# ---- block 1 ----
--- config.mk ---
export PLATFORM = sky130hd
export DESIGN_NAME = prism_out_capture
export DESIGN_NICKNAME = d
export VERILOG_FILES = /design/src/rtl/prism_cap_pkg.sv /design/src/rtl/prism_cap_fifo.sv /design/src/rtl/prism_out_capture.sv
export SDC_FILE = /design/constraint.sdc
export NUM_CORES = 1
export LEC_CHECK = 0
export ABC_AREA = 1
export CAP_MARGIN = 0
export CORE_MARGIN = 4
export CORE_UTILIZATION = 35
export CTS_CLUSTER_DIAMETER = 150
export CTS_CLUSTER_SIZE = 40
export DETAILED_ROUTE_END_ITERATION = 16
export PLACE_DENSITY = 0.48
export SYNTH_ARGS = -nofsm -noshare
export SYNTH_HDL_FRONTEND = slang
export SYNTH_SLANG_ARGS = --single-unit
--- constraint.sdc ---
create_clock -name clk -period 3.5 [get_ports clk]
set_clock_uncertainty 0.05 [all_clocks]
set_input_delay 0.35 -clock clk [delete_from_list [all_inputs] [get_ports clk]]
set_output_delay 0.35 -clock clk [all_outputs]
set_load 0.01 [all_outputs]
--- src/rtl/prism_cap_pkg.sv ---
// Shared constants and entry layout for the PRISM output capture block.
// An entry is the captured output word plus the timestamp at which it changed.
package prism_cap_pkg;

  localparam int CAP_DATA_W = 11;
  localparam int CAP_TS_W   = 16;

  // Bit positions inside the 32-bit software-visible read word.
  localparam int VALID_BIT = 31;
  localparam int DATA_LSB  = 16;
  localparam int TS_LSB    = 0;

  typedef struct packed {
    logic [CAP_DATA_W-1:0] data;
    logic [CAP_TS_W-1:0]   ts;
  } cap_entry_t;

endpackage

--- src/rtl/prism_cap_fifo.sv ---
// Generic synchronous FIFO with an explicit occupancy counter and a combinational head.
// A push into a full FIFO is accepted only when a pop frees a slot in the same cycle.
module prism_cap_fifo #(
  parameter int WIDTH = 27,
  parameter int DEPTH = 8
) (
  input  logic                     clk,
  input  logic                     rst,
  input  logic                     clr,
  input  logic                     push,
  input  logic                     pop,
  input  logic [WIDTH-1:0]         din,
  output logic [WIDTH-1:0]         dout,
  output logic [$clog2(DEPTH):0]   count,
  output logic [$clog2(DEPTH):0]   count_next,
  output logic                     full,
  output logic                     empty
);

  localparam int AW = $clog2(DEPTH);
  localparam logic [AW:0] FULL_CNT = (AW+1)'(DEPTH);

  logic [WIDTH-1:0] mem_q [DEPTH];
  logic [AW-1:0]    wr_ptr_q, wr_ptr_d;
  logic [AW-1:0]    rd_ptr_q, rd_ptr_d;
  logic [AW:0]      count_q, count_d;
  logic             pop_ok, push_ok, wr_en;

  always_comb begin
    pop_ok   = pop && (count_q != '0);
    push_ok  = push && ((count_q != FULL_CNT) || pop_ok);
    wr_en    = push_ok && !clr;
    wr_ptr_d = wr_ptr_q;
    rd_ptr_d = rd_ptr_q;
    count_d  = count_q;
    if (clr) begin
      wr_ptr_d = '0;
      rd_ptr_d = '0;
      count_d  = '0;
    end else begin
      if (push_ok) wr_ptr_d = wr_ptr_q + AW'(1);
      if (pop_ok)  rd_ptr_d = rd_ptr_q + AW'(1);
      case ({push_ok, pop_ok})
        2'b10:   count_d = count_q + (AW+1)'(1);
        2'b01:   count_d = count_q - (AW+1)'(1);
        default: count_d = count_q;
      endcase
    end
  end

  always_ff @(posedge clk or posedge rst) begin
    if (rst) begin
      wr_ptr_q <= '0;
      rd_ptr_q <= '0;
      count_q  <= '0;
    end else begin
      wr_ptr_q <= wr_ptr_d;
      rd_ptr_q <= rd_ptr_d;
      count_q  <= count_d;
    end
  end

  // Storage carries no reset; occupancy alone decides what is valid.
  always_ff @(posedge clk) begin
    if (wr_en) mem_q[wr_ptr_q] <= din;
  end

  assign dout       = mem_q[rd_ptr_q];
  assign count      = count_q;
  assign count_next = count_d;
  assign full       = (count_q == FULL_CNT);
  assign empty      = (count_q == '0);

endmodule

--- src/rtl/prism_out_capture.sv ---
// Timestamps every change of the PRISM output bus and queues {data, ts} events
// for software to pop, with a threshold/overflow interrupt.
module prism_out_capture
  import prism_cap_pkg::*;
#(
  parameter int DATA_W = 11,
  parameter int TS_W   = 16,
  parameter int DEPTH  = 8
) (
  input  logic                   clk,
  input  logic                   rst,
  input  logic                   enable,
  input  logic                   clear,
  input  logic [$clog2(DEPTH):0] thresh,
  input  logic [DATA_W-1:0]      out_data,
  input  logic                   rd_pop,
  output logic [31:0]            rd_data,
  output logic [$clog2(DEPTH):0] count,
  output logic                   empty,
  output logic                   full,
  output logic                   overflow,
  output logic                   irq
);

  logic [DATA_W-1:0]      prev_q, prev_d;
  logic [TS_W-1:0]        ts_q, ts_d;
  logic                   overflow_q, overflow_d;
  logic                   irq_q, irq_d;
  logic                   evt, drop;
  logic [$clog2(DEPTH):0] count_next;
  cap_entry_t             push_entry, head;

  // prev tracks the bus even while disabled, so enabling never sees a stale value.
  assign evt        = enable && (out_data != prev_q);
  assign drop       = evt && full && !rd_pop;
  assign push_entry = '{data: out_data, ts: ts_q};

  prism_cap_fifo #(
    .WIDTH($bits(cap_entry_t)),
    .DEPTH(DEPTH)
  ) u_fifo (
    .clk        (clk),
    .rst        (rst),
    .clr        (clear),
    .push       (evt),
    .pop        (rd_pop),
    .din        (push_entry),
    .dout       (head),
    .count      (count),
    .count_next (count_next),
    .full       (full),
    .empty      (empty)
  );

  always_comb begin
    prev_d     = out_data;
    ts_d       = ts_q;
    overflow_d = overflow_q;
    if (clear) begin
      ts_d       = '0;
      overflow_d = 1'b0;
    end else begin
      if (enable) ts_d = ts_q + TS_W'(1);
      if (drop)   overflow_d = 1'b1;
    end
    irq_d = ((|thresh) && (count_next >= thresh)) || overflow_d;
  end

  always_ff @(posedge clk or posedge rst) begin
    if (rst) begin
      prev_q     <= '0;
      ts_q       <= '0;
      overflow_q <= 1'b0;
      irq_q      <= 1'b0;
    end else begin
      prev_q     <= prev_d;
      ts_q       <= ts_d;
      overflow_q <= overflow_d;
      irq_q      <= irq_d;
    end
  end

  always_comb begin
    rd_data = '0;
    if (!empty) begin
      rd_data[VALID_BIT]               = 1'b1;
      rd_data[DATA_LSB +: CAP_DATA_W]  = head.data;
      rd_data[TS_LSB +: CAP_TS_W]      = head.ts;
    end
  end

  assign overflow = overflow_q;
  assign irq      = irq_q;

endmodule

# ---- block 2 ----
**src/rtl/prco_lmem_ctrl.sv**
```systemverilog
// prco_lmem_ctrl: single-port initiator for the PRCO local memory.
// It captures fetch and load/store request strobes into one pending slot per
// port and serves them one at a time, with data taking priority over fetch.
// Each access drives one enable cycle (ISSUE), then waits for the matching
// completion strobe (WAIT), then returns the word with a one-cycle pulse (RESP).
// Optional feature macro: PRCO_LMEM_CTRL_TIMEOUT_EN compiles in a WAIT watchdog
// that aborts the access and pulses q_err after P_TIMEOUT cycles.
module prco_lmem_ctrl #(
    parameter int unsigned P_TIMEOUT = 8
) (
    input  logic        i_clk,
    input  logic        i_reset,
    input  logic        i_fetch_req,
    input  logic [15:0] i_fetch_addr,
    output logic        q_fetch_rdy,
    output logic        q_fetch_valid,
    output logic [15:0] q_fetch_instr,
    input  logic        i_data_req,
    input  logic        i_data_we,
    input  logic [15:0] i_data_addr,
    input  logic [15:0] i_data_wdata,
    output logic        q_data_rdy,
    output logic        q_data_done,
    output logic [15:0] q_data_rdata,
    output logic        q_err,
    output logic        q_busy,
    output logic        q_ce_fetch,
    output logic        q_ce_alu,
    output logic        q_mem_we,
    output logic [15:0] q_mem_addr,
    output logic [15:0] q_mem_dina,
    input  logic        i_ce_dec,
    input  logic        i_ce_reg,
    input  logic [15:0] i_mem_douta
);

    typedef enum logic [1:0] {
        ST_IDLE  = 2'd0,
        ST_ISSUE = 2'd1,
        ST_WAIT  = 2'd2,
        ST_RESP  = 2'd3
    } state_t;

    // The watchdog counter is 8 bits wide, so the limit must fit in it.
    if (P_TIMEOUT < 2 || P_TIMEOUT > 255) begin : g_bad_timeout
        $error("prco_lmem_ctrl: P_TIMEOUT must be in 2..255");
    end

    state_t      state_r;
    state_t      state_s;
    logic        sel_data_r;      // current access belongs to the data port
    logic        sel_data_s;
    logic        take_s;          // a pending entry is selected on this edge
    logic        match_s;         // matching completion strobe seen in WAIT
    logic        capture_s;       // read word is captured on this edge
    logic        timeout_s;       // watchdog expires on this edge
    logic        err_s;

    logic [15:0] fetch_addr_r;
    logic        data_we_r;
    logic [15:0] data_addr_r;
    logic [15:0] data_wdata_r;

`ifdef PRCO_LMEM_CTRL_TIMEOUT_EN
    logic [7:0]  wait_cnt_r;

    // WAIT watchdog: held at zero outside WAIT, so it starts from zero on entry.
    always_ff @(posedge i_clk or negedge i_reset) begin
        if (!i_reset) begin
            wait_cnt_r <= 8'd0;
        end else if (state_r != ST_WAIT) begin
            wait_cnt_r <= 8'd0;
        end else begin
            wait_cnt_r <= wait_cnt_r + 8'd1;
        end
    end

    // The limit is reached on the P_TIMEOUT-th WAIT edge without a match.
    assign timeout_s = (state_r == ST_WAIT) && (wait_cnt_r == 8'(P_TIMEOUT - 1));
`else
    assign timeout_s = 1'b0;
`endif

    // Next-state and selection logic; data is always preferred over fetch.
    always_comb begin
        state_s    = state_r;
        sel_data_s = sel_data_r;
        take_s     = 1'b0;
        match_s    = 1'b0;
        capture_s  = 1'b0;
        err_s      = 1'b0;
        case (state_r)
            ST_IDLE: begin
                if (!q_data_rdy) begin
                    state_s    = ST_ISSUE;
                    sel_data_s = 1'b1;
                    take_s     = 1'b1;
                end else if (!q_fetch_rdy) begin
                    state_s    = ST_ISSUE;
                    sel_data_s = 1'b0;
                    take_s     = 1'b1;
                end else begin
                    state_s    = ST_IDLE;
                end
            end
            ST_ISSUE: begin
                state_s = ST_WAIT;
            end
            ST_WAIT: begin
                match_s = sel_data_r ? i_ce_reg : i_ce_dec;
                if (match_s) begin
                    state_s   = ST_RESP;
                    capture_s = 1'b1;
                end else if (timeout_s) begin
                    state_s = ST_IDLE;
                    err_s   = 1'b1;
                end else begin
                    state_s = ST_WAIT;
                end
            end
            ST_RESP: begin
                state_s = ST_IDLE;
            end
            default: begin
                state_s = ST_IDLE;
            end
        endcase
    end

    // State register and record of which port owns the current access.
    always_ff @(posedge i_clk or negedge i_reset) begin
        if (!i_reset) begin
            state_r    <= ST_IDLE;
            sel_data_r <= 1'b0;
        end else begin
            state_r    <= state_s;
            sel_data_r <= sel_data_s;
        end
    end

    // Fetch pending slot: freed when selected, filled by a strobe while free.
    always_ff @(posedge i_clk or negedge i_reset) begin
        if (!i_reset) begin
            q_fetch_rdy  <= 1'b1;
            fetch_addr_r <= 16'h0000;
        end else if (take_s && !sel_data_s) begin
            q_fetch_rdy  <= 1'b1;
        end else if (i_fetch_req && q_fetch_rdy) begin
            q_fetch_rdy  <= 1'b0;
            fetch_addr_r <= i_fetch_addr;
        end
    end

    // Data pending slot: same discipline, also holding we and write data.
    always_ff @(posedge i_clk or negedge i_reset) begin
        if (!i_reset) begin
            q_data_rdy   <= 1'b1;
            data_we_r    <= 1'b0;
            data_addr_r  <= 16'h0000;
            data_wdata_r <= 16'h0000;
        end else if (take_s && sel_data_s) begin
            q_data_rdy   <= 1'b1;
        end else if (i_data_req && q_data_rdy) begin
            q_data_rdy   <= 1'b0;
            data_we_r    <= i_data_we;
            data_addr_r  <= i_data_addr;
            data_wdata_r <= i_data_wdata;
        end
    end

    // Memory request outputs: enables live only for the ISSUE cycle,
    // address and write data stay put until the next selection.
    always_ff @(posedge i_clk or negedge i_reset) begin
        if (!i_reset) begin
            q_ce_fetch <= 1'b0;
            q_ce_alu   <= 1'b0;
            q_mem_we   <= 1'b0;
            q_mem_addr <= 16'h0000;
            q_mem_dina <= 16'h0000;
        end else begin
            q_ce_fetch <= take_s & ~sel_data_s;
            q_ce_alu   <= take_s & sel_data_s;
            q_mem_we   <= take_s & sel_data_s & data_we_r;
            if (take_s) begin
                q_mem_addr <= sel_data_s ? data_addr_r : fetch_addr_r;
                q_mem_dina <= sel_data_s ? data_wdata_r : 16'h0000;
            end
        end
    end

    // Response outputs: one-cycle pulses during RESP (or after a timeout)
    // and read words that hold until the next completion on their port.
    always_ff @(posedge i_clk or negedge i_reset) begin
        if (!i_reset) begin
            q_fetch_valid <= 1'b0;
            q_data_done   <= 1'b0;
            q_err         <= 1'b0;
            q_busy        <= 1'b0;
            q_fetch_instr <= 16'h0000;
            q_data_rdata  <= 16'h0000;
        end else begin
            q_fetch_valid <= capture_s & ~sel_data_r;
            q_data_done   <= capture_s & sel_data_r;
            q_err         <= err_s;
            q_busy        <= (state_s != ST_IDLE);
            if (capture_s && !sel_data_r) begin
                q_fetch_instr <= i_mem_douta;
            end
            if (capture_s && sel_data_r) begin
                q_data_rdata <= i_mem_douta;
            end
        end
    end

endmodule

```
**config.mk**
```make
export PLATFORM = sky130hd
export DESIGN_NAME = prco_lmem_ctrl
export DESIGN_NICKNAME = d
export VERILOG_FILES = /design/src/rtl/prco_lmem_ctrl.sv
export SDC_FILE = /design/constraint.sdc
export NUM_CORES = 1
export LEC_CHECK = 0
export ABC_AREA = 1
export CORE_MARGIN = 2
export CORE_UTILIZATION = 35
export CTS_BUF_LIST = sky130_fd_sc_hd__clkbuf_8
export DETAILED_ROUTE_END_ITERATION = 10
export PLACE_DENSITY = 0.74
export SYNTH_ARGS = -nofsm -noshare
export SYNTH_HDL_FRONTEND = slang
export SYNTH_SLANG_ARGS = --single-unit
```
**constraint.sdc**
```tcl
create_clock -name i_clk -period 1.45 [get_ports i_clk]
set_clock_uncertainty 0.05 [all_clocks]
set_input_delay 0.2175 -clock i_clk [delete_from_list [all_inputs] [get_ports i_clk]]
set_output_delay 0.2175 -clock i_clk [all_outputs]
set_load 0.05 [all_outputs]
```
# ---- block 3 ----
**src/rtl/blk_rd_engine.sv**
```systemverilog
// Block read engine: reads one cache block per request from SRAM, extracts the
// packet length from the header word and streams the words out with SOP/EOP.
module blk_rd_engine #(
    parameter int BLK_ADDR_WIDTH = 10,
    parameter int DATA_WIDTH     = 32,
    parameter int LEN_WIDTH      = 10,
    parameter int TIMES_WIDTH    = 4,
    parameter int BUF_DEPTH      = 4
) (
    input  logic                              i_clk,
    input  logic                              i_rst_n,
    input  logic [BLK_ADDR_WIDTH-1:0]         i_blk_addr,
    input  logic                              i_blk_addr_vld,
    input  logic                              i_last_blk_vld,
    input  logic [TIMES_WIDTH-1:0]            i_last_r_times,
    output logic                              o_sram_rd_en,
    output logic [BLK_ADDR_WIDTH+TIMES_WIDTH-1:0] o_sram_rd_addr,
    input  logic [DATA_WIDTH-1:0]             i_sram_rd_data,
    output logic [LEN_WIDTH-1:0]              o_len,
    output logic                              o_len_vld,
    output logic [DATA_WIDTH-1:0]             o_data,
    output logic                              o_data_vld,
    input  logic                              i_out_rdy,
    output logic                              o_sop,
    output logic                              o_eop,
    output logic                              o_r_done
);

    localparam int PTR_W = (BUF_DEPTH > 1) ? $clog2(BUF_DEPTH) : 1;
    localparam int CNT_W = PTR_W + 1;
    localparam int OCC_W = CNT_W + 1;

    typedef enum logic [1:0] {
        S_IDLE  = 2'd0,
        S_READ  = 2'd1,
        S_DRAIN = 2'd2,
        S_DONE  = 2'd3
    } state_t;

    state_t                    state;
    logic [BLK_ADDR_WIDTH-1:0] blk_q;
    logic                      is_last_q;
    logic [TIMES_WIDTH-1:0]    last_idx_q;
    logic [TIMES_WIDTH-1:0]    word_idx;
    logic                      pkt_start;
    logic                      tag_sop_q;
    logic                      tag_eop_q;
    logic                      rd_en_d;
    logic                      tag_sop_d;
    logic                      tag_eop_d;

    logic [DATA_WIDTH-1:0]     data_mem [BUF_DEPTH];
    logic                      sop_mem  [BUF_DEPTH];
    logic                      eop_mem  [BUF_DEPTH];
    logic [PTR_W-1:0]          wr_ptr;
    logic [PTR_W-1:0]          rd_ptr;
    logic [CNT_W-1:0]          count;

    logic                      push;
    logic                      pop;
    logic [OCC_W-1:0]          occ;
    logic                      can_issue;
    logic                      final_pop;

    // Output handshake: a word moves when o_data_vld & i_out_rdy; while i_out_rdy
    // is low the head entry (o_data, o_sop, o_eop, o_data_vld) holds unchanged.
    assign o_data_vld = (count != '0);
    assign o_data     = data_mem[rd_ptr];
    assign o_sop      = o_data_vld & sop_mem[rd_ptr];
    assign o_eop      = o_data_vld & eop_mem[rd_ptr];

    assign push = rd_en_d;
    assign pop  = o_data_vld & i_out_rdy;

    // Buffered words plus both pipeline stages of reads still to land.
    assign occ = OCC_W'(count) + OCC_W'(o_sram_rd_en) + OCC_W'(rd_en_d) - OCC_W'(pop);
    assign can_issue = (occ < OCC_W'(BUF_DEPTH));
    assign final_pop = pop && (count == CNT_W'(1)) && !o_sram_rd_en && !rd_en_d;

    always_ff @(posedge i_clk or negedge i_rst_n) begin
        if (!i_rst_n) begin
            state          <= S_IDLE;
            blk_q          <= '0;
            is_last_q      <= 1'b0;
            last_idx_q     <= '0;
            word_idx       <= '0;
            pkt_start      <= 1'b1;
            tag_sop_q      <= 1'b0;
            tag_eop_q      <= 1'b0;
            rd_en_d        <= 1'b0;
            tag_sop_d      <= 1'b0;
            tag_eop_d      <= 1'b0;
            o_sram_rd_en   <= 1'b0;
            o_sram_rd_addr <= '0;
            o_len          <= '0;
            o_len_vld      <= 1'b0;
            o_r_done       <= 1'b0;
        end else begin
            o_sram_rd_en <= 1'b0;
            o_r_done     <= 1'b0;
            rd_en_d      <= o_sram_rd_en;
            tag_sop_d    <= tag_sop_q;
            tag_eop_d    <= tag_eop_q;
            o_len_vld    <= rd_en_d & tag_sop_d;
            if (rd_en_d && tag_sop_d) begin
                o_len <= i_sram_rd_data[LEN_WIDTH-1:0];
            end
            if (pop && o_eop) begin
                pkt_start <= 1'b1;
            end

            case (state)
                S_IDLE: begin
                    // Word 0 is issued on the accept edge so the read lands one cycle later.
                    if (i_blk_addr_vld) begin
                        blk_q          <= i_blk_addr;
                        is_last_q      <= i_last_blk_vld;
                        last_idx_q     <= i_last_blk_vld ? i_last_r_times : '1;
                        o_sram_rd_en   <= 1'b1;
                        o_sram_rd_addr <= {i_blk_addr, TIMES_WIDTH'(0)};
                        tag_sop_q      <= pkt_start;
                        tag_eop_q      <= i_last_blk_vld && (i_last_r_times == '0);
                        pkt_start      <= 1'b0;
                        word_idx       <= TIMES_WIDTH'(1);
                        if (i_last_blk_vld && (i_last_r_times == '0)) begin
                            state <= S_DRAIN;
                        end else begin
                            state <= S_READ;
                        end
                    end
                end
                S_READ: begin
                    if (can_issue) begin
                        o_sram_rd_en   <= 1'b1;
                        o_sram_rd_addr <= {blk_q, word_idx};
                        tag_sop_q      <= 1'b0;
                        tag_eop_q      <= is_last_q && (word_idx == last_idx_q);
                        word_idx       <= word_idx + TIMES_WIDTH'(1);
                        if (word_idx == last_idx_q) begin
                            state <= S_DRAIN;
                        end
                    end
                end
                S_DRAIN: begin
                    if (final_pop) begin
                        o_r_done <= 1'b1;
                        state    <= S_DONE;
                    end
                end
                S_DONE: begin
                    state <= S_IDLE;
                end
                default: begin
                    state <= S_IDLE;
                end
            endcase
        end
    end

    always_ff @(posedge i_clk or negedge i_rst_n) begin
        if (!i_rst_n) begin
            for (int i = 0; i < BUF_DEPTH; i++) begin
                data_mem[i] <= '0;
                sop_mem[i]  <= 1'b0;
                eop_mem[i]  <= 1'b0;
            end
            wr_ptr <= '0;
            rd_ptr <= '0;
            count  <= '0;
        end else begin
            if (push) begin
                data_mem[wr_ptr] <= i_sram_rd_data;
                sop_mem[wr_ptr]  <= tag_sop_d;
                eop_mem[wr_ptr]  <= tag_eop_d;
                wr_ptr           <= wr_ptr + PTR_W'(1);
            end
            if (pop) begin
                rd_ptr <= rd_ptr + PTR_W'(1);
            end
            case ({push, pop})
                2'b10:   count <= count + CNT_W'(1);
                2'b01:   count <= count - CNT_W'(1);
                default: count <= count;
            endcase
        end
    end

endmodule

```
**config.mk**
```make
export PLATFORM = sky130hd
export DESIGN_NAME = blk_rd_engine
export DESIGN_NICKNAME = d
export VERILOG_FILES = /design/src/rtl/blk_rd_engine.sv
export SDC_FILE = /design/constraint.sdc
export NUM_CORES = 1
export LEC_CHECK = 0
export ABC_AREA = 1
export ABC_CLOCK_PERIOD_IN_PS = 2200
export CORE_ASPECT_RATIO = 1.5
export CORE_MARGIN = 10
export CORE_UTILIZATION = 50
export CTS_CLUSTER_SIZE = 16
export DETAILED_ROUTE_END_ITERATION = 10
export MAX_ROUTING_LAYER = met4
export PLACE_DENSITY = 0.76
export REMOVE_ABC_BUFFERS = 1
export SYNTH_ARGS = -nofsm -noshare
export SYNTH_HDL_FRONTEND = slang
export SYNTH_SLANG_ARGS = --single-unit
```
**constraint.sdc**
```tcl
create_clock -name i_clk -period 2.2 [get_ports i_clk]
set_clock_uncertainty 0.2 [all_clocks]
set_input_delay 0.66 -clock i_clk [delete_from_list [all_inputs] [get_ports i_clk]]
set_output_delay 0.66 -clock i_clk [all_outputs]
set_load 0.01 [all_outputs]
```
# ---- block 4 ----
$ cat src/rtl/shiftright_seq_32b_if.sv
// Request/result bundle for the sequential right shifter.
// master issues requests; slave is the shifter itself.
interface shiftright_seq_32b_if #(
  parameter int WIDTH = 32,
  parameter int SHW   = 5
);
  logic             start;
  logic [WIDTH-1:0] data_in;
  logic [SHW-1:0]   shamt;
  logic             arith;
  logic [WIDTH-1:0] data_out;
  logic             busy;
  logic             done;

  modport master (
    output start,
    output data_in,
    output shamt,
    output arith,
    input  data_out,
    input  busy,
    input  done
  );

  modport slave (
    input  start,
    input  data_in,
    input  shamt,
    input  arith,
    output data_out,
    output busy,
    output done
  );
endinterface

$ cat src/rtl/shiftright_seq_32b.sv
// Bit-serial right shifter: one bit per cycle, logical or arithmetic.
// Result register only changes when the operation completes.
module shiftright_seq_32b #(
  parameter int WIDTH = 32,
  parameter int SHW   = 5
) (
  input logic                  clk,
  input logic                  reset,
  shiftright_seq_32b_if.slave  bus
);

  localparam logic [1:0] IDLE  = 2'd0;
  localparam logic [1:0] SHIFT = 2'd1;
  localparam logic [1:0] DONE  = 2'd2;

  localparam logic [SHW-1:0] CNT_ONE = SHW'(1);

  logic [1:0]       state;
  logic [WIDTH-1:0] work;
  logic [WIDTH-1:0] result;
  logic [SHW-1:0]   cnt;
  logic             mode;
  logic [WIDTH-1:0] work_sh;

  // Sign fill only in arithmetic mode.
  assign work_sh = {mode & work[WIDTH-1],
                    work[WIDTH-1:1]};

  always_ff @(posedge clk) begin
    if (reset) begin
      state  <= IDLE;
      work   <= '0;
      cnt    <= '0;
      mode   <= 1'b0;
      result <= '0;
    end else begin
      unique case (state)
        IDLE: begin
          if (bus.start) begin
            work <= bus.data_in;
            cnt  <= bus.shamt;
            mode <= bus.arith;
            if (bus.shamt == '0) begin
              state  <= DONE;
              result <= bus.data_in;
            end else begin
              state <= SHIFT;
            end
          end
        end
        SHIFT: begin
          work <= work_sh;
          cnt  <= cnt - CNT_ONE;
          if (cnt == CNT_ONE) begin
            state  <= DONE;
            result <= work_sh;
          end
        end
        DONE: begin
          state <= IDLE;
        end
        default: begin
          state <= IDLE;
        end
      endcase
    end
  end

  assign bus.data_out = result;
  assign bus.busy     = (state != IDLE);
  assign bus.done     = (state == DONE);

endmodule

$ cat src/flat_wrapper.sv
// flat-port wrapper written by rule: the top's interface ports become plain ports
module shiftright_seq_32b_flat 
#(
  parameter int WIDTH = 32,
  parameter int SHW   = 5
)
  (clk, reset, bus_start, bus_data_in, bus_shamt, bus_arith, bus_data_out, bus_busy, bus_done);
  shiftright_seq_32b_if #(.WIDTH(WIDTH), .SHW(SHW)) bus_i ();
  input logic clk;
  input logic reset;
  input wire logic [$bits(bus_i.start)-1:0] bus_start;
  input wire logic [$bits(bus_i.data_in)-1:0] bus_data_in;
  input wire logic [$bits(bus_i.shamt)-1:0] bus_shamt;
  input wire logic [$bits(bus_i.arith)-1:0] bus_arith;
  output wire logic [$bits(bus_i.data_out)-1:0] bus_data_out;
  output wire logic [$bits(bus_i.busy)-1:0] bus_busy;
  output wire logic [$bits(bus_i.done)-1:0] bus_done;
  assign bus_i.start = bus_start;
  assign bus_i.data_in = bus_data_in;
  assign bus_i.shamt = bus_shamt;
  assign bus_i.arith = bus_arith;
  assign bus_data_out = bus_i.data_out;
  assign bus_busy = bus_i.busy;
  assign bus_done = bus_i.done;
  shiftright_seq_32b #(.WIDTH(WIDTH), .SHW(SHW)) u_core (.clk(clk), .reset(reset), .bus(bus_i));
endmodule
$ cat config.mk
export PLATFORM = sky130hd
export DESIGN_NAME = shiftright_seq_32b_flat
export DESIGN_NICKNAME = d
export VERILOG_FILES = /design/src/rtl/shiftright_seq_32b_if.sv /design/src/rtl/shiftright_seq_32b.sv /design/src/flat_wrapper.sv
export SDC_FILE = /design/constraint.sdc
export NUM_CORES = 1
export LEC_CHECK = 0
export ABC_AREA = 0
export CORE_ASPECT_RATIO = 1.4
export CORE_UTILIZATION = 40
export CTS_CLUSTER_DIAMETER = 80
export DETAILED_ROUTE_END_ITERATION = 12
export PLACE_DENSITY = 0.78
export SLEW_MARGIN = 30
export SYNTH_ARGS = -nofsm -noshare
export SYNTH_HDL_FRONTEND = slang
export SYNTH_SLANG_ARGS = --single-unit
$ cat constraint.sdc
create_clock -name clk -period 3.7 [get_ports clk]
set_input_delay 1.11 -clock clk [delete_from_list [all_inputs] [get_ports clk]]
set_output_delay 1.11 -clock clk [all_outputs]
set_load 0.005 [all_outputs]
block_3/flops_by_reg.png
Drawn at 2 px/um.
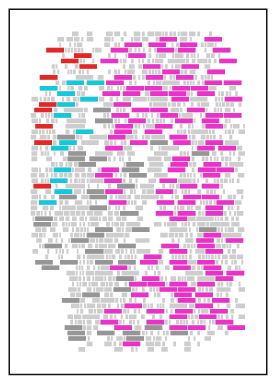
Key: red = `blk_q` [sequential cells 10, where upper left]; cyan = `o_sram_rd_addr` [sequential cells 14]; magenta = `data_mem` [sequential cells 128]

==> results_dict.tcl, block 3 <==
# flow metrics
set metrics [dict create \
    status "finished, violations left" \
    violations "negative setup slack" \
    pg_comb_mw 10.1 \
    min-delay-start "tag_eop_q$_DFFE_PN0P_" \
    swShare_pct 40.7 \
    hold_end "tag_eop_d$_DFF_PN0_" \
    area_growth_pct 34.1 \
    post_drt_wl_per_cell_um 17.1 \
    crit_slowest_cell "dfrtp_2" \
    wl_met3_um 1070 \
    crit_buf_inv 3 \
    final_cells 1393 \
    grt_usage_pct 20.6 \
    hold_viol 0 \
    synth.area.top_cells "dfrtp_1 (56%), o21ai_0 (14%), nand2_1 (11%)" \
    adder_share_pct 2.29 \
    top_cells_by_count "nand2_1 (249), o21ai_0 (239), dfrtp_1 (196)" \
    cts.sinks 197 \
    crit_required_ns 1.34 \
    core-area_sq_um 17300 \
    topRoutingLayerUsed "met4" \
    r2r-start "count[1]$_DFFE_PN0P_" \
    cts.clk_slew.worst_paths_ns 0.07 \
    tightest_slew_ns 0.596 \
    tns_ns -14.99 \
    setup_ws_ns -0.382 \
    setup_viol 57 \
    fin_area_sq_um 11700 \
    warnings 36 \
]
==> block 3: kinds of logic (layout without fill, tap and decap cells) <==
family	count (synthesis)	after routing
AND/OR/NAND/NOR	370	370
adder cells (fa/ha/maj)	16	16
XOR/XNOR	9	9
flip-flops	197	197
AND-OR/OR-AND	281	281
buffers and inverters	134	306
multiplexers	1	1
==> block 3: area by class of cell <==
class,count,area (sq um)
Fill cell,1354,5560
Clock inverter,13,115
Sequential cell,197,4930
Tap cell,213,267
Timing Repair Buffer,204,2090
Clock buffer,19,453
Multi-Input combinational cell,677,3580
Inverter,70,273
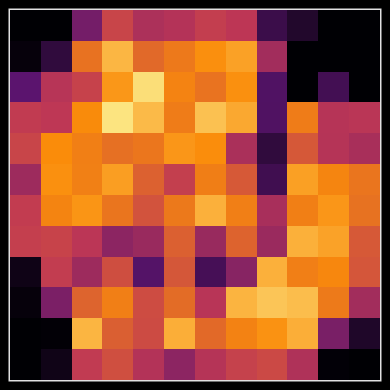
block_2/cell_density.png
Drawn at 3 px/um. The die is cut into 12 by 12 equal tiles; black is low, pale yellow is high, 0 to 100% covered.
The emptiest ninth of the die: upper right. 20% of the tiles are over 75% full. The densest ninth of the die: top center.

block_2/detail.png
Window x 49 to 74, y 49 to 74 um. Cells in gray, sequential cells in the stronger gray; small squares are vias.
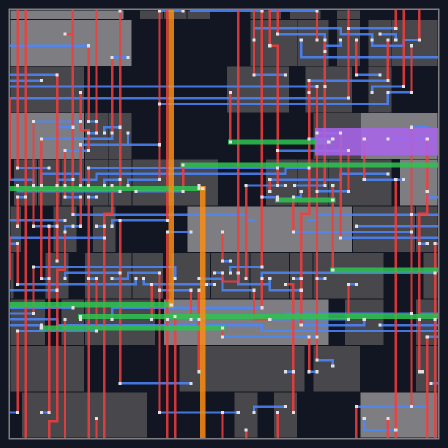
Key: purple = metal 5; orange = metal 4; red = metal 2; blue = metal 1; green = metal 3
45 logic cells have their middle in the window. Most frequent: nand2_1 (17), buf_4 (6). Sequential cells in the window: 3.

==> results_dict.tcl, block 2 <==
# flow metrics
set metrics [dict create \
    setup_viol 25 \
    power.total_mw 20.6 \
    chipWidth_um 123 \
    grt_pass1_wl_um 22100 \
    tap-cell-count 180 \
    crit_path_start_kind "flip-flop" \
    firstDrtPassIters 4 \
    seq_cell_power_mw 6.42 \
    gr-total-overflow 0 \
    status "finished, violations left" \
    internal_power_mw 11.7 \
    crit_slowest_cell "dfstp_2" \
    antenna_cells 2 \
    gp_congestion 0.792 \
    via_count 4247 \
    buffers 173 \
    violations "negative setup slack" \
    comb_area_sq_um 1660 \
    setup_ws_ns -0.0700 \
    tns_ns -0.841 \
    r2r-start "q_data_rdy$_DFFE_PN1P_" \
]
-- block 2: Yosys cell counts --
library cell,n
a21oi_1,11
nand4_1,16
dfstp_2,2
nor2_1,12
clkbuf_1,5
o21ai_1,8
inv_1,16
buf_4,5
buf_6,3
buf_2,15
o22ai_1,1
nor2_8,1
nand2_1,231
conb_1,1
nand3_1,56
nand2_2,14
ha_1,3
inv_2,5
nand2_4,1
nand3_4,1
nand4_4,1
dfrtp_1,122
o21ai_0,3
buf_1,1
inv_4,1
buf_12,1
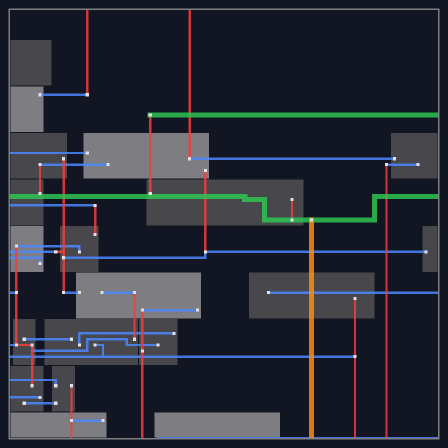
block_4/detail.png
Window x 27 to 52, y 42 to 67 um. Cells in gray, sequential cells in the stronger gray; small squares are vias.
Key: orange = metal 4; blue = metal 1; red = metal 2; green = metal 3
Most frequent: dfxtp_1 (4), nor2b_1 (2), nor2_1 (2). Netlist names of flops here include `u_core.bus.data_out` (2), `u_core.work` (2). 13 logic cells have their middle in the window. Sequential cells in the window: 4.

==> results_dict.tcl, block 4 <==
# flow metrics
set metrics [dict create \
    status "finished, final reports clean" \
    inverters 4 \
    final_max_slew_viol_count 0 \
    antenna_cells 0 \
    met1_length_um 2980 \
    r2r_end "u_core.bus.data_out[31]$_SDFFE_PP0P_" \
    grt_pass1_wl_um 11400 \
    clock-root-buffer "clkbuf_16" \
    final_cells 506 \
    clkCellAreaFrac_pct 6.47 \
    fp_util_pct 41.1 \
    warnings 27 \
    seq_cell_power_mw 0.902 \
    dr_wl_met2_um 3450 \
    r2r-start "u_core.state[0]$_SDFFE_PP0P_" \
    yosys.area_share.xor_xnor_pct 0 \
    rows 39 \
    ys_warn_count 0 \
    topRoutingLayerUsed "met4" \
    portBuffers 74 \
    ant_nets 0 \
    register_area_sq_um 1420 \
    ctsResizeCount 0 \
]
-- block 4: flip-flops by register name, summed over array words and instances (netlist names) --
name	cells
u_core.cnt	5
u_core.mode	1
u_core.state	2
u_core.bus.data_out	32
u_core.work	31
-- block 4: critical path: cells and delay by family --
| kind | cells | cell delay (ns) |
|---|---|---|
| simple gates | 2 | 0.69 |
| compound gates | 1 | 0.30 |
| buf+inv | 2 | 0.73 |
| mux | 1 | 0.31 |
block_1/flops_by_reg.png
Drawn at 2 px/um.
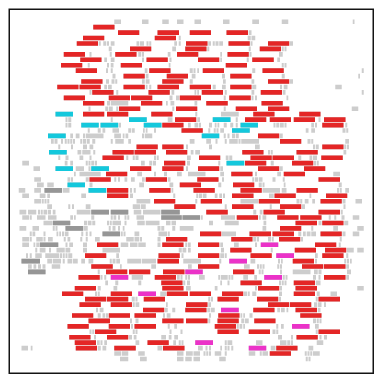
Key: magenta = `prev_q` [sequential cells 11]; cyan = `ts_q` [sequential cells 16]; red = `u_fifo.mem_q` [sequential cells 216]
Another 12 sequential cells are not colored.

==> results_dict.tcl, block 1 <==
# flow metrics
set metrics [dict create \
    portBuffers 55 \
    largest_area_cell "edfxtp_1" \
    yosys.area_share.xor_xnor_pct 0.500 \
    hold_viol 0 \
    dp_cells 1334 \
    synth_top_area_share_pct 61.7 \
    cpPeakStageDelay_ns 0.65 \
    setup_viol 0 \
    status "finished, final reports clean" \
    globalRouteMet2Util_pct 24.3 \
    grtUsageMet1_pct 21.8 \
    post_drt_wl_per_cell_um 18.5 \
    top_cells_by_count "edfxtp_1 (216), nor2_1 (198), o21ai_0 (138)" \
    r2r_cells 21 \
    first_global_vias 6621 \
    netlist_instances 893 \
]
-- block 1: power groups by stage --
| stage | Clock, mW | Sequential, mW | Combinational (mW) |
|---|---|---|---|
| 6_report | 1.52 | 3.45 | 2.06 |
| 5_1_grt | 1.66 | 3.46 | 2.28 |
| 4_1_cts | 1.57 | 3.45 | 2.09 |
| 3_5_place_dp | 0 | 3.51 | 2.08 |
| 3_3_place_gp | 0 | 3.51 | 2.08 |
| 2_1_floorplan | 0 | 3.47 | 1.15 |
-- block 1: routing by layer --
layer	up-vias	part of all wire, %
li1	3268	-
met1	3362	50
met2	94	46
met3	20	2.8
met4	0	1.1
met5	-	0

==> gallery <==
Sizing map.
panel A
Drawn at 2 px/um.
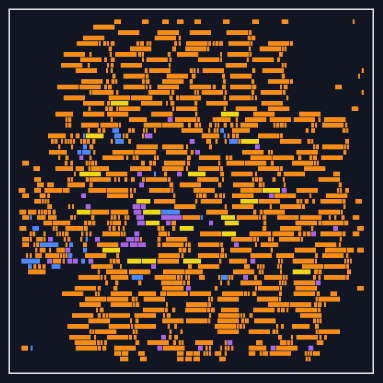
panel B
Drawn at 4 px/um.
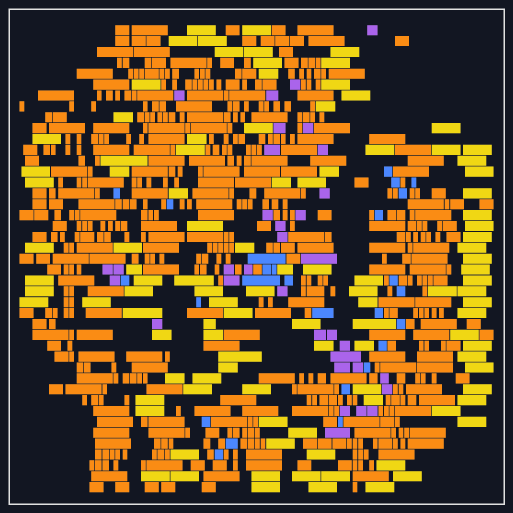
panel C
Drawn at 4 px/um.
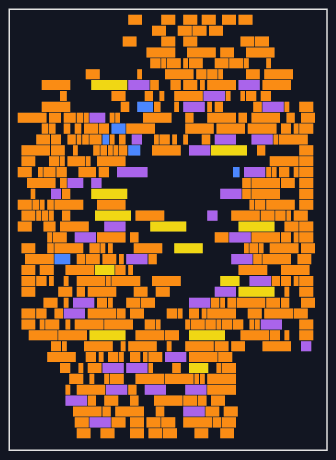
panel D
Drawn at 2 px/um.
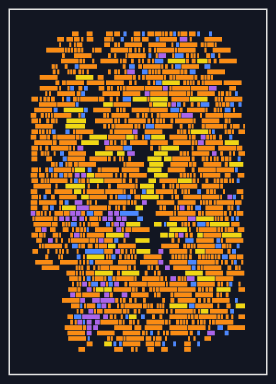
- largest die: panel A
- smallest die: panel C
block 2: panel B
block 1: panel A
block 3: panel D
block 4: panel C


# ---- block 5 ----
===== src/rtl/writeback_unit.sv =====
// Write side of the register file: selects and extends the
// result of a retiring instruction and drives IR/load/data.
// Ports:
//   i_clk, i_rst        clock, async active-high reset
//   i_valid, o_ready    accept handshake (accept in IDLE)
//   i_IR, i_alu_result  instruction word, ALU result / load addr
//   i_pc                PC of the instruction
//   i_mem_rdata/ack     aligned load word with 1-cycle ack
//   o_rf_IR/load/data   register file write port
//   o_done, o_err       retire pulse and error flag
module writeback_unit #(
  parameter int MEM_TIMEOUT = 255
) (
  input  logic        i_clk,
  input  logic        i_rst,
  input  logic        i_valid,
  input  logic [31:0] i_IR,
  input  logic [31:0] i_alu_result,
  input  logic [31:0] i_pc,
  input  logic [31:0] i_mem_rdata,
  input  logic        i_mem_ack,
  output logic        o_ready,
  output logic [31:0] o_rf_IR,
  output logic        o_rf_load,
  output logic [31:0] o_rf_data,
  output logic        o_done,
  output logic        o_err
);

  typedef enum logic [1:0] {
    S_IDLE,
    S_ISSUE,
    S_WAIT,
    S_WRITE
  } state_t;

  localparam logic [15:0] TMO = 16'(MEM_TIMEOUT);

  state_t      state_q;
  logic [31:0] ir_q;
  logic [31:0] alu_q;
  logic [31:0] pc_q;
  logic        load_q;
  logic [31:0] data_q;
  logic        done_q;
  logic        err_q;
  logic [15:0] cnt_q;

  logic [6:0]  opc;
  logic [2:0]  f3;
  logic [1:0]  off;
  logic        rd_nz;
  logic        wr_alu;
  logic        wr_pc4;
  logic        is_load;
  logic        bad_op;
  logic        ld_ok;
  logic [31:0] sh_b;
  logic [31:0] sh_h;
  logic [31:0] ext_d;
  logic [15:0] cnt_d;

  assign opc   = ir_q[6:0];
  assign f3    = ir_q[14:12];
  assign off   = alu_q[1:0];
  assign rd_nz = (ir_q[11:7] != 5'd0);
  assign cnt_d = cnt_q + 16'd1;

  always_comb begin
    wr_alu  = 1'b0;
    wr_pc4  = 1'b0;
    is_load = 1'b0;
    bad_op  = 1'b0;
    case (opc)
      7'b0110011, 7'b0010011,
      7'b0110111, 7'b0010111: wr_alu = 1'b1;
      7'b1101111, 7'b1100111: wr_pc4 = 1'b1;
      7'b1100011, 7'b0100011,
      7'b1110011, 7'b0001111: ;
      7'b0000011:             is_load = 1'b1;
      default:                bad_op = 1'b1;
    endcase
  end

  always_comb begin
    case (f3)
      3'b000, 3'b100: ld_ok = 1'b1;
      3'b001, 3'b101: ld_ok = ~off[0];
      3'b010:         ld_ok = (off == 2'b00);
      default:        ld_ok = 1'b0;
    endcase
  end

  // Byte/half lanes are shifted down to bit 0 before extension.
  always_comb begin
    sh_b = i_mem_rdata >> {off, 3'b000};
    sh_h = i_mem_rdata >> {off[1], 4'b0000};
    case (f3)
      3'b000:  ext_d = {{24{sh_b[7]}}, sh_b[7:0]};
      3'b100:  ext_d = {24'd0, sh_b[7:0]};
      3'b001:  ext_d = {{16{sh_h[15]}}, sh_h[15:0]};
      3'b101:  ext_d = {16'd0, sh_h[15:0]};
      default: ext_d = i_mem_rdata;
    endcase
  end

  always_ff @(posedge i_clk or posedge i_rst) begin
    if (i_rst) begin
      state_q <= S_IDLE;
      ir_q    <= '0;
      alu_q   <= '0;
      pc_q    <= '0;
      load_q  <= 1'b0;
      data_q  <= '0;
      done_q  <= 1'b0;
      err_q   <= 1'b0;
      cnt_q   <= '0;
    end else begin
      load_q <= 1'b0;
      done_q <= 1'b0;
      err_q  <= 1'b0;
      case (state_q)
        S_IDLE: begin
          if (i_valid) begin
            ir_q    <= i_IR;
            alu_q   <= i_alu_result;
            pc_q    <= i_pc;
            state_q <= S_ISSUE;
          end
        end
        S_ISSUE: begin
          if (is_load && ld_ok) begin
            cnt_q   <= '0;
            state_q <= S_WAIT;
          end else begin
            done_q  <= 1'b1;
            err_q   <= bad_op | is_load;
            load_q  <= (wr_alu | wr_pc4) & rd_nz;
            if (wr_alu)
              data_q <= alu_q;
            else if (wr_pc4)
              data_q <= pc_q + 32'd4;
            state_q <= S_WRITE;
          end
        end
        S_WAIT: begin
          // An ack on the timeout cycle still completes the load.
          if (i_mem_ack) begin
            data_q  <= ext_d;
            load_q  <= rd_nz;
            done_q  <= 1'b1;
            state_q <= S_WRITE;
          end else if (cnt_d == TMO) begin
            done_q  <= 1'b1;
            err_q   <= 1'b1;
            state_q <= S_WRITE;
          end else begin
            cnt_q <= cnt_d;
          end
        end
        default: state_q <= S_IDLE;
      endcase
    end
  end

  assign o_ready   = (state_q == S_IDLE);
  assign o_rf_IR   = ir_q;
  assign o_rf_load = load_q;
  assign o_rf_data = data_q;
  assign o_done    = done_q;
  assign o_err     = err_q;

endmodule


===== config.mk =====
export PLATFORM = sky130hd
export DESIGN_NAME = writeback_unit
export DESIGN_NICKNAME = d
export VERILOG_FILES = /design/src/rtl/writeback_unit.sv
export SDC_FILE = /design/constraint.sdc
export NUM_CORES = 1
export LEC_CHECK = 0
export CAP_MARGIN = 20
export CELL_PAD_IN_SITES_DETAIL_PLACEMENT = 0
export CELL_PAD_IN_SITES_GLOBAL_PLACEMENT = 1
export CORE_MARGIN = 5
export CORE_UTILIZATION = 39
export CTS_BUF_LIST = sky130_fd_sc_hd__clkbuf_4 sky130_fd_sc_hd__clkbuf_8
export CTS_CLUSTER_SIZE = 10
export DETAILED_ROUTE_END_ITERATION = 16
export PLACE_DENSITY_LB_ADDON = 0.05
export SLEW_MARGIN = 20
export SYNTH_ARGS = -nofsm -noshare
export SYNTH_HDL_FRONTEND = slang
export SYNTH_SLANG_ARGS = --single-unit

===== constraint.sdc =====
create_clock -name i_clk -period 5.35 [get_ports i_clk]
set_clock_uncertainty 0.2 [all_clocks]
set_input_delay 0.8025 -clock i_clk [delete_from_list [all_inputs] [get_ports i_clk]]
set_output_delay 0.8025 -clock i_clk [all_outputs]
set_load 0.005 [all_outputs]

# ---- block 6 ----
--- src/rtl/md4_round1_seq.sv ---
// -----------------------------------------------------------------------------
// md4_round1_seq
//
// Iterative MD4 round-1 engine. A single step datapath is reused for all
// sixteen round-1 steps, one step per clock, so a block takes 16 cycles in
// RUN instead of needing sixteen unrolled step instances.
//
// Ports:
//   clk                      system clock, all state on the rising edge
//   rst                      synchronous active-high reset
//   in_valid / in_ready      request handshake for a new block
//   a_in, b_in, c_in, d_in   32-bit chaining state
//   x_in                     512-bit message block, word k = x_in[32k+31:32k]
//   out_valid / out_ready    result handshake, consumer may backpressure
//   a_out .. d_out           round-1 result, zero whenever out_valid is low
//   busy                     high while the step datapath is iterating
// -----------------------------------------------------------------------------
module md4_round1_seq #(
   parameter int unsigned ROT0 = 3,
   parameter int unsigned ROT1 = 7,
   parameter int unsigned ROT2 = 11,
   parameter int unsigned ROT3 = 19
) (
   input  logic         clk,
   input  logic         rst,
   input  logic         in_valid,
   output logic         in_ready,
   input  logic [31:0]  a_in,
   input  logic [31:0]  b_in,
   input  logic [31:0]  c_in,
   input  logic [31:0]  d_in,
   input  logic [511:0] x_in,
   output logic         out_valid,
   input  logic         out_ready,
   output logic [31:0]  a_out,
   output logic [31:0]  b_out,
   output logic [31:0]  c_out,
   output logic [31:0]  d_out,
   output logic         busy
);

   localparam logic [1:0] S_IDLE = 2'd0;
   localparam logic [1:0] S_RUN  = 2'd1;
   localparam logic [1:0] S_DONE = 2'd2;

   localparam logic [4:0] ROT0_W = ROT0[4:0];
   localparam logic [4:0] ROT1_W = ROT1[4:0];
   localparam logic [4:0] ROT2_W = ROT2[4:0];
   localparam logic [4:0] ROT3_W = ROT3[4:0];

   logic [1:0]   state_q, state_d;
   logic [4:0]   step_q, step_d;
   logic [31:0]  a_q, a_d;
   logic [31:0]  b_q, b_d;
   logic [31:0]  c_q, c_d;
   logic [31:0]  d_q, d_d;
   logic [511:0] x_q, x_d;

   logic [31:0]  fVal;
   logic [31:0]  xWord;
   logic [31:0]  stepSum;
   logic [4:0]   rotAmt;
   logic [31:0]  newWord;

   // A zero rotate shifts right by 32, which yields zero and leaves v intact.
   function automatic logic [31:0] rotl32(input logic [31:0] v, input logic [4:0] s);
      return (v << s) | (v >> (6'd32 - {1'b0, s}));
   endfunction

   // Shared step datapath. F is the bitwise select "b ? c : d" on every bit,
   // and the sum wraps at 32 bits. The rotate amount cycles every four steps.
   always_comb begin
      fVal    = (b_q & c_q) | (~b_q & d_q);
      xWord   = x_q[{step_q[3:0], 5'd0} +: 32];
      stepSum = a_q + fVal + xWord;
      rotAmt  = ROT0_W;
      case (step_q[1:0])
         2'd0: rotAmt = ROT0_W;
         2'd1: rotAmt = ROT1_W;
         2'd2: rotAmt = ROT2_W;
         2'd3: rotAmt = ROT3_W;
         default: rotAmt = ROT0_W;
      endcase
      newWord = rotl32(stepSum, rotAmt);
   end

   // Next-state logic. The word register rotates (a,b,c,d) <= (d,new,b,c)
   // every RUN cycle so the same datapath always updates "a"; after sixteen
   // steps, a multiple of four, the original register order is back in place.
   always_comb begin
      state_d = state_q;
      step_d  = step_q;
      a_d     = a_q;
      b_d     = b_q;
      c_d     = c_q;
      d_d     = d_q;
      x_d     = x_q;
      case (state_q)
         S_IDLE: begin
            if (in_valid) begin
               a_d     = a_in;
               b_d     = b_in;
               c_d     = c_in;
               d_d     = d_in;
               x_d     = x_in;
               step_d  = 5'd0;
               state_d = S_RUN;
            end
         end
         S_RUN: begin
            a_d    = d_q;
            b_d    = newWord;
            c_d    = b_q;
            d_d    = c_q;
            step_d = step_q + 5'd1;
            if (step_q == 5'd15) begin
               state_d = S_DONE;
            end
         end
         S_DONE: begin
            if (out_ready) begin
               state_d = S_IDLE;
            end
         end
         default: begin
            state_d = S_IDLE;
         end
      endcase
   end

   // State registers; reset aborts any block in flight.
   always_ff @(posedge clk) begin
      if (rst) begin
         state_q <= S_IDLE;
         step_q  <= 5'd0;
         a_q     <= 32'd0;
         b_q     <= 32'd0;
         c_q     <= 32'd0;
         d_q     <= 32'd0;
         x_q     <= 512'd0;
      end else begin
         state_q <= state_d;
         step_q  <= step_d;
         a_q     <= a_d;
         b_q     <= b_d;
         c_q     <= c_d;
         d_q     <= d_d;
         x_q     <= x_d;
      end
   end

   // Results are only exposed in DONE so the consumer never sees partial state.
   always_comb begin
      in_ready  = (state_q == S_IDLE);
      busy      = (state_q == S_RUN);
      out_valid = (state_q == S_DONE);
      a_out     = out_valid ? a_q : 32'd0;
      b_out     = out_valid ? b_q : 32'd0;
      c_out     = out_valid ? c_q : 32'd0;
      d_out     = out_valid ? d_q : 32'd0;
   end

endmodule

--- config.mk ---
export PLATFORM = sky130hd
export DESIGN_NAME = md4_round1_seq
export DESIGN_NICKNAME = d
export VERILOG_FILES = /design/src/rtl/md4_round1_seq.sv
export SDC_FILE = /design/constraint.sdc
export NUM_CORES = 2
export LEC_CHECK = 0
export ABC_AREA = 1
export CORE_AREA = 5 5 297 299
export DETAILED_ROUTE_END_ITERATION = 7
export DIE_AREA = 0 0 302 304
export GPL_TIMING_DRIVEN = 0
export SYNTH_ARGS = -nofsm -noshare
export SYNTH_HDL_FRONTEND = slang
export SYNTH_SLANG_ARGS = --single-unit
--- constraint.sdc ---
create_clock -name clk -period 7.3 [get_ports clk]
set_clock_uncertainty 0.1 [all_clocks]
set_input_delay 1.46 -clock clk [delete_from_list [all_inputs] [get_ports clk]]
set_output_delay 1.46 -clock clk [all_outputs]
set_load 0.02 [all_outputs]
# ---- block 7 ----
[src/rtl/pc_sel_ctrl.sv]
// ============================================================================
// pc_sel_ctrl : fetch PC-source select with EPC/cause/pending state and a
//               saturating exception counter. Optional macro PCSEL_VECTORED_EN
//               selects vectored handler entry.  Revision: 1.0
// ============================================================================
`default_nettype none

module pc_sel_ctrl #(
  parameter logic [31:0] HANDLER_BASE = 32'h0000_0100
) (
  input  logic        i_clk,
  input  logic        i_rst_n,
  input  logic [31:0] i_pc,
  input  logic        i_branch,
  input  logic [3:0]  i_exc_req,
  input  logic        i_eret,
  output logic [1:0]  o_pcsrc,
  output logic [31:0] o_epc,
  output logic [31:0] o_handler_addr,
  output logic [1:0]  o_cause,
  output logic [3:0]  o_pending,
  output logic        o_in_handler,
  output logic        o_flush,
  output logic [7:0]  o_exc_count
);

  typedef enum logic [0:0] {
    RUN     = 1'b0,
    HANDLER = 1'b1
  } state_t;

  localparam logic [1:0] SRC_SEQ = 2'b00;
  localparam logic [1:0] SRC_EXE = 2'b01;
  localparam logic [1:0] SRC_EPC = 2'b10;
  localparam logic [1:0] SRC_HDL = 2'b11;

  state_t      state_q, state_d;
  logic [31:0] epc_q, epc_d;
  logic [1:0]  cause_q, cause_d;
  logic [3:0]  pending_q, pending_d;
  logic [7:0]  count_q, count_d;
  logic [1:0]  pcsrc_d;
  logic [3:0]  pend_all;
  logic        take_exc;

  // Lowest set bit index has the highest priority.
  function automatic logic [1:0] prio_idx(input logic [3:0] req);
    logic [1:0] idx;
    idx = 2'd0;
    if (req[3]) idx = 2'd3;
    if (req[2]) idx = 2'd2;
    if (req[1]) idx = 2'd1;
    if (req[0]) idx = 2'd0;
    return idx;
  endfunction

  always_comb begin
    state_d   = state_q;
    epc_d     = epc_q;
    cause_d   = cause_q;
    pending_d = pending_q;
    pcsrc_d   = SRC_SEQ;
    take_exc  = 1'b0;
    pend_all  = pending_q | i_exc_req;

    unique case (state_q)
      RUN: begin
        if (|i_exc_req) begin
          pcsrc_d  = SRC_HDL;
          epc_d    = i_pc;
          cause_d  = prio_idx(i_exc_req);
          state_d  = HANDLER;
          take_exc = 1'b1;
        end else if (i_branch) begin
          pcsrc_d = SRC_EXE;
        end
      end
      HANDLER: begin
        // New requests join pending before the eret chain decision.
        pending_d = pend_all;
        if (i_eret) begin
          if (pend_all == 4'b0000) begin
            pcsrc_d = SRC_EPC;
            state_d = RUN;
          end else begin
            pcsrc_d   = SRC_HDL;
            cause_d   = prio_idx(pend_all);
            pending_d = pend_all & ~(4'b0001 << prio_idx(pend_all));
            take_exc  = 1'b1;
          end
        end else if (i_branch) begin
          pcsrc_d = SRC_EXE;
        end
      end
      default: state_d = RUN;
    endcase

    count_d = (take_exc && count_q != 8'hFF) ? count_q + 8'd1 : count_q;
  end

  always_ff @(posedge i_clk) begin
    if (!i_rst_n) begin
      state_q   <= RUN;
      epc_q     <= 32'd0;
      cause_q   <= 2'd0;
      pending_q <= 4'd0;
      count_q   <= 8'd0;
    end else begin
      state_q   <= state_d;
      epc_q     <= epc_d;
      cause_q   <= cause_d;
      pending_q <= pending_d;
      count_q   <= count_d;
    end
  end

  assign o_pcsrc      = i_rst_n ? pcsrc_d : SRC_SEQ;
  assign o_flush      = (o_pcsrc != SRC_SEQ);
  assign o_epc        = epc_q;
  assign o_cause      = cause_q;
  assign o_pending    = pending_q;
  assign o_in_handler = (state_q == HANDLER);
  assign o_exc_count  = count_q;

`ifdef PCSEL_VECTORED_EN
  // Offset follows the cause being entered, so it is valid in the entry cycle.
  assign o_handler_addr = HANDLER_BASE + {26'd0, cause_d, 4'd0};
`else
  assign o_handler_addr = HANDLER_BASE;
`endif

endmodule

`default_nettype wire
[config.mk]
export PLATFORM = sky130hd
export DESIGN_NAME = pc_sel_ctrl
export DESIGN_NICKNAME = d
export VERILOG_FILES = /design/src/rtl/pc_sel_ctrl.sv
export SDC_FILE = /design/constraint.sdc
export NUM_CORES = 1
export LEC_CHECK = 0
export CAP_MARGIN = 0
export CORE_ASPECT_RATIO = 0.5
export CORE_MARGIN = 2
export CORE_UTILIZATION = 38
export DETAILED_ROUTE_END_ITERATION = 8
export PLACE_DENSITY = 0.79
export SLEW_MARGIN = 20
export SYNTH_ARGS = -nofsm -noshare
export SYNTH_HDL_FRONTEND = slang
export SYNTH_SLANG_ARGS = --single-unit
[constraint.sdc]
create_clock -name i_clk -period 2.4 [get_ports i_clk]
set_input_delay 0.36 -clock i_clk [delete_from_list [all_inputs] [get_ports i_clk]]
set_output_delay 0.36 -clock i_clk [all_outputs]
set_load 0.02 [all_outputs]
# ---- block 8 ----
--- src/rtl/key_scan_pkg.sv ---
// Shared types and elaboration-time helpers for the key scan controller.
package key_scan_pkg;

  // Widest key index the controller supports (up to 16 keys).
  localparam int KEY_FIELD_W = 4;

  // Generic event entry; the controller narrows the key field to its own width.
  typedef struct packed {
    logic [KEY_FIELD_W-1:0] key;
    logic                   press;
  } key_evt_t;

  // Number of consecutive visits a new level must survive before it is accepted.
  function automatic int calc_stable_scans(input int glitch_ns, input int clk_mhz,
                                           input int keys);
    int num;
    int den;
    int s;
    num = glitch_ns * clk_mhz;
    den = 1000 * keys;
    s   = (num + den - 1) / den;
    return (s < 1) ? 1 : s;
  endfunction

  // Bits needed to index KEYS_NUM keys (at least one).
  function automatic int key_idx_w(input int keys);
    return (keys > 1) ? $clog2(keys) : 1;
  endfunction

endpackage

--- src/rtl/key_event_fifo.sv ---
// Small synchronous FIFO holding debounced key events; full push is refused
// unless a pop frees a slot in the same cycle.
module key_event_fifo
  import key_scan_pkg::*;
#(
  parameter int  DEPTH   = 4,
  parameter type entry_t = key_evt_t
) (
  input  logic                       clk_i,
  input  logic                       srst_i,
  input  logic                       push_i,
  input  entry_t                     data_i,
  input  logic                       pop_i,
  output entry_t                     data_o,
  output logic                       full_o,
  output logic                       empty_o,
  output logic [$clog2(DEPTH+1)-1:0] count_o
);

  localparam int AW = (DEPTH > 1) ? $clog2(DEPTH) : 1;
  localparam int CW = $clog2(DEPTH + 1);

  entry_t          mem_q [DEPTH];
  logic [AW-1:0]   wr_ptr_q, wr_ptr_d;
  logic [AW-1:0]   rd_ptr_q, rd_ptr_d;
  logic [CW-1:0]   count_q, count_d;
  logic            do_push, do_pop;

  assign empty_o = (count_q == '0);
  assign full_o  = (count_q == CW'(DEPTH));
  assign count_o = count_q;
  assign data_o  = mem_q[rd_ptr_q];

  // Pointer and occupancy update; DEPTH is a power of two so pointers wrap naturally.
  always_comb begin
    do_pop   = pop_i && !empty_o;
    do_push  = push_i && (!full_o || do_pop);
    wr_ptr_d = wr_ptr_q;
    rd_ptr_d = rd_ptr_q;
    count_d  = count_q;
    if (do_push) wr_ptr_d = wr_ptr_q + 1'b1;
    if (do_pop)  rd_ptr_d = rd_ptr_q + 1'b1;
    case ({do_push, do_pop})
      2'b10:   count_d = count_q + 1'b1;
      2'b01:   count_d = count_q - 1'b1;
      default: count_d = count_q;
    endcase
  end

  // Control state registers.
  always_ff @(posedge clk_i) begin
    if (srst_i) begin
      wr_ptr_q <= '0;
      rd_ptr_q <= '0;
      count_q  <= '0;
    end else begin
      wr_ptr_q <= wr_ptr_d;
      rd_ptr_q <= rd_ptr_d;
      count_q  <= count_d;
    end
  end

  // Storage; contents are don't-care until written, so no reset.
  always_ff @(posedge clk_i) begin
    if (do_push) mem_q[wr_ptr_q] <= data_i;
  end

endmodule

--- src/rtl/key_scan_ctrl.sv ---
// Round-robin key debouncer: one shared evaluation slot visits a key per
// enabled cycle, keeps per-key stability counters and queues edge events.
module key_scan_ctrl
  import key_scan_pkg::*;
#(
  parameter int KEYS_NUM       = 4,
  parameter int CLK_FREQ_MHZ   = 50,
  parameter int GLITCH_TIME_NS = 2000,
  parameter int EVT_DEPTH      = 4,
  parameter int REPORT_RELEASE = 0
) (
  input  logic                        clk_i,
  input  logic                        srst_i,
  input  logic                        enable_i,
  input  logic [KEYS_NUM-1:0]         key_i,
  output logic [KEYS_NUM-1:0]         key_state_o,
  output logic                        event_valid_o,
  output logic [$clog2(KEYS_NUM)-1:0] event_key_o,
  output logic                        event_press_o,
  input  logic                        event_ready_i,
  output logic                        overflow_o,
  input  logic                        clear_ovf_i
);

  localparam int STABLE_SCANS = calc_stable_scans(GLITCH_TIME_NS, CLK_FREQ_MHZ, KEYS_NUM);
  localparam int CNT_W        = $clog2(STABLE_SCANS + 1);
  localparam int IDX_W        = key_idx_w(KEYS_NUM);
  localparam int FCW          = $clog2(EVT_DEPTH + 1);

  localparam logic [CNT_W-1:0] LAST_CNT = CNT_W'(STABLE_SCANS - 1);
  localparam logic [IDX_W-1:0] LAST_IDX = IDX_W'(KEYS_NUM - 1);

  // Entry narrowed to this instance's key index width.
  typedef struct packed {
    logic [IDX_W-1:0] key;
    logic             press;
  } evt_t;

  logic [KEYS_NUM-1:0]            sync1_q, sync1_d;
  logic [KEYS_NUM-1:0]            sync2_q, sync2_d;
  logic [KEYS_NUM-1:0]            key_state_q, key_state_d;
  logic [KEYS_NUM-1:0][CNT_W-1:0] cnt_q, cnt_d;
  logic [IDX_W-1:0]               scan_idx_q, scan_idx_d;
  logic                           ovf_q, ovf_d;

  logic     evt_push;
  evt_t     evt_data;
  evt_t     fifo_head;
  logic     fifo_full, fifo_empty, fifo_pop, drop;
  logic [FCW-1:0] fifo_cnt;

  // Synchronizers run unconditionally; the scan slot only evaluates while enabled.
  always_comb begin
    sync1_d     = key_i;
    sync2_d     = sync1_q;
    key_state_d = key_state_q;
    cnt_d       = cnt_q;
    scan_idx_d  = scan_idx_q;
    evt_push    = 1'b0;
    evt_data    = '0;
    if (enable_i) begin
      scan_idx_d = (scan_idx_q == LAST_IDX) ? '0 : scan_idx_q + 1'b1;
      if (sync2_q[scan_idx_q] == key_state_q[scan_idx_q]) begin
        // Level back at the debounced value: any partial count was a glitch.
        cnt_d[scan_idx_q] = '0;
      end else if (cnt_q[scan_idx_q] == LAST_CNT) begin
        key_state_d[scan_idx_q] = sync2_q[scan_idx_q];
        cnt_d[scan_idx_q]       = '0;
        evt_push                = sync2_q[scan_idx_q] || (REPORT_RELEASE != 0);
        evt_data.key            = scan_idx_q;
        evt_data.press          = sync2_q[scan_idx_q];
      end else begin
        cnt_d[scan_idx_q] = cnt_q[scan_idx_q] + 1'b1;
      end
    end
  end

  // Overflow is sticky; a drop in the same cycle as a clear keeps it set.
  always_comb begin
    fifo_pop = !fifo_empty && event_ready_i;
    drop     = evt_push && fifo_full && !fifo_pop;
    ovf_d    = ovf_q;
    if (clear_ovf_i) ovf_d = 1'b0;
    if (drop)        ovf_d = 1'b1;
  end

  // Scan, debounce and status registers.
  always_ff @(posedge clk_i) begin
    if (srst_i) begin
      sync1_q     <= '0;
      sync2_q     <= '0;
      key_state_q <= '0;
      cnt_q       <= '0;
      scan_idx_q  <= '0;
      ovf_q       <= 1'b0;
    end else begin
      sync1_q     <= sync1_d;
      sync2_q     <= sync2_d;
      key_state_q <= key_state_d;
      cnt_q       <= cnt_d;
      scan_idx_q  <= scan_idx_d;
      ovf_q       <= ovf_d;
    end
  end

  key_event_fifo #(
    .DEPTH   (EVT_DEPTH),
    .entry_t (evt_t)
  ) u_fifo (
    .clk_i   (clk_i),
    .srst_i  (srst_i),
    .push_i  (evt_push),
    .data_i  (evt_data),
    .pop_i   (fifo_pop),
    .data_o  (fifo_head),
    .full_o  (fifo_full),
    .empty_o (fifo_empty),
    .count_o (fifo_cnt)
  );

  // Occupancy and full flag must agree.
  a_full_cnt: assert property (@(posedge clk_i) disable iff (srst_i)
    fifo_full == (fifo_cnt == FCW'(EVT_DEPTH)));

  assign key_state_o   = key_state_q;
  assign event_valid_o = !fifo_empty;
  assign event_key_o   = fifo_head.key;
  assign event_press_o = fifo_head.press;
  assign overflow_o    = ovf_q;

endmodule

--- config.mk ---
export PLATFORM = sky130hd
export DESIGN_NAME = key_scan_ctrl
export DESIGN_NICKNAME = d
export VERILOG_FILES = /design/src/rtl/key_scan_pkg.sv /design/src/rtl/key_event_fifo.sv /design/src/rtl/key_scan_ctrl.sv
export SDC_FILE = /design/constraint.sdc
export NUM_CORES = 1
export LEC_CHECK = 0
export ABC_AREA = 1
export CORE_AREA = 2 2 87 89
export CTS_CLUSTER_SIZE = 14
export DETAILED_ROUTE_END_ITERATION = 10
export DIE_AREA = 0 0 89 91
export PLACE_DENSITY = 0.55
export REMOVE_ABC_BUFFERS = 1
export SETUP_SLACK_MARGIN = 0.2
export SYNTH_ARGS = -nofsm -noshare
export SYNTH_HDL_FRONTEND = slang
export SYNTH_SLANG_ARGS = --single-unit
--- constraint.sdc ---
create_clock -name clk_i -period 2.7 [get_ports clk_i]
set_input_delay 0.675 -clock clk_i [delete_from_list [all_inputs] [get_ports clk_i]]
set_output_delay 0.675 -clock clk_i [all_outputs]
set_load 0.005 [all_outputs]
# ---- block 9 ----
**config.mk**
```make
export PLATFORM = sky130hd
export DESIGN_NAME = serial_word_tx
export DESIGN_NICKNAME = d
export VERILOG_FILES = /design/src/rtl/serial_pkg.sv /design/src/rtl/word_hold_buf.sv /design/src/rtl/serial_word_tx.sv
export SDC_FILE = /design/constraint.sdc
export NUM_CORES = 1
export LEC_CHECK = 0
export ABC_AREA = 1
export CAP_MARGIN = 40
export CORE_MARGIN = 3
export CORE_UTILIZATION = 50
export CTS_CLUSTER_SIZE = 12
export DETAILED_ROUTE_END_ITERATION = 12
export PLACE_DENSITY = 0.77
export SETUP_SLACK_MARGIN = 0.3
export SYNTH_ARGS = -nofsm -noshare
export SYNTH_HDL_FRONTEND = slang
export SYNTH_SLANG_ARGS = --single-unit
```
**constraint.sdc**
```tcl
create_clock -name clk -period 2 [get_ports clk]
set_input_delay 0.4 -clock clk [delete_from_list [all_inputs] [get_ports clk]]
set_output_delay 0.4 -clock clk [all_outputs]
set_load 0.02 [all_outputs]
```
**src/rtl/serial_pkg.sv**
```systemverilog
// Shared definitions for the bit-serial datapath blocks.
package serial_pkg;

  typedef enum logic {
    IDLE  = 1'b0,
    SHIFT = 1'b1
  } tx_state_e;

  localparam int DEFAULT_WIDTH = 8;

  // Bit-counter width for a w-bit word; never narrower than one bit.
  function automatic int cnt_width(input int w);
    return (w < 2) ? 1 : $clog2(w);
  endfunction

endpackage

```
**src/rtl/word_hold_buf.sv**
```systemverilog
// One-entry holding buffer for the word that follows the one being shifted.
module word_hold_buf #(
  parameter int WIDTH = 8
) (
  input  logic             clk,
  input  logic             rst,
  input  logic             load_i,
  input  logic             take_i,
  input  logic [WIDTH-1:0] data_i,
  output logic [WIDTH-1:0] hold_o,
  output logic             pending_o,
  output logic             ready_o
);

  logic [WIDTH-1:0] hold_q, hold_d;
  logic             pend_q, pend_d;

  always_comb begin
    hold_d = hold_q;
    pend_d = pend_q;
    if (load_i) begin
      hold_d = data_i;
      pend_d = 1'b1;
    end else if (take_i) begin
      pend_d = 1'b0;
    end
  end

  always_ff @(posedge clk or negedge rst) begin
    if (!rst) begin
      hold_q <= '0;
      pend_q <= 1'b0;
    end else begin
      hold_q <= hold_d;
      pend_q <= pend_d;
    end
  end

  assign hold_o    = hold_q;
  assign pending_o = pend_q;
  // Ready is held low for as long as reset is asserted, not just after the edge.
  assign ready_o   = rst & ~pend_q;

endmodule

```
**src/rtl/serial_word_tx.sv**
```systemverilog
// Parallel-to-serial word transmitter, LSB first, with sof/eof strobes.
module serial_word_tx
  import serial_pkg::*;
#(
  parameter int WIDTH = DEFAULT_WIDTH
) (
  input  logic             clk,
  input  logic             rst,
  input  logic [WIDTH-1:0] word_in,
  input  logic             word_valid,
  output logic             word_ready,
  output logic             bit_out,
  output logic             bit_valid,
  output logic             sof,
  output logic             eof
);

  localparam int CW = cnt_width(WIDTH);
  localparam logic [CW-1:0] LAST = CW'(WIDTH - 1);

  tx_state_e        state_q, state_d;
  logic [WIDTH-1:0] sh_q, sh_d;
  logic [CW-1:0]    cnt_q, cnt_d;
  logic             load_hold, take_hold, pending;
  logic [WIDTH-1:0] hold;
  logic             accept;

  assign accept = word_valid & word_ready;

  word_hold_buf #(
    .WIDTH(WIDTH)
  ) u_hold (
    .clk      (clk),
    .rst      (rst),
    .load_i   (load_hold),
    .take_i   (take_hold),
    .data_i   (word_in),
    .hold_o   (hold),
    .pending_o(pending),
    .ready_o  (word_ready)
  );

  always_comb begin
    state_d   = state_q;
    sh_d      = sh_q;
    cnt_d     = cnt_q;
    load_hold = 1'b0;
    take_hold = 1'b0;
    unique case (state_q)
      IDLE: begin
        if (accept) begin
          sh_d    = word_in;
          cnt_d   = '0;
          state_d = SHIFT;
        end
      end
      SHIFT: begin
        if (cnt_q != LAST) begin
          sh_d      = sh_q >> 1;
          cnt_d     = cnt_q + CW'(1);
          load_hold = accept;
        end else if (pending) begin
          sh_d      = hold;
          take_hold = 1'b1;
          cnt_d     = '0;
        end else if (accept) begin
          // Direct load keeps the stream gapless when the buffer is empty.
          sh_d  = word_in;
          cnt_d = '0;
        end else begin
          cnt_d   = '0;
          state_d = IDLE;
        end
      end
      default: state_d = IDLE;
    endcase
  end

  always_ff @(posedge clk or negedge rst) begin
    if (!rst) begin
      state_q <= IDLE;
      sh_q    <= '0;
      cnt_q   <= '0;
    end else begin
      state_q <= state_d;
      sh_q    <= sh_d;
      cnt_q   <= cnt_d;
    end
  end

  assign bit_valid = (state_q == SHIFT);
  assign bit_out   = bit_valid & sh_q[0];
  assign sof       = bit_valid & (cnt_q == '0);
  assign eof       = bit_valid & (cnt_q == LAST);

endmodule

```
block_6/flops_by_reg.png
Drawn at 1 px/um.
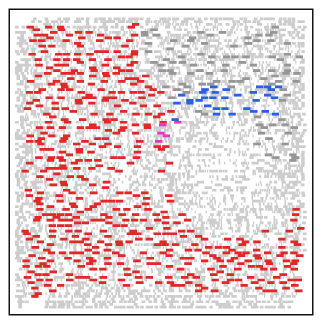
Key: blue = `b_q` [sequential cells 32]; red = `x_q` [sequential cells 512, where all over the die]; magenta = `step_q` [sequential cells 5, where center]
Another 98 sequential cells are not colored.

block_6/sizes.png
Drawn at 1.5 px/um.
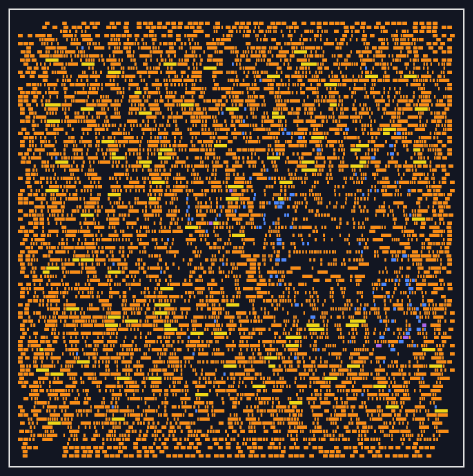
Key: orange = _0 and _1 cells [cells 5544]; purple = _3 and _4 cells [cells 5]; yellow = _6 and larger [cells 101]; blue = _2 cells [cells 124]

==> results_dict.tcl, block 6 <==
# flow metrics
set metrics [dict create \
    cts_setup_buffers 0 \
    relSlewSlack_pct 14.0 \
    comb_area_sq_um 17100 \
    ant_nets 0 \
    simple_gate_share_pct 28.0 \
    hold_viol 0 \
    lay_top_cells "nor2_1 (1540), o21ai_0 (866), clkdlybuf4s50_1 (774)" \
    cts_tree "yes" \
    globalRouteMet2Util_pct 64.4 \
    tns_ns 0 \
    cts_buffers 75 \
    top_cell "nor2_1" \
    cellPowerDensity_nw_per_um2 245 \
    flop-count 647 \
    ff_type "dfxtp_1" \
    drv_cap 0 \
    core-area_sq_um 84900 \
    dp_cells 6783 \
    warnings 28 \
    nMultiInputCombCells 3573 \
    clockBufferDepth 3 \
    r2r_cells 22 \
    hold_end "x_q[319]$_SDFFE_PP0P_" \
    status "finished, final reports clean" \
]
-- block 6: report_power, final --
part | leakage [nW] | internal (mW) | switching (mW) | total (mW)
clock network | 1.23 | 2.19 | 1.68 | 3.87
logic | 11.0 | 0.975 | 1.93 | 2.90
registers | 5.36 | 3.84 | 0.239 | 4.07
total | 17.6 | 7.00 | 3.85 | 10.9
-- block 6: sequential cells by signal (all words and copies together), names as in the netlist --
name     flops
state_q      2
c_q         32
a_q         32
step_q       5
d_q         32
b_q         32
x_q        512
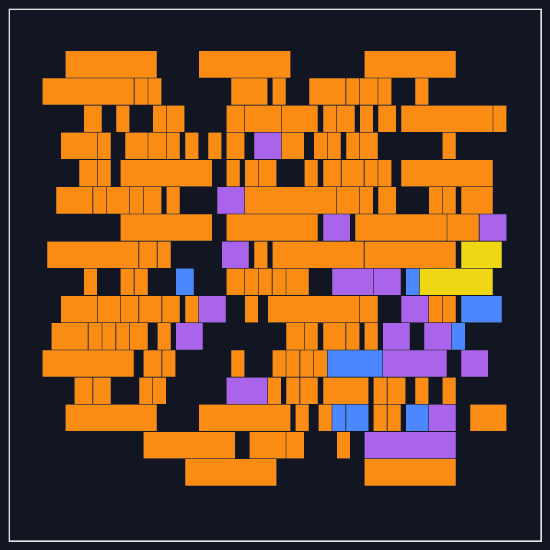
block_9/sizes.png
Drawn at 10 px/um.
Key: purple = _3 and _4 cells [cells 17]; orange = _0 and _1 cells [cells 138]; yellow = _6 and larger [cells 2]; blue = _2 cells [cells 8]

==> results_dict.tcl, block 9 <==
# flow metrics
set metrics [dict create \
    synthAoiAreaFrac_pct 8.14 \
    syn_area_per_cell_sq_um 7.84 \
    status "finished, final reports clean" \
    comb_share_pct 33.9 \
    grtUsageMet1_pct 24.2 \
    cts_buffers 3 \
    antenna_found_initial 0 \
    cellPowerDensity_nw_per_um2 1360 \
    flop-count 21 \
    whs_ns 0.531 \
    clk_latency_ns 0.30 \
    path_depth 5 \
    setup_viol 0 \
    synth-edff-count 0 \
    rows 16 \
    crit_required_ns 1.60 \
    antenna_cells 0 \
    top_cell "nand2_1" \
    grt_max_degree 30 \
    hold_class "reg -> reg" \
    crit_buf_inv 2 \
]
block 9: logic make-up after synthesis:
family,Yosys count
fa+ha+maj,3
flops,21
simple gates,69
buf+inv,30
compound gates,18
block 9: registers in the layout (all words and copies together), names as in the netlist:
register / count
sh_q: 8
bit_valid: 1
cnt_q: 3
u_hold.hold_o: 8
u_hold.pending_o: 1
block 9: tightest hold or removal path, delay by kind of cell (launching register included):
kind / cells / cell delay, ns
AND/OR/NAND/NOR: 2 / 0.12
flip-flops: 1 / 0.40
block 9: power breakdown:
part | switching [mW] | internal (mW)
sequential | 0.110 | 0.625
clock | 0.134 | 0.0745
combinational | 0.563 | 0.383
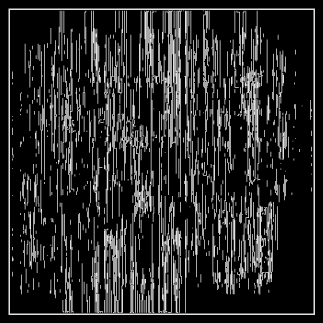
block_5/layer_met2.png
Drawn at 2 px/um.
The wires run mostly vertical. The layer carries 11100 um of wire.

==> results_dict.tcl, block 5 <==
# flow metrics
set metrics [dict create \
    status "finished, final reports clean" \
    hold_class "reg -> reg" \
    drtIter0Drc 307 \
    buffers 207 \
    largest_class "combinational gates" \
    dr_wl_met2_um 11100 \
    pg_comb_mw 2.63 \
    synth_top_area_share_pct 47.6 \
    grt_max_degree 77 \
    fp_util_pct 40.0 \
    final_max_slew_viol_count 0 \
    endpoint "o_rf_IR[13]" \
    synth.area.top_cells "dfrtp_1 (48%), mux2_2 (15%), nor2_1 (3.2%)" \
    synthAoiAreaFrac_pct 13.7 \
    met1_length_um 10100 \
    adder_share_pct 1.12 \
    rsz0062_at_grt "false" \
    largest_area_cell "dfrtp_1" \
    synth.distinct_cells 61 \
    ys_seq_share_pct 47.6 \
    syn_area_per_cell_sq_um 10.4 \
    whs_ns 0.279 \
    ff_type "dfrtp_1" \
    antenna_cells 4 \
    top_cells_by_count "dfrtp_1 (149), mux2_2 (104), nor2_1 (67)" \
    ys_cells 756 \
    hold_viol 0 \
    swShare_pct 37.1 \
    hold_end "o_rf_data[23]$_DFFE_PP0P_" \
]
==> block 5: metal layers <==
| layer | up-vias | track usage, % |
|---|---|---|
| li1 | 3069 | - |
| met1 | 3132 | 26.8 |
| met2 | 201 | 32.2 |
| met3 | 20 | 6.78 |
| met4 | 2 | 6.24 |
| met5 | - | 0 |
==> block 5: through the flow <==
step / area (sq um) / util, % / power, mW
after floorplan: 7830 / - / 3.65
after global placement: 10000 / 51.3 / 4.72
after detailed placement: 10000 / 51.3 / 4.79
after CTS: 10500 / 53.5 / 5.79
after global routing: 10500 / 53.5 / 6.14
final: 10500 / 53.5 / 5.73
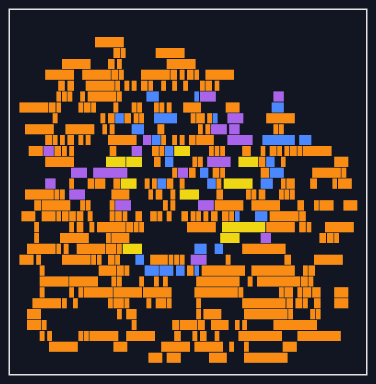
block_8/sizes.png
Drawn at 4 px/um.
Key: purple = _3 and _4 cells [cells 19]; orange = _0 and _1 cells [cells 313]; yellow = _6 and larger [cells 10]; blue = _2 cells [cells 27]

block_8/layer_met2.png
Drawn at 4 px/um.
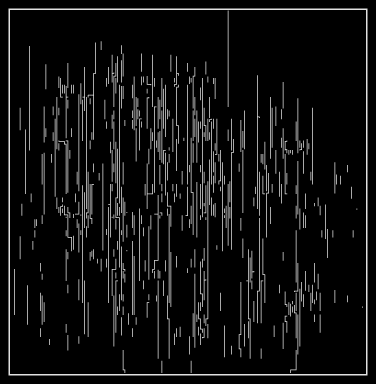
The longest straight run is 34.7 um. The layer holds 46% of the routed length. The layer carries 2630 um of wire. The wires run mostly vertical.

==> results_dict.tcl, block 8 <==
# flow metrics
set metrics [dict create \
    status "finished, final reports clean" \
    largest_area_cell "dfxtp_1" \
    min-delay-start "sync1_q[2]$_SDFF_PP0_" \
    ff_type "dfxtp_1" \
    area_growth_pct 15.5 \
    adder_share_pct 5.24 \
    inverters 45 \
    hold_buffers 0 \
    final_max_slew_viol_count 0 \
    final_cells 468 \
    chipWidth_um 89 \
    fillerInstances 748 \
    endpoint "u_fifo.count_o[1]$_SDFFE_PP0P_" \
    viasPerCell 4.73 \
    warnings 32 \
    async_flop_share_pct 0 \
    dp_cells 460 \
    ant_nets 0 \
    dr_wl_met2_um 2630 \
    period_used_pct 85.5 \
]
block 8: cell usage in the layout, fill, tap and decap left out, types with 3 or more instances in the layout:
cell	instances
dfxtp_1	43
a21oi_2	5
o21ai_1	3
nor3_1	5
o21ai_0	9
inv_1	39
a21oi_1	29
buf_4	7
a22oi_1	4
inv_2	4
nand4_1	4
ha_1	10
nor2_1	34
nand2_2	10
nand3_1	17
o22ai_1	3
nand2_1	82
nor2_4	7
edfxtp_1	12
nand3_2	3
clkdlybuf4s50_1	17
clkbuf_8	5
block_7/congestion.png
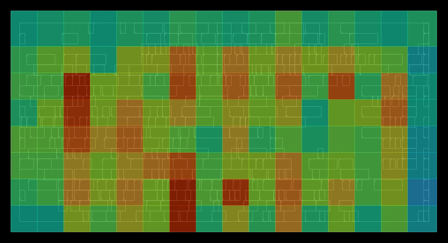
Layout Utilization: 59.0%
overall global routing resource usage: 16.6%

==> results_dict.tcl, block 7 <==
# flow metrics
set metrics [dict create \
    adder_share_pct 0.574 \
    tap-cell-count 73 \
    postRouteWirelength_um 5500 \
    crit_required_ns 2.04 \
    crit_path_cell_trace "clkdlybuf4s50_1 > buf_4 > nor4_4 > buf_4 > a21o_1 > nor2_1 > dlygate4sd2_1" \
    fp_util_pct 39.5 \
    status "finished, final reports clean" \
    setup_viol 0 \
    gr-total-overflow 0 \
    path_depth 7 \
    core-area_sq_um 5520 \
    die_h_um 57.6 \
    cts_tree "yes" \
    route.detailed.drc 0 \
    power.total_mw 1.95 \
    ir_drop_v 0.000290 \
]
## block 7: final timing paths
path | from | endpoint | slack [ns]
setup / recovery | i_exc_req[0] | o_pcsrc[1] | 0.10
hold reg to reg | o_epc[25]$_SDFFE_PN0P_ | o_epc[25]$_SDFFE_PN0P_ | 0.46
setup reg to reg | o_pending[1]$_SDFFE_PN0P_ | o_exc_count[6]$_SDFFE_PN0P_ | 0.56
hold / removal | o_epc[25]$_SDFFE_PN0P_ | o_epc[25]$_SDFFE_PN0P_ | 0.46

==> gallery <==
Close-up of the layout.
shot_01.png
Window x 138 to 163, y 140 to 165 um. Cells in gray, sequential cells in the stronger gray; small squares are vias.
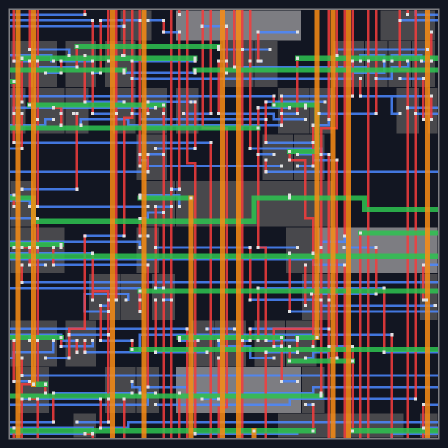
shot_02.png
Window x 14 to 39, y 14 to 39 um. Cells in gray, sequential cells in the stronger gray; small squares are vias.
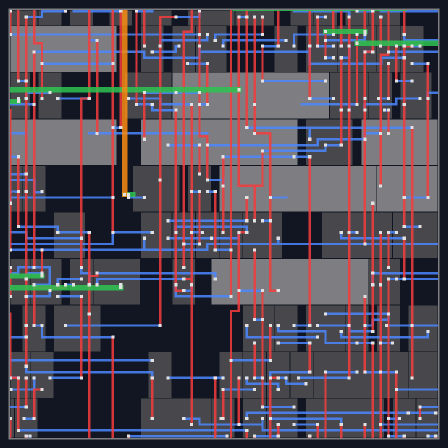
shot_03.png
Window x 32 to 57, y 33 to 58 um. Cells in gray, sequential cells in the stronger gray; small squares are vias.
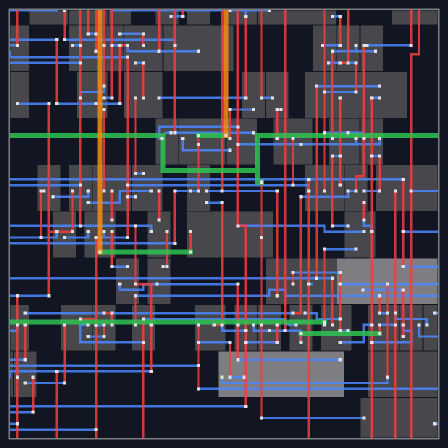
shot_04.png
Window x 43 to 68, y 16 to 41 um. Cells in gray, sequential cells in the stronger gray; small squares are vias.
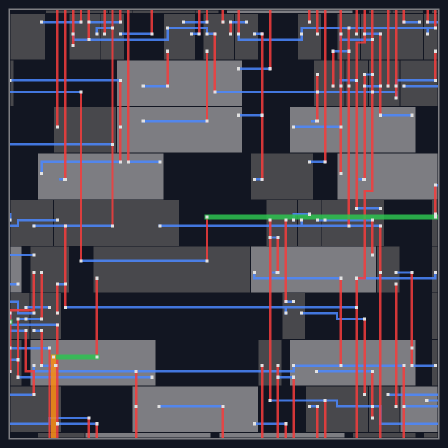
shot_05.png
Window x 63 to 88, y 63 to 88 um. Cells in gray, sequential cells in the stronger gray; small squares are vias.
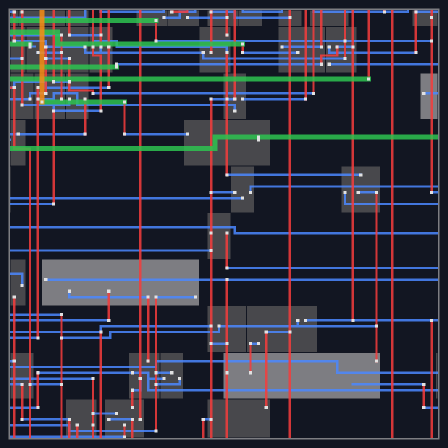
- block 6 = shot_01.png
- block 8 = shot_03.png
- block 9 = shot_02.png
- block 5 = shot_05.png
- block 7 = shot_04.png


# ---- block 10 ----
block_10/layer_met2.png
Drawn at 8 px/um.
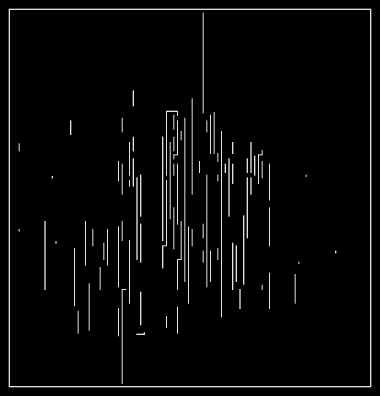

### src/rtl/sat_counter.sv
// sat_counter: up-counter that sticks at all-ones, with synchronous clear.
module sat_counter #(
  parameter int W = 8
) (
  input  logic         clk,
  input  logic         reset_n,
  input  logic         clear,
  input  logic         inc,
  output logic [W-1:0] value
);
  logic [W-1:0] value_q, value_d;
  always_comb begin
    value_d = clear ? '0 : (inc && value_q != '1) ? value_q + W'(1) : value_q;
  end
  always_ff @(posedge clk or negedge reset_n) begin
    if (!reset_n) value_q <= '0;
    else value_q <= value_d;
  end
  assign value = value_q;
endmodule

### config.mk
export PLATFORM = sky130hd
export DESIGN_NAME = sat_counter
export DESIGN_NICKNAME = d
export VERILOG_FILES = /design/src/rtl/sat_counter.sv
export SDC_FILE = /design/constraint.sdc
export NUM_CORES = 1
export LEC_CHECK = 0
export CORE_AREA = 4 4 41 43
export CTS_BUF_LIST = sky130_fd_sc_hd__clkbuf_16
export DETAILED_ROUTE_END_ITERATION = 8
export DIE_AREA = 0 0 45 47
export GPL_TIMING_DRIVEN = 0
export HOLD_SLACK_MARGIN = 0.15
export PLACE_DENSITY_LB_ADDON = 0.1
export SLEW_MARGIN = 20
export SYNTH_ARGS = -nofsm -noshare
export SYNTH_HDL_FRONTEND = slang
export SYNTH_SLANG_ARGS = --single-unit
### constraint.sdc
create_clock -name clk -period 2.65 [get_ports clk]
set_clock_uncertainty 0.15 [all_clocks]
set_input_delay 0.3975 -clock clk [delete_from_list [all_inputs] [get_ports clk]]
set_output_delay 0.3975 -clock clk [all_outputs]
set_load 0.005 [all_outputs]
# ---- block 11 ----
`src/rtl/event_challenge_handler_if.sv`:
```
// Signal bundle between the game controller and the event challenge handler:
// phase, trigger and key inputs plus the registered event status outputs.
interface event_challenge_handler_if;
    logic [2:0] current_state;
    logic       trig_ev1;
    logic       trig_ev2;
    logic       key_ev1;
    logic       key_ev2;
    logic       event_active;
    logic [1:0] event_type;
    logic [4:0] time_left;
    logic       ev_success;
    logic       ev_fail;

    modport master (
        output current_state, trig_ev1, trig_ev2, key_ev1, key_ev2,
        input  event_active, event_type, time_left, ev_success, ev_fail
    );

    modport slave (
        input  current_state, trig_ev1, trig_ev2, key_ev1, key_ev2,
        output event_active, event_type, time_left, ev_success, ev_fail
    );
endinterface

```
`src/rtl/event_challenge_handler.sv`:
```
// Timed two-key challenge: a trigger starts a countdown, the matching key edge wins,
// a wrong key or expiry loses, and the verdict is shown for a fixed hold time.
module event_challenge_handler #(
    parameter int unsigned CYCLES_PER_SEC = 50_000_000,
    parameter int unsigned TIMEOUT_SEC    = 10,
    parameter int unsigned HOLD_CYCLES    = 25_000_000
) (
    input  logic                      clk,
    input  logic                      rst_n,
    event_challenge_handler_if.slave  ev_if
);

    localparam int unsigned SEC_W  = (CYCLES_PER_SEC > 1) ? $clog2(CYCLES_PER_SEC) : 1;
    localparam int unsigned HOLD_W = (HOLD_CYCLES > 1) ? $clog2(HOLD_CYCLES) : 1;

    localparam logic [SEC_W-1:0]  SEC_LAST     = SEC_W'(CYCLES_PER_SEC - 1);
    localparam logic [HOLD_W-1:0] HOLD_LAST    = HOLD_W'(HOLD_CYCLES - 1);
    localparam logic [4:0]        TIMEOUT_INIT = 5'(TIMEOUT_SEC);

    localparam logic [1:0] TYPE_NONE = 2'd0;
    localparam logic [1:0] TYPE_EV1  = 2'd1;
    localparam logic [1:0] TYPE_EV2  = 2'd2;

    typedef enum logic [1:0] {
        S_IDLE,
        S_ACTIVE,
        S_RESULT
    } state_e;

    state_e              state_q,    state_d;
    logic [SEC_W-1:0]    sec_cnt_q,  sec_cnt_d;
    logic [HOLD_W-1:0]   hold_cnt_q, hold_cnt_d;
    logic [4:0]          time_left_q, time_left_d;
    logic [1:0]          type_q,     type_d;
    logic                active_q,   active_d;
    logic                success_q,  success_d;
    logic                fail_q,     fail_d;
    logic                key1_prev_q, key1_prev_d;
    logic                key2_prev_q, key2_prev_d;

    logic phase_ok;
    logic edge1;
    logic edge2;
    logic any_edge;
    logic correct_edge;
    logic sec_wrap;
    logic timeout;

    assign phase_ok = (ev_if.current_state == 3'd1) ||
                      (ev_if.current_state == 3'd3) ||
                      (ev_if.current_state == 3'd4);

    // Key history tracks every cycle, so a key already held at event start never shows an edge.
    assign edge1    = ev_if.key_ev1 & ~key1_prev_q;
    assign edge2    = ev_if.key_ev2 & ~key2_prev_q;
    assign any_edge = edge1 | edge2;

    assign correct_edge = (type_q == TYPE_EV1) ? (edge1 & ~edge2) : (edge2 & ~edge1);

    assign sec_wrap = (sec_cnt_q == SEC_LAST);
    assign timeout  = sec_wrap && (time_left_q == 5'd1);

    always_ff @(posedge clk) begin
        if (!rst_n) begin
            state_q     <= S_IDLE;
            sec_cnt_q   <= '0;
            hold_cnt_q  <= '0;
            time_left_q <= '0;
            type_q      <= TYPE_NONE;
            active_q    <= 1'b0;
            success_q   <= 1'b0;
            fail_q      <= 1'b0;
            key1_prev_q <= 1'b0;
            key2_prev_q <= 1'b0;
        end else begin
            state_q     <= state_d;
            sec_cnt_q   <= sec_cnt_d;
            hold_cnt_q  <= hold_cnt_d;
            time_left_q <= time_left_d;
            type_q      <= type_d;
            active_q    <= active_d;
            success_q   <= success_d;
            fail_q      <= fail_d;
            key1_prev_q <= key1_prev_d;
            key2_prev_q <= key2_prev_d;
        end
    end

    always_comb begin
        state_d     = state_q;
        sec_cnt_d   = sec_cnt_q;
        hold_cnt_d  = hold_cnt_q;
        time_left_d = time_left_q;
        type_d      = type_q;
        active_d    = active_q;
        success_d   = 1'b0;
        fail_d      = 1'b0;
        key1_prev_d = ev_if.key_ev1;
        key2_prev_d = ev_if.key_ev2;

        unique case (state_q)
            S_IDLE: begin
                if (phase_ok && (ev_if.trig_ev1 || ev_if.trig_ev2)) begin
                    state_d     = S_ACTIVE;
                    active_d    = 1'b1;
                    type_d      = ev_if.trig_ev1 ? TYPE_EV1 : TYPE_EV2;
                    time_left_d = TIMEOUT_INIT;
                    sec_cnt_d   = '0;
                end
            end

            S_ACTIVE: begin
                // Abort outranks any key edge in the same cycle: no verdict is given.
                if (!phase_ok) begin
                    state_d     = S_IDLE;
                    active_d    = 1'b0;
                    type_d      = TYPE_NONE;
                    time_left_d = '0;
                    sec_cnt_d   = '0;
                end else if (any_edge || timeout) begin
                    state_d     = S_RESULT;
                    time_left_d = '0;
                    hold_cnt_d  = '0;
                    success_d   = correct_edge;
                    fail_d      = ~correct_edge;
                end else if (sec_wrap) begin
                    sec_cnt_d   = '0;
                    time_left_d = time_left_q - 5'd1;
                end else begin
                    sec_cnt_d   = sec_cnt_q + SEC_W'(1);
                end
            end

            S_RESULT: begin
                if (hold_cnt_q == HOLD_LAST) begin
                    state_d  = S_IDLE;
                    active_d = 1'b0;
                    type_d   = TYPE_NONE;
                end else begin
                    hold_cnt_d = hold_cnt_q + HOLD_W'(1);
                end
            end

            default: begin
                state_d = S_IDLE;
            end
        endcase
    end

    assign ev_if.event_active = active_q;
    assign ev_if.event_type   = type_q;
    assign ev_if.time_left    = time_left_q;
    assign ev_if.ev_success   = success_q;
    assign ev_if.ev_fail      = fail_q;

endmodule

```
`src/flat_wrapper.sv`:
```
// flat-port wrapper written by rule: the top's interface ports become plain ports
module event_challenge_handler_flat 
#(
    parameter int unsigned CYCLES_PER_SEC = 50_000_000,
    parameter int unsigned TIMEOUT_SEC    = 10,
    parameter int unsigned HOLD_CYCLES    = 25_000_000
)
  (clk, rst_n, ev_if_current_state, ev_if_trig_ev1, ev_if_trig_ev2, ev_if_key_ev1, ev_if_key_ev2, ev_if_event_active, ev_if_event_type, ev_if_time_left, ev_if_ev_success, ev_if_ev_fail);
  event_challenge_handler_if ev_if_i ();
  input  logic clk;
  input  logic rst_n;
  input wire logic [$bits(ev_if_i.current_state)-1:0] ev_if_current_state;
  input wire logic [$bits(ev_if_i.trig_ev1)-1:0] ev_if_trig_ev1;
  input wire logic [$bits(ev_if_i.trig_ev2)-1:0] ev_if_trig_ev2;
  input wire logic [$bits(ev_if_i.key_ev1)-1:0] ev_if_key_ev1;
  input wire logic [$bits(ev_if_i.key_ev2)-1:0] ev_if_key_ev2;
  output wire logic [$bits(ev_if_i.event_active)-1:0] ev_if_event_active;
  output wire logic [$bits(ev_if_i.event_type)-1:0] ev_if_event_type;
  output wire logic [$bits(ev_if_i.time_left)-1:0] ev_if_time_left;
  output wire logic [$bits(ev_if_i.ev_success)-1:0] ev_if_ev_success;
  output wire logic [$bits(ev_if_i.ev_fail)-1:0] ev_if_ev_fail;
  assign ev_if_i.current_state = ev_if_current_state;
  assign ev_if_i.trig_ev1 = ev_if_trig_ev1;
  assign ev_if_i.trig_ev2 = ev_if_trig_ev2;
  assign ev_if_i.key_ev1 = ev_if_key_ev1;
  assign ev_if_i.key_ev2 = ev_if_key_ev2;
  assign ev_if_event_active = ev_if_i.event_active;
  assign ev_if_event_type = ev_if_i.event_type;
  assign ev_if_time_left = ev_if_i.time_left;
  assign ev_if_ev_success = ev_if_i.ev_success;
  assign ev_if_ev_fail = ev_if_i.ev_fail;
  event_challenge_handler #(.CYCLES_PER_SEC(CYCLES_PER_SEC), .TIMEOUT_SEC(TIMEOUT_SEC), .HOLD_CYCLES(HOLD_CYCLES)) u_core (.clk(clk), .rst_n(rst_n), .ev_if(ev_if_i));
endmodule
```
`config.mk`:
```
export PLATFORM = sky130hd
export DESIGN_NAME = event_challenge_handler_flat
export DESIGN_NICKNAME = d
export VERILOG_FILES = /design/src/rtl/event_challenge_handler_if.sv /design/src/rtl/event_challenge_handler.sv /design/src/flat_wrapper.sv
export SDC_FILE = /design/constraint.sdc
export NUM_CORES = 1
export LEC_CHECK = 0
export ABC_CLOCK_PERIOD_IN_PS = 2600
export CAP_MARGIN = 10
export CORE_MARGIN = 3
export CORE_UTILIZATION = 60
export CTS_CLUSTER_SIZE = 8
export DETAILED_ROUTE_END_ITERATION = 7
export PLACE_DENSITY = 0.84
export SYNTH_ARGS = -nofsm -noshare
export SYNTH_HDL_FRONTEND = slang
export SYNTH_SLANG_ARGS = --single-unit
export TNS_END_PERCENT = 30
```
`constraint.sdc`:
```
create_clock -name clk -period 2.6 [get_ports clk]
set_input_delay 0.52 -clock clk [delete_from_list [all_inputs] [get_ports clk]]
set_output_delay 0.52 -clock clk [all_outputs]
set_load 0.01 [all_outputs]
```
# ---- block 12 ----
[src/rtl/rv32i_pkg.sv]
// Shared RV32 fetch definitions: default widths, reset PC and the fetch entry layout.
package rv32i_pkg;

  localparam int unsigned WIDTH_DEF    = 32;
  localparam logic [31:0] RESET_PC_DEF = 32'h0000_0000;
  localparam int unsigned FETCH_DEPTH  = 2;

  typedef struct packed {
    logic [WIDTH_DEF-1:0] inst;
    logic [WIDTH_DEF-1:0] pc;
  } fetch_entry_t;

endpackage

[src/rtl/rv32i_fetch_ctrl_if.sv]
// Fetch controller bus: instruction memory port, decoder handshake and EX redirect/halt.
interface rv32i_fetch_ctrl_if #(
  parameter int unsigned WIDTH = 32
);
  logic [WIDTH-1:0] o_imem_addr;
  logic             o_imem_req;
  logic [WIDTH-1:0] i_imem_inst;
  logic [WIDTH-1:0] o_inst;
  logic [WIDTH-1:0] o_inst_pc;
  logic             o_inst_valid;
  logic             i_inst_ready;
  logic             i_redirect;
  logic [WIDTH-1:0] i_redirect_pc;
  logic             i_halt;

  modport master (
    output o_imem_addr, o_imem_req, o_inst, o_inst_pc, o_inst_valid,
    input  i_imem_inst, i_inst_ready, i_redirect, i_redirect_pc, i_halt
  );

  modport slave (
    input  o_imem_addr, o_imem_req, o_inst, o_inst_pc, o_inst_valid,
    output i_imem_inst, i_inst_ready, i_redirect, i_redirect_pc, i_halt
  );
endinterface

[src/rtl/rv32i_fetch_fifo.sv]
// Two-entry skid FIFO of {inst, pc}; clear beats push/pop, simultaneous push and pop allowed.
module rv32i_fetch_fifo
  import rv32i_pkg::*;
(
  input  logic         clk,
  input  logic         rst_n,
  input  logic         push_i,
  input  logic         pop_i,
  input  logic         clear_i,
  input  fetch_entry_t wdata_i,
  output fetch_entry_t rdata_o,
  output logic         full_o,
  output logic         empty_o,
  output logic [1:0]   count_o
);

  fetch_entry_t mem_q [FETCH_DEPTH];
  logic         wr_ptr_q, rd_ptr_q;
  logic [1:0]   cnt_q;
  logic         do_push, do_pop;

  assign empty_o = (cnt_q == 2'd0);
  assign full_o  = (cnt_q == 2'(FETCH_DEPTH));
  assign count_o = cnt_q;
  assign rdata_o = mem_q[rd_ptr_q];
  assign do_pop  = pop_i & ~empty_o;
  assign do_push = push_i & (~full_o | do_pop);

  always_ff @(posedge clk or negedge rst_n) begin
    if (!rst_n) begin
      for (int unsigned i = 0; i < FETCH_DEPTH; i++) mem_q[i] <= '0;
      wr_ptr_q <= 1'b0;
      rd_ptr_q <= 1'b0;
      cnt_q    <= '0;
    end else if (clear_i) begin
      wr_ptr_q <= 1'b0;
      rd_ptr_q <= 1'b0;
      cnt_q    <= '0;
    end else begin
      if (do_push) begin
        mem_q[wr_ptr_q] <= wdata_i;
        wr_ptr_q        <= ~wr_ptr_q;
      end
      if (do_pop) rd_ptr_q <= ~rd_ptr_q;
      cnt_q <= cnt_q + {1'b0, do_push} - {1'b0, do_pop};
    end
  end

endmodule

[src/rtl/rv32i_fetch_ctrl.sv]
// RV32 fetch controller: PC, imem request issue, response capture and redirect flush.
// Optional RV32I_FETCH_PERF_EN adds fetch/stall event counters.
module rv32i_fetch_ctrl
  import rv32i_pkg::*;
#(
  parameter int unsigned      WIDTH    = WIDTH_DEF,
  parameter logic [WIDTH-1:0] RESET_PC = RESET_PC_DEF
) (
  input  logic                     clk,
  input  logic                     rst,
  rv32i_fetch_ctrl_if.master       bus
`ifdef RV32I_FETCH_PERF_EN
  ,
  output logic [WIDTH-1:0]         o_fetch_cnt,
  output logic [WIDTH-1:0]         o_stall_cnt
`endif
);

  logic [WIDTH-1:0] pc_q, pc_d, inflight_pc_q, inflight_pc_d;
  logic [WIDTH-1:0] target, imem_addr;
  logic             inflight_q, inflight_d, drop_q, drop_d;
  logic             issue, push, pop, pop_raw, redirect;
  logic [1:0]       fifo_cnt;
  logic [2:0]       occ;
  logic             fifo_full, fifo_empty;
  fetch_entry_t     head, wentry;
  logic             unused_ok;

  // Redirect and issue are masked while reset is held so outputs sit at reset values.
  assign redirect = rst & bus.i_redirect;
  assign target   = {bus.i_redirect_pc[WIDTH-1:2], 2'b00};
  assign pop_raw  = ~fifo_empty & bus.i_inst_ready;
  assign pop      = pop_raw & ~redirect;
  assign push     = inflight_q & ~drop_q & ~redirect;
  assign occ      = {1'b0, fifo_cnt} + {2'b00, inflight_q} - {2'b00, pop_raw};
  assign wentry   = '{inst: bus.i_imem_inst, pc: inflight_pc_q};

  always_comb begin
    issue         = 1'b0;
    imem_addr     = pc_q;
    pc_d          = pc_q;
    inflight_pc_d = inflight_pc_q;
    drop_d        = 1'b0;
    if (redirect) begin
      issue     = ~bus.i_halt;
      imem_addr = target;
      pc_d      = issue ? target + WIDTH'(4) : target;
      drop_d    = inflight_q & ~issue;
    end else begin
      issue = rst & ~bus.i_halt & (occ < 3'd2);
      if (issue) pc_d = pc_q + WIDTH'(4);
    end
    inflight_d = issue;
    if (issue) inflight_pc_d = imem_addr;
  end

  always_ff @(posedge clk or negedge rst) begin
    if (!rst) begin
      pc_q          <= RESET_PC;
      inflight_pc_q <= '0;
      inflight_q    <= 1'b0;
      drop_q        <= 1'b0;
    end else begin
      pc_q          <= pc_d;
      inflight_pc_q <= inflight_pc_d;
      inflight_q    <= inflight_d;
      drop_q        <= drop_d;
    end
  end

  rv32i_fetch_fifo u_fifo (
    .clk     (clk),
    .rst_n   (rst),
    .push_i  (push),
    .pop_i   (pop),
    .clear_i (redirect),
    .wdata_i (wentry),
    .rdata_o (head),
    .full_o  (fifo_full),
    .empty_o (fifo_empty),
    .count_o (fifo_cnt)
  );

  assign bus.o_imem_req   = issue;
  assign bus.o_imem_addr  = imem_addr;
  assign bus.o_inst       = head.inst;
  assign bus.o_inst_pc    = head.pc;
  assign bus.o_inst_valid = ~fifo_empty;
  assign unused_ok        = ^{bus.i_redirect_pc[1:0], fifo_full};

`ifdef RV32I_FETCH_PERF_EN
  logic [WIDTH-1:0] fetch_cnt_q, stall_cnt_q;

  always_ff @(posedge clk or negedge rst) begin
    if (!rst) begin
      fetch_cnt_q <= '0;
      stall_cnt_q <= '0;
    end else begin
      fetch_cnt_q <= fetch_cnt_q + WIDTH'(push);
      stall_cnt_q <= stall_cnt_q + WIDTH'(~fifo_empty & ~bus.i_inst_ready);
    end
  end

  assign o_fetch_cnt = fetch_cnt_q;
  assign o_stall_cnt = stall_cnt_q;
`endif

endmodule

[src/flat_wrapper.sv]
// flat-port wrapper written by rule: the top's interface ports become plain ports
module rv32i_fetch_ctrl_flat import rv32i_pkg::*;
#(
  parameter int unsigned      WIDTH    = WIDTH_DEF,
  parameter logic [WIDTH-1:0] RESET_PC = RESET_PC_DEF
)
  (clk, rst, bus_o_imem_addr, bus_o_imem_req, bus_o_inst, bus_o_inst_pc, bus_o_inst_valid, bus_i_imem_inst, bus_i_inst_ready, bus_i_redirect, bus_i_redirect_pc, bus_i_halt);
  rv32i_fetch_ctrl_if #(.WIDTH(WIDTH)) bus_i ();
  input  logic clk;
  input  logic rst;
  output wire logic [$bits(bus_i.o_imem_addr)-1:0] bus_o_imem_addr;
  output wire logic [$bits(bus_i.o_imem_req)-1:0] bus_o_imem_req;
  output wire logic [$bits(bus_i.o_inst)-1:0] bus_o_inst;
  output wire logic [$bits(bus_i.o_inst_pc)-1:0] bus_o_inst_pc;
  output wire logic [$bits(bus_i.o_inst_valid)-1:0] bus_o_inst_valid;
  input wire logic [$bits(bus_i.i_imem_inst)-1:0] bus_i_imem_inst;
  input wire logic [$bits(bus_i.i_inst_ready)-1:0] bus_i_inst_ready;
  input wire logic [$bits(bus_i.i_redirect)-1:0] bus_i_redirect;
  input wire logic [$bits(bus_i.i_redirect_pc)-1:0] bus_i_redirect_pc;
  input wire logic [$bits(bus_i.i_halt)-1:0] bus_i_halt;
  assign bus_o_imem_addr = bus_i.o_imem_addr;
  assign bus_o_imem_req = bus_i.o_imem_req;
  assign bus_o_inst = bus_i.o_inst;
  assign bus_o_inst_pc = bus_i.o_inst_pc;
  assign bus_o_inst_valid = bus_i.o_inst_valid;
  assign bus_i.i_imem_inst = bus_i_imem_inst;
  assign bus_i.i_inst_ready = bus_i_inst_ready;
  assign bus_i.i_redirect = bus_i_redirect;
  assign bus_i.i_redirect_pc = bus_i_redirect_pc;
  assign bus_i.i_halt = bus_i_halt;
  rv32i_fetch_ctrl #(.WIDTH(WIDTH), .RESET_PC(RESET_PC)) u_core (.clk(clk), .rst(rst), .bus(bus_i));
endmodule
[config.mk]
export PLATFORM = sky130hd
export DESIGN_NAME = rv32i_fetch_ctrl_flat
export DESIGN_NICKNAME = d
export VERILOG_FILES = /design/src/rtl/rv32i_pkg.sv /design/src/rtl/rv32i_fetch_ctrl_if.sv /design/src/rtl/rv32i_fetch_fifo.sv /design/src/rtl/rv32i_fetch_ctrl.sv /design/src/flat_wrapper.sv
export SDC_FILE = /design/constraint.sdc
export NUM_CORES = 1
export LEC_CHECK = 0
export ABC_AREA = 1
export CORE_MARGIN = 1.5
export CORE_UTILIZATION = 50
export CTS_CLUSTER_SIZE = 30
export DETAILED_ROUTE_END_ITERATION = 10
export PLACE_DENSITY_LB_ADDON = 0.15
export SYNTH_ARGS = -nofsm -noshare
export SYNTH_HDL_FRONTEND = slang
export SYNTH_SLANG_ARGS = --single-unit
[constraint.sdc]
create_clock -name clk -period 3.7 [get_ports clk]
set_clock_uncertainty 0.1 [all_clocks]
set_input_delay 0.555 -clock clk [delete_from_list [all_inputs] [get_ports clk]]
set_output_delay 0.555 -clock clk [all_outputs]
set_load 0.1 [all_outputs]
block_11/detail.png
Window x 31 to 56, y 31 to 56 um. Cells in gray, sequential cells in the stronger gray; small squares are vias.
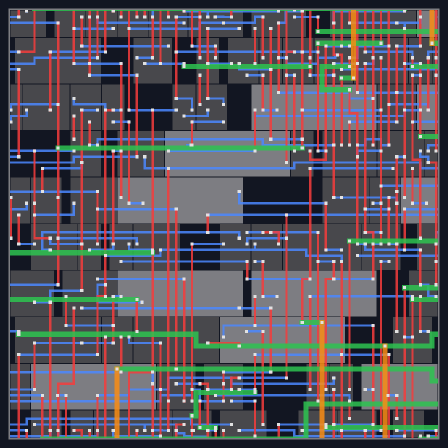
Key: green = metal 3; blue = metal 1; orange = metal 4; red = metal 2
Most frequent: dfxtp_1 (8), buf_4 (7). Sequential cells in the window: 8. Netlist names of flops here include `u_core.sec_cnt_q` (6), `u_core.hold_cnt_q` (2). 68 logic cells have their middle in the window.

==> results_dict.tcl, block 11 <==
# flow metrics
set metrics [dict create \
    arrival_ns 2.76 \
    path_max_fanout 10 \
    portBuffers 18 \
    grt_max_degree 29 \
    synthAoiAreaFrac_pct 27.6 \
    final_cells 613 \
    fillerInstances 443 \
    status "finished, final reports clean" \
    area_growth_pct 18.4 \
    top_cells_by_count "dfxtp_1 (65), nand2_1 (43), nor2_1 (40)" \
    setup_viol 0 \
    rows 28 \
    tightest_slew_ns 0.572 \
    ys_cells 482 \
    cts_setup_buffers 0 \
    drive_gt1_share_pct 13.9 \
    ff_type "dfxtp_1" \
    comb_share_pct 53.5 \
]
-- block 11: state kept, by name, indices dropped and copies added (netlist names) --
signal,flops
u_core.ev_if.ev_fail,1
u_core.ev_if.ev_success,1
u_core.ev_if.event_active,1
u_core.ev_if.event_type,2
u_core.ev_if.time_left,5
u_core.hold_cnt_q,25
u_core.key1_prev_q,1
u_core.key2_prev_q,1
u_core.sec_cnt_q,26
u_core.state_q,2
-- block 11: timing repair --
action                     in CTS  in global routing
hold buffers                    0                  0
resized                         0                  2
setup endpoints to repair       0                 11
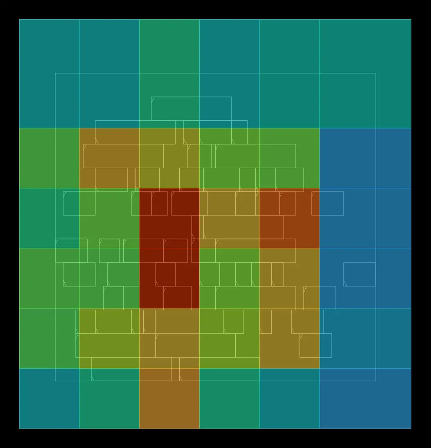
block_10/congestion.png
most used routing layer: met4
M1 GR Usage: 13.4%
Layout Utilization: 48.0%
met3 Usage GRT: 4.98%
met2 Use GR: 15.3%

block_10/sizes.png
Drawn at 10 px/um.
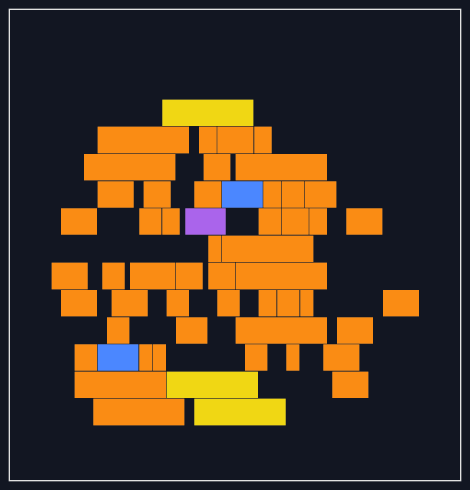
Key: orange = _0 and _1 cells [cells 49]; blue = _2 cells [cells 2]; yellow = _6 and larger [cells 3]; purple = _3 and _4 cells [cells 1]

## Picture notes: block_10/layer_met2.png
The longest straight run is 23.1 um. The wires run mostly vertical. 55 nets have wire on it. The layer carries 394 um of wire.

==> results_dict.tcl, block 10 <==
# flow metrics
set metrics [dict create \
    status "finished, final reports clean" \
    fillerInstances 128 \
    syn-num-nets 47 \
    r2r_slack_ns 0.82 \
    tns_ns 0 \
    dr_wl_met2_um 393 \
    cts_buffers 3 \
    r2r-start "value[0]$_DFFE_PN0P_" \
    drv_cap 0 \
    comb_share_pct 35.7 \
    r2r_cells 4 \
    hpwl_um 715 \
    via_count 406 \
    synth.distinct_cells 25 \
    warnings 26 \
    antenna_found_initial 0 \
    largest_class "combinational gates" \
    crit_slowest_cell "dfrtp_1" \
    area_growth_pct 45.1 \
    dp_cells 67 \
    topRoutingLayerUsed "met4" \
    die_h_um 47 \
    crit_required_ns 2.61 \
    timing.fmax_mhz 545 \
]
-- block 10: cells in the final DEF (no fill, tap or decap) --
cell type        count
clkdlybuf4s50_1     10
dfrtp_1              8
a21oi_1              4
clkbuf_16            3
and3_1               2
nand2_1              2
nand2b_1             2
a21boi_0             2
nor3_1               2
nand4_1              2
a31oi_1              2
and4_4               1
clkbuf_1             1
a211oi_1             1
mux2i_1              1
nor2b_1              1
nor2_1               1
mux2_2               1
and4b_2              1
inv_1                1
nor4_1               1
and4_1               1
a311oi_1             1
o31ai_1              1
or4_1                1
o21bai_1             1
ha_1                 1
block_12/flops_by_reg.png
Drawn at 2 px/um.
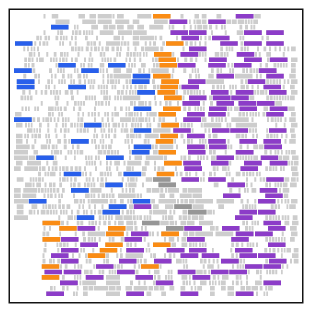
Key: orange = `u_core.inflight_pc_q` [sequential cells 31]; purple = `u_core.u_fifo.mem_q` [sequential cells 126]; blue = `u_core.pc_q` [sequential cells 30]

block_12/layer_met2.png
Drawn at 2 px/um.
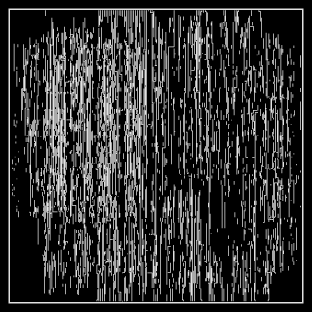
1254 nets have wire on it. The longest straight run is 84.3 um. The wires run mostly vertical.

==> results_dict.tcl, block 12 <==
# flow metrics
set metrics [dict create \
    status "finished, final reports clean" \
    synth_top_area_share_pct 47.3 \
    hold_buffers 0 \
    bufAreaShareNonClock_pct 15.5 \
    largest_class "sequential cells" \
    syn_area_per_cell_sq_um 7.09 \
    clkCellAreaFrac_pct 4.64 \
    route.detailed.drc 0 \
    use_met3_pct 4.42 \
    arrival_ns 2.90 \
    top_usage_layer "met2" \
    antenna_found_initial 0 \
    drive_gt1_share_pct 11.4 \
    fin_area_sq_um 12900 \
    portBuffers 162 \
]
## block 12: state kept, by name (all words and copies together), names as in the netlist
name,cells
u_core.u_fifo.mem_q,126
u_core.pc_q,30
u_core.u_fifo.wr_ptr_q,1
u_core.u_fifo.count_o,2
u_core.inflight_pc_q,31
u_core.drop_q,1
u_core.u_fifo.rd_ptr_q,1
u_core.inflight_q,1
## block 12: timing repair
| item | 4_1_cts | 5_1_grt |
|---|---|---|
| gates resized | 0 | 7 |
| endpoints found under the setup margin | 0 | 1 |
| setup buffers | 0 | 5 |

# ---- block 13 ----
block_13/sizes.png
Drawn at 3 px/um.
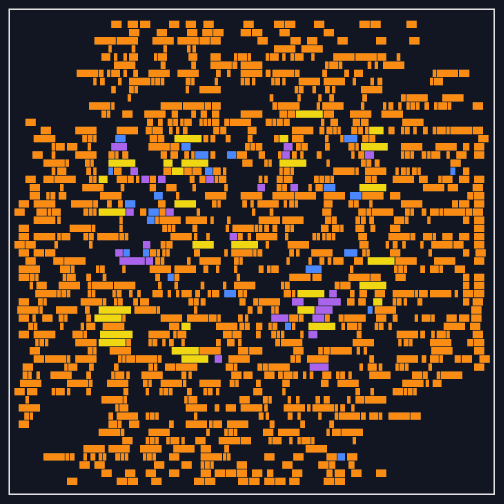
block_13/congestion.png
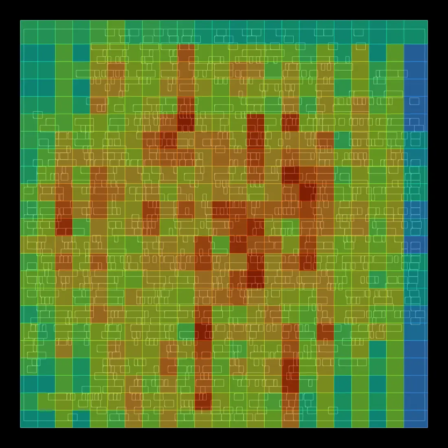
block_13/flops_by_reg.png
Drawn at 2 px/um.
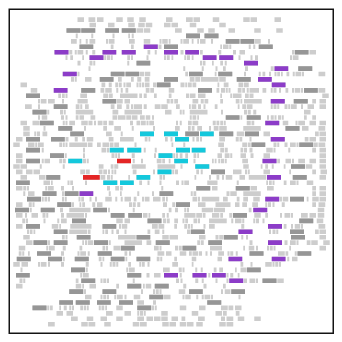
--- src/rtl/fetch_unit.sv ---
// Instruction-fetch front end: owns the PC, boots from the reset vector in instruction
// memory, and packs two-word (immediate-carrying) instructions into one FD bundle.
module fetch_unit #(
  parameter int unsigned PC_WIDTH        = 32,
  parameter int unsigned INSTR_WIDTH     = 16,
  parameter int unsigned IMEM_ADDR_WIDTH = 21,
  parameter int unsigned RESET_VEC_ADDR  = 0,
  parameter int unsigned IMM_BIT         = 11
) (
  input  logic                       clk,
  input  logic                       reset,
  input  logic                       stall,
  input  logic                       redirect,
  input  logic [PC_WIDTH-1:0]        redirect_pc,
  output logic [IMEM_ADDR_WIDTH-1:0] imem_addr,
  input  logic [INSTR_WIDTH-1:0]     imem_data,
  output logic [INSTR_WIDTH-1:0]     fd_instr,
  output logic [INSTR_WIDTH-1:0]     fd_imm,
  output logic                       fd_has_imm,
  output logic [PC_WIDTH-1:0]        fd_pc,
  output logic                       fd_valid,
  output logic [PC_WIDTH-1:0]        pc
);

  typedef enum logic [1:0] {StVecHi, StVecLo, StFetch, StImm} state_e;

  localparam logic [IMEM_ADDR_WIDTH-1:0] VecHiAddr = IMEM_ADDR_WIDTH'(RESET_VEC_ADDR);
  localparam logic [IMEM_ADDR_WIDTH-1:0] VecLoAddr = IMEM_ADDR_WIDTH'(RESET_VEC_ADDR + 1);
  localparam logic [PC_WIDTH-1:0]        PcOne     = PC_WIDTH'(1);

  state_e                  state_q;
  logic [PC_WIDTH-1:0]     pc_q;
  logic [INSTR_WIDTH-1:0]  vec_hi_q;
  logic [INSTR_WIDTH-1:0]  hold_instr_q;
  logic [PC_WIDTH-1:0]     hold_pc_q;
  logic [INSTR_WIDTH-1:0]  fd_instr_q;
  logic [INSTR_WIDTH-1:0]  fd_imm_q;
  logic                    fd_has_imm_q;
  logic [PC_WIDTH-1:0]     fd_pc_q;
  logic                    fd_valid_q;

  // Memory read is combinational, so the address must be too.
  always_comb begin
    unique case (state_q)
      StVecHi: imem_addr = VecHiAddr;
      StVecLo: imem_addr = VecLoAddr;
      default: imem_addr = pc_q[IMEM_ADDR_WIDTH-1:0];
    endcase
  end

  always_ff @(posedge clk) begin
    if (reset) begin
      state_q      <= StVecHi;
      pc_q         <= PC_WIDTH'(RESET_VEC_ADDR);
      vec_hi_q     <= '0;
      hold_instr_q <= '0;
      hold_pc_q    <= '0;
      fd_instr_q   <= '0;
      fd_imm_q     <= '0;
      fd_has_imm_q <= 1'b0;
      fd_pc_q      <= '0;
      fd_valid_q   <= 1'b0;
    end else begin
      unique case (state_q)
        StVecHi: begin
          vec_hi_q   <= imem_data;
          fd_valid_q <= 1'b0;
          state_q    <= StVecLo;
        end
        StVecLo: begin
          pc_q       <= PC_WIDTH'({vec_hi_q, imem_data});
          fd_valid_q <= 1'b0;
          state_q    <= StFetch;
        end
        StFetch: begin
          if (redirect) begin
            pc_q       <= redirect_pc;
            fd_valid_q <= 1'b0;
          end else if (!stall) begin
            if (imem_data[IMM_BIT]) begin
              // First word of a two-word instruction: park it and emit a bubble.
              hold_instr_q <= imem_data;
              hold_pc_q    <= pc_q;
              fd_valid_q   <= 1'b0;
              state_q      <= StImm;
            end else begin
              fd_instr_q   <= imem_data;
              fd_pc_q      <= pc_q;
              fd_has_imm_q <= 1'b0;
              fd_valid_q   <= 1'b1;
            end
            pc_q <= pc_q + PcOne;
          end
        end
        StImm: begin
          if (redirect) begin
            pc_q       <= redirect_pc;
            fd_valid_q <= 1'b0;
            state_q    <= StFetch;
          end else if (!stall) begin
            fd_instr_q   <= hold_instr_q;
            fd_imm_q     <= imem_data;
            fd_pc_q      <= hold_pc_q;
            fd_has_imm_q <= 1'b1;
            fd_valid_q   <= 1'b1;
            pc_q         <= pc_q + PcOne;
            state_q      <= StFetch;
          end
        end
        default: state_q <= StVecHi;
      endcase
    end
  end

  assign pc         = pc_q;
  assign fd_instr   = fd_instr_q;
  assign fd_imm     = fd_imm_q;
  assign fd_has_imm = fd_has_imm_q;
  assign fd_pc      = fd_pc_q;
  assign fd_valid   = fd_valid_q;

endmodule

--- config.mk ---
export PLATFORM = sky130hd
export DESIGN_NAME = fetch_unit
export DESIGN_NICKNAME = d
export VERILOG_FILES = /design/src/rtl/fetch_unit.sv
export SDC_FILE = /design/constraint.sdc
export NUM_CORES = 1
export LEC_CHECK = 0
export ABC_CLOCK_PERIOD_IN_PS = 4300
export CAP_MARGIN = 15
export CORE_UTILIZATION = 30
export CTS_CLUSTER_DIAMETER = 100
export DETAILED_ROUTE_END_ITERATION = 10
export PLACE_DENSITY_LB_ADDON = 0.1
export RECOVER_POWER = 25
export SKIP_LAST_GASP = 1
export SLEW_MARGIN = 20
export SYNTH_ARGS = -nofsm -noshare
export SYNTH_HDL_FRONTEND = slang
export SYNTH_SLANG_ARGS = --single-unit
--- constraint.sdc ---
create_clock -name clk -period 4.3 [get_ports clk]
set_input_delay 0.86 -clock clk [delete_from_list [all_inputs] [get_ports clk]]
set_output_delay 0.86 -clock clk [all_outputs]
set_load 0.01 [all_outputs]
==> results_dict.tcl <==
# flow metrics
set metrics [dict create \
    syn_area_sq_um 7600 \
    cp_top_family "buffers and inverters" \
    drv_cap 2 \
    nMultiInputCombCells 739 \
    route.detailed.drc 0 \
    syn_area_per_cell_sq_um 7.60 \
    critical_path_class "in -> reg" \
    path_max_fanout 29 \
    post_drt_wl_per_cell_um 19.1 \
    first_global_vias 7113 \
    crit_path_start_kind "input port" \
    place_area_sq_um 9510 \
    r2r_cells 6 \
    gr-total-overflow 0 \
    clk_latency_ns 0.44 \
    r2r_end "fd_pc[9]$_SDFFE_PP0P_" \
    clock_skew_ns 0.0161 \
    status "finished, violations left" \
    crit_path_cell_trace "clkdlybuf4s50_1 > clkbuf_1 > nand2_1 > o221ai_1 > a221oi_2" \
    die-area_sq_um 26000 \
    combPwrFrac_pct 15.5 \
    fp_util_pct 30.9 \
    final_max_slew_viol_count 92 \
    globalRouteMet2Util_pct 33.6 \
    cts.sinks 164 \
    synth-edff-count 0 \
    hold_end "fd_imm[14]$_SDFFE_PP0P_" \
    violations "max-capacitance violations, max-slew violations" \
    buffers 189 \
    antenna_found_initial 0 \
]
About block_13/sizes.png:
Key: orange = _0 and _1 cells [cells 1053]; yellow = _6 and larger [cells 29]; purple = _3 and _4 cells [cells 26]; blue = _2 cells [cells 23]

About block_13/congestion.png:
Layout Utilization: 41.1%
met3 Usage GRT: 4.39%
M1 GR Usage: 29.5%

About block_13/flops_by_reg.png:
Key: red = `state_q` [sequential cells 2]; purple = `hold_pc_q` [sequential cells 32]; cyan = `vec_hi_q` [sequential cells 16, where center]
Another 114 sequential cells are not colored.

[state kept, by name, summed over array words and instances (netlist names)]
signal / flops
fd_instr: 16
pc: 32
fd_pc: 32
fd_has_imm: 1
fd_imm: 16
hold_instr_q: 16
vec_hi_q: 16
state_q: 2
hold_pc_q: 32
fd_valid: 1
[per-stage QoR]
stage               setup WS, ns  cells
global placement            1.19   1423
CTS                        0.966   1455
detailed placement          1.11   1423
finish                     0.757   1455
global route               0.504   1455
floorplan                   2.22   1001


==> screenshots <==
Met2 routing.
picture 1
Drawn at 2 px/um.
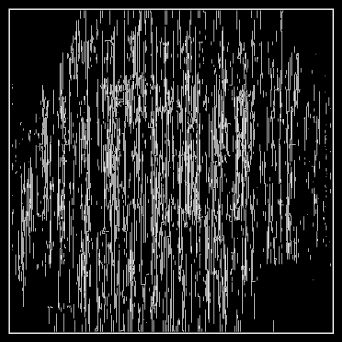
picture 2
Drawn at 8 px/um.
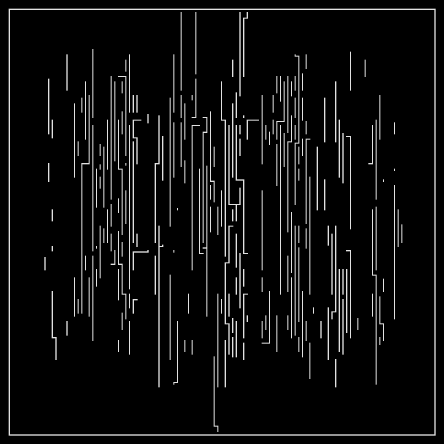
picture 3
Drawn at 4 px/um.
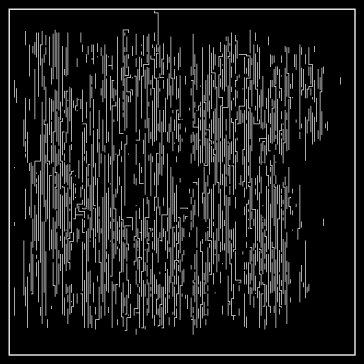
picture 4
Drawn at 4 px/um.
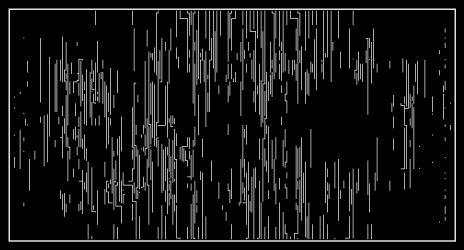
picture 5
Drawn at 1 px/um.
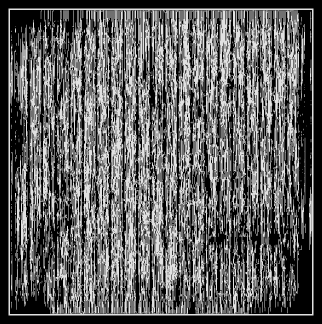
picture 6
Drawn at 3 px/um.
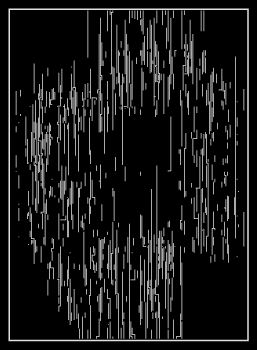
Picture 1 comes from block 13.
Picture 4 comes from block 7.
Picture 2 comes from block 9.
Picture 6 comes from block 4.
Picture 3 comes from block 11.
Picture 5 comes from block 6.

Key to picture 6:
The wires run mostly vertical. The longest straight run is 60.5 um. The layer carries 3450 um of wire. 386 nets have wire on it.


==> screenshots <==
Sequential cells colored by netlist name.
(a)
Drawn at 4 px/um.
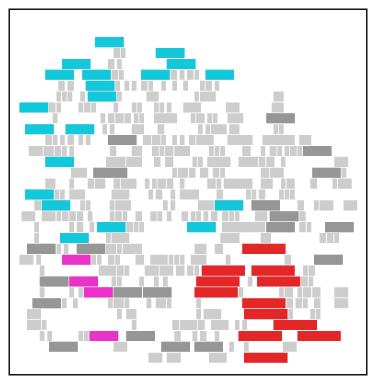
(b)
Drawn at 8 px/um.
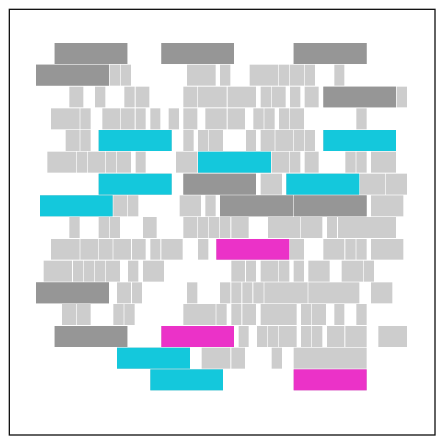
(c)
Drawn at 4 px/um.
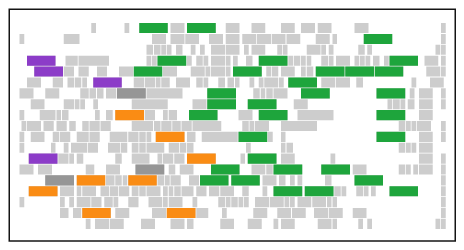
(d)
Drawn at 3 px/um.
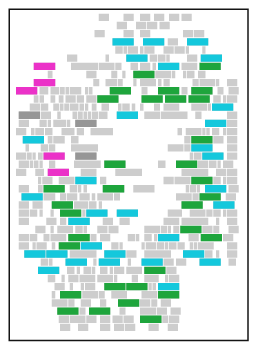
(e)
Drawn at 4 px/um.
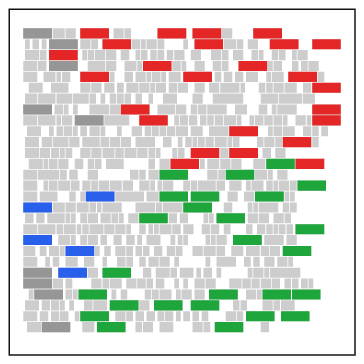
(f)
Drawn at 2 px/um.
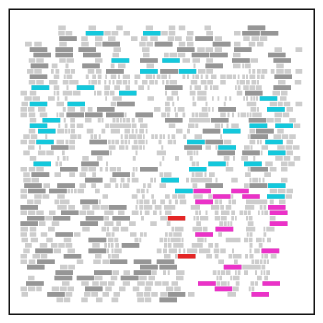
Of these, largest die: (f)
Block 5 is (f).
Block 7 is (c).
Block 4 is (d).
Block 11 is (e).
Block 8 is (a).
Block 9 is (b).

Key to (e):
Key: blue = `u_core.ev_if.time_left` [sequential cells 5]; red = `u_core.hold_cnt_q` [sequential cells 25]; green = `u_core.sec_cnt_q` [sequential cells 26]
Another 9 sequential cells are not colored.

Power and IR drop assume default switching activity.
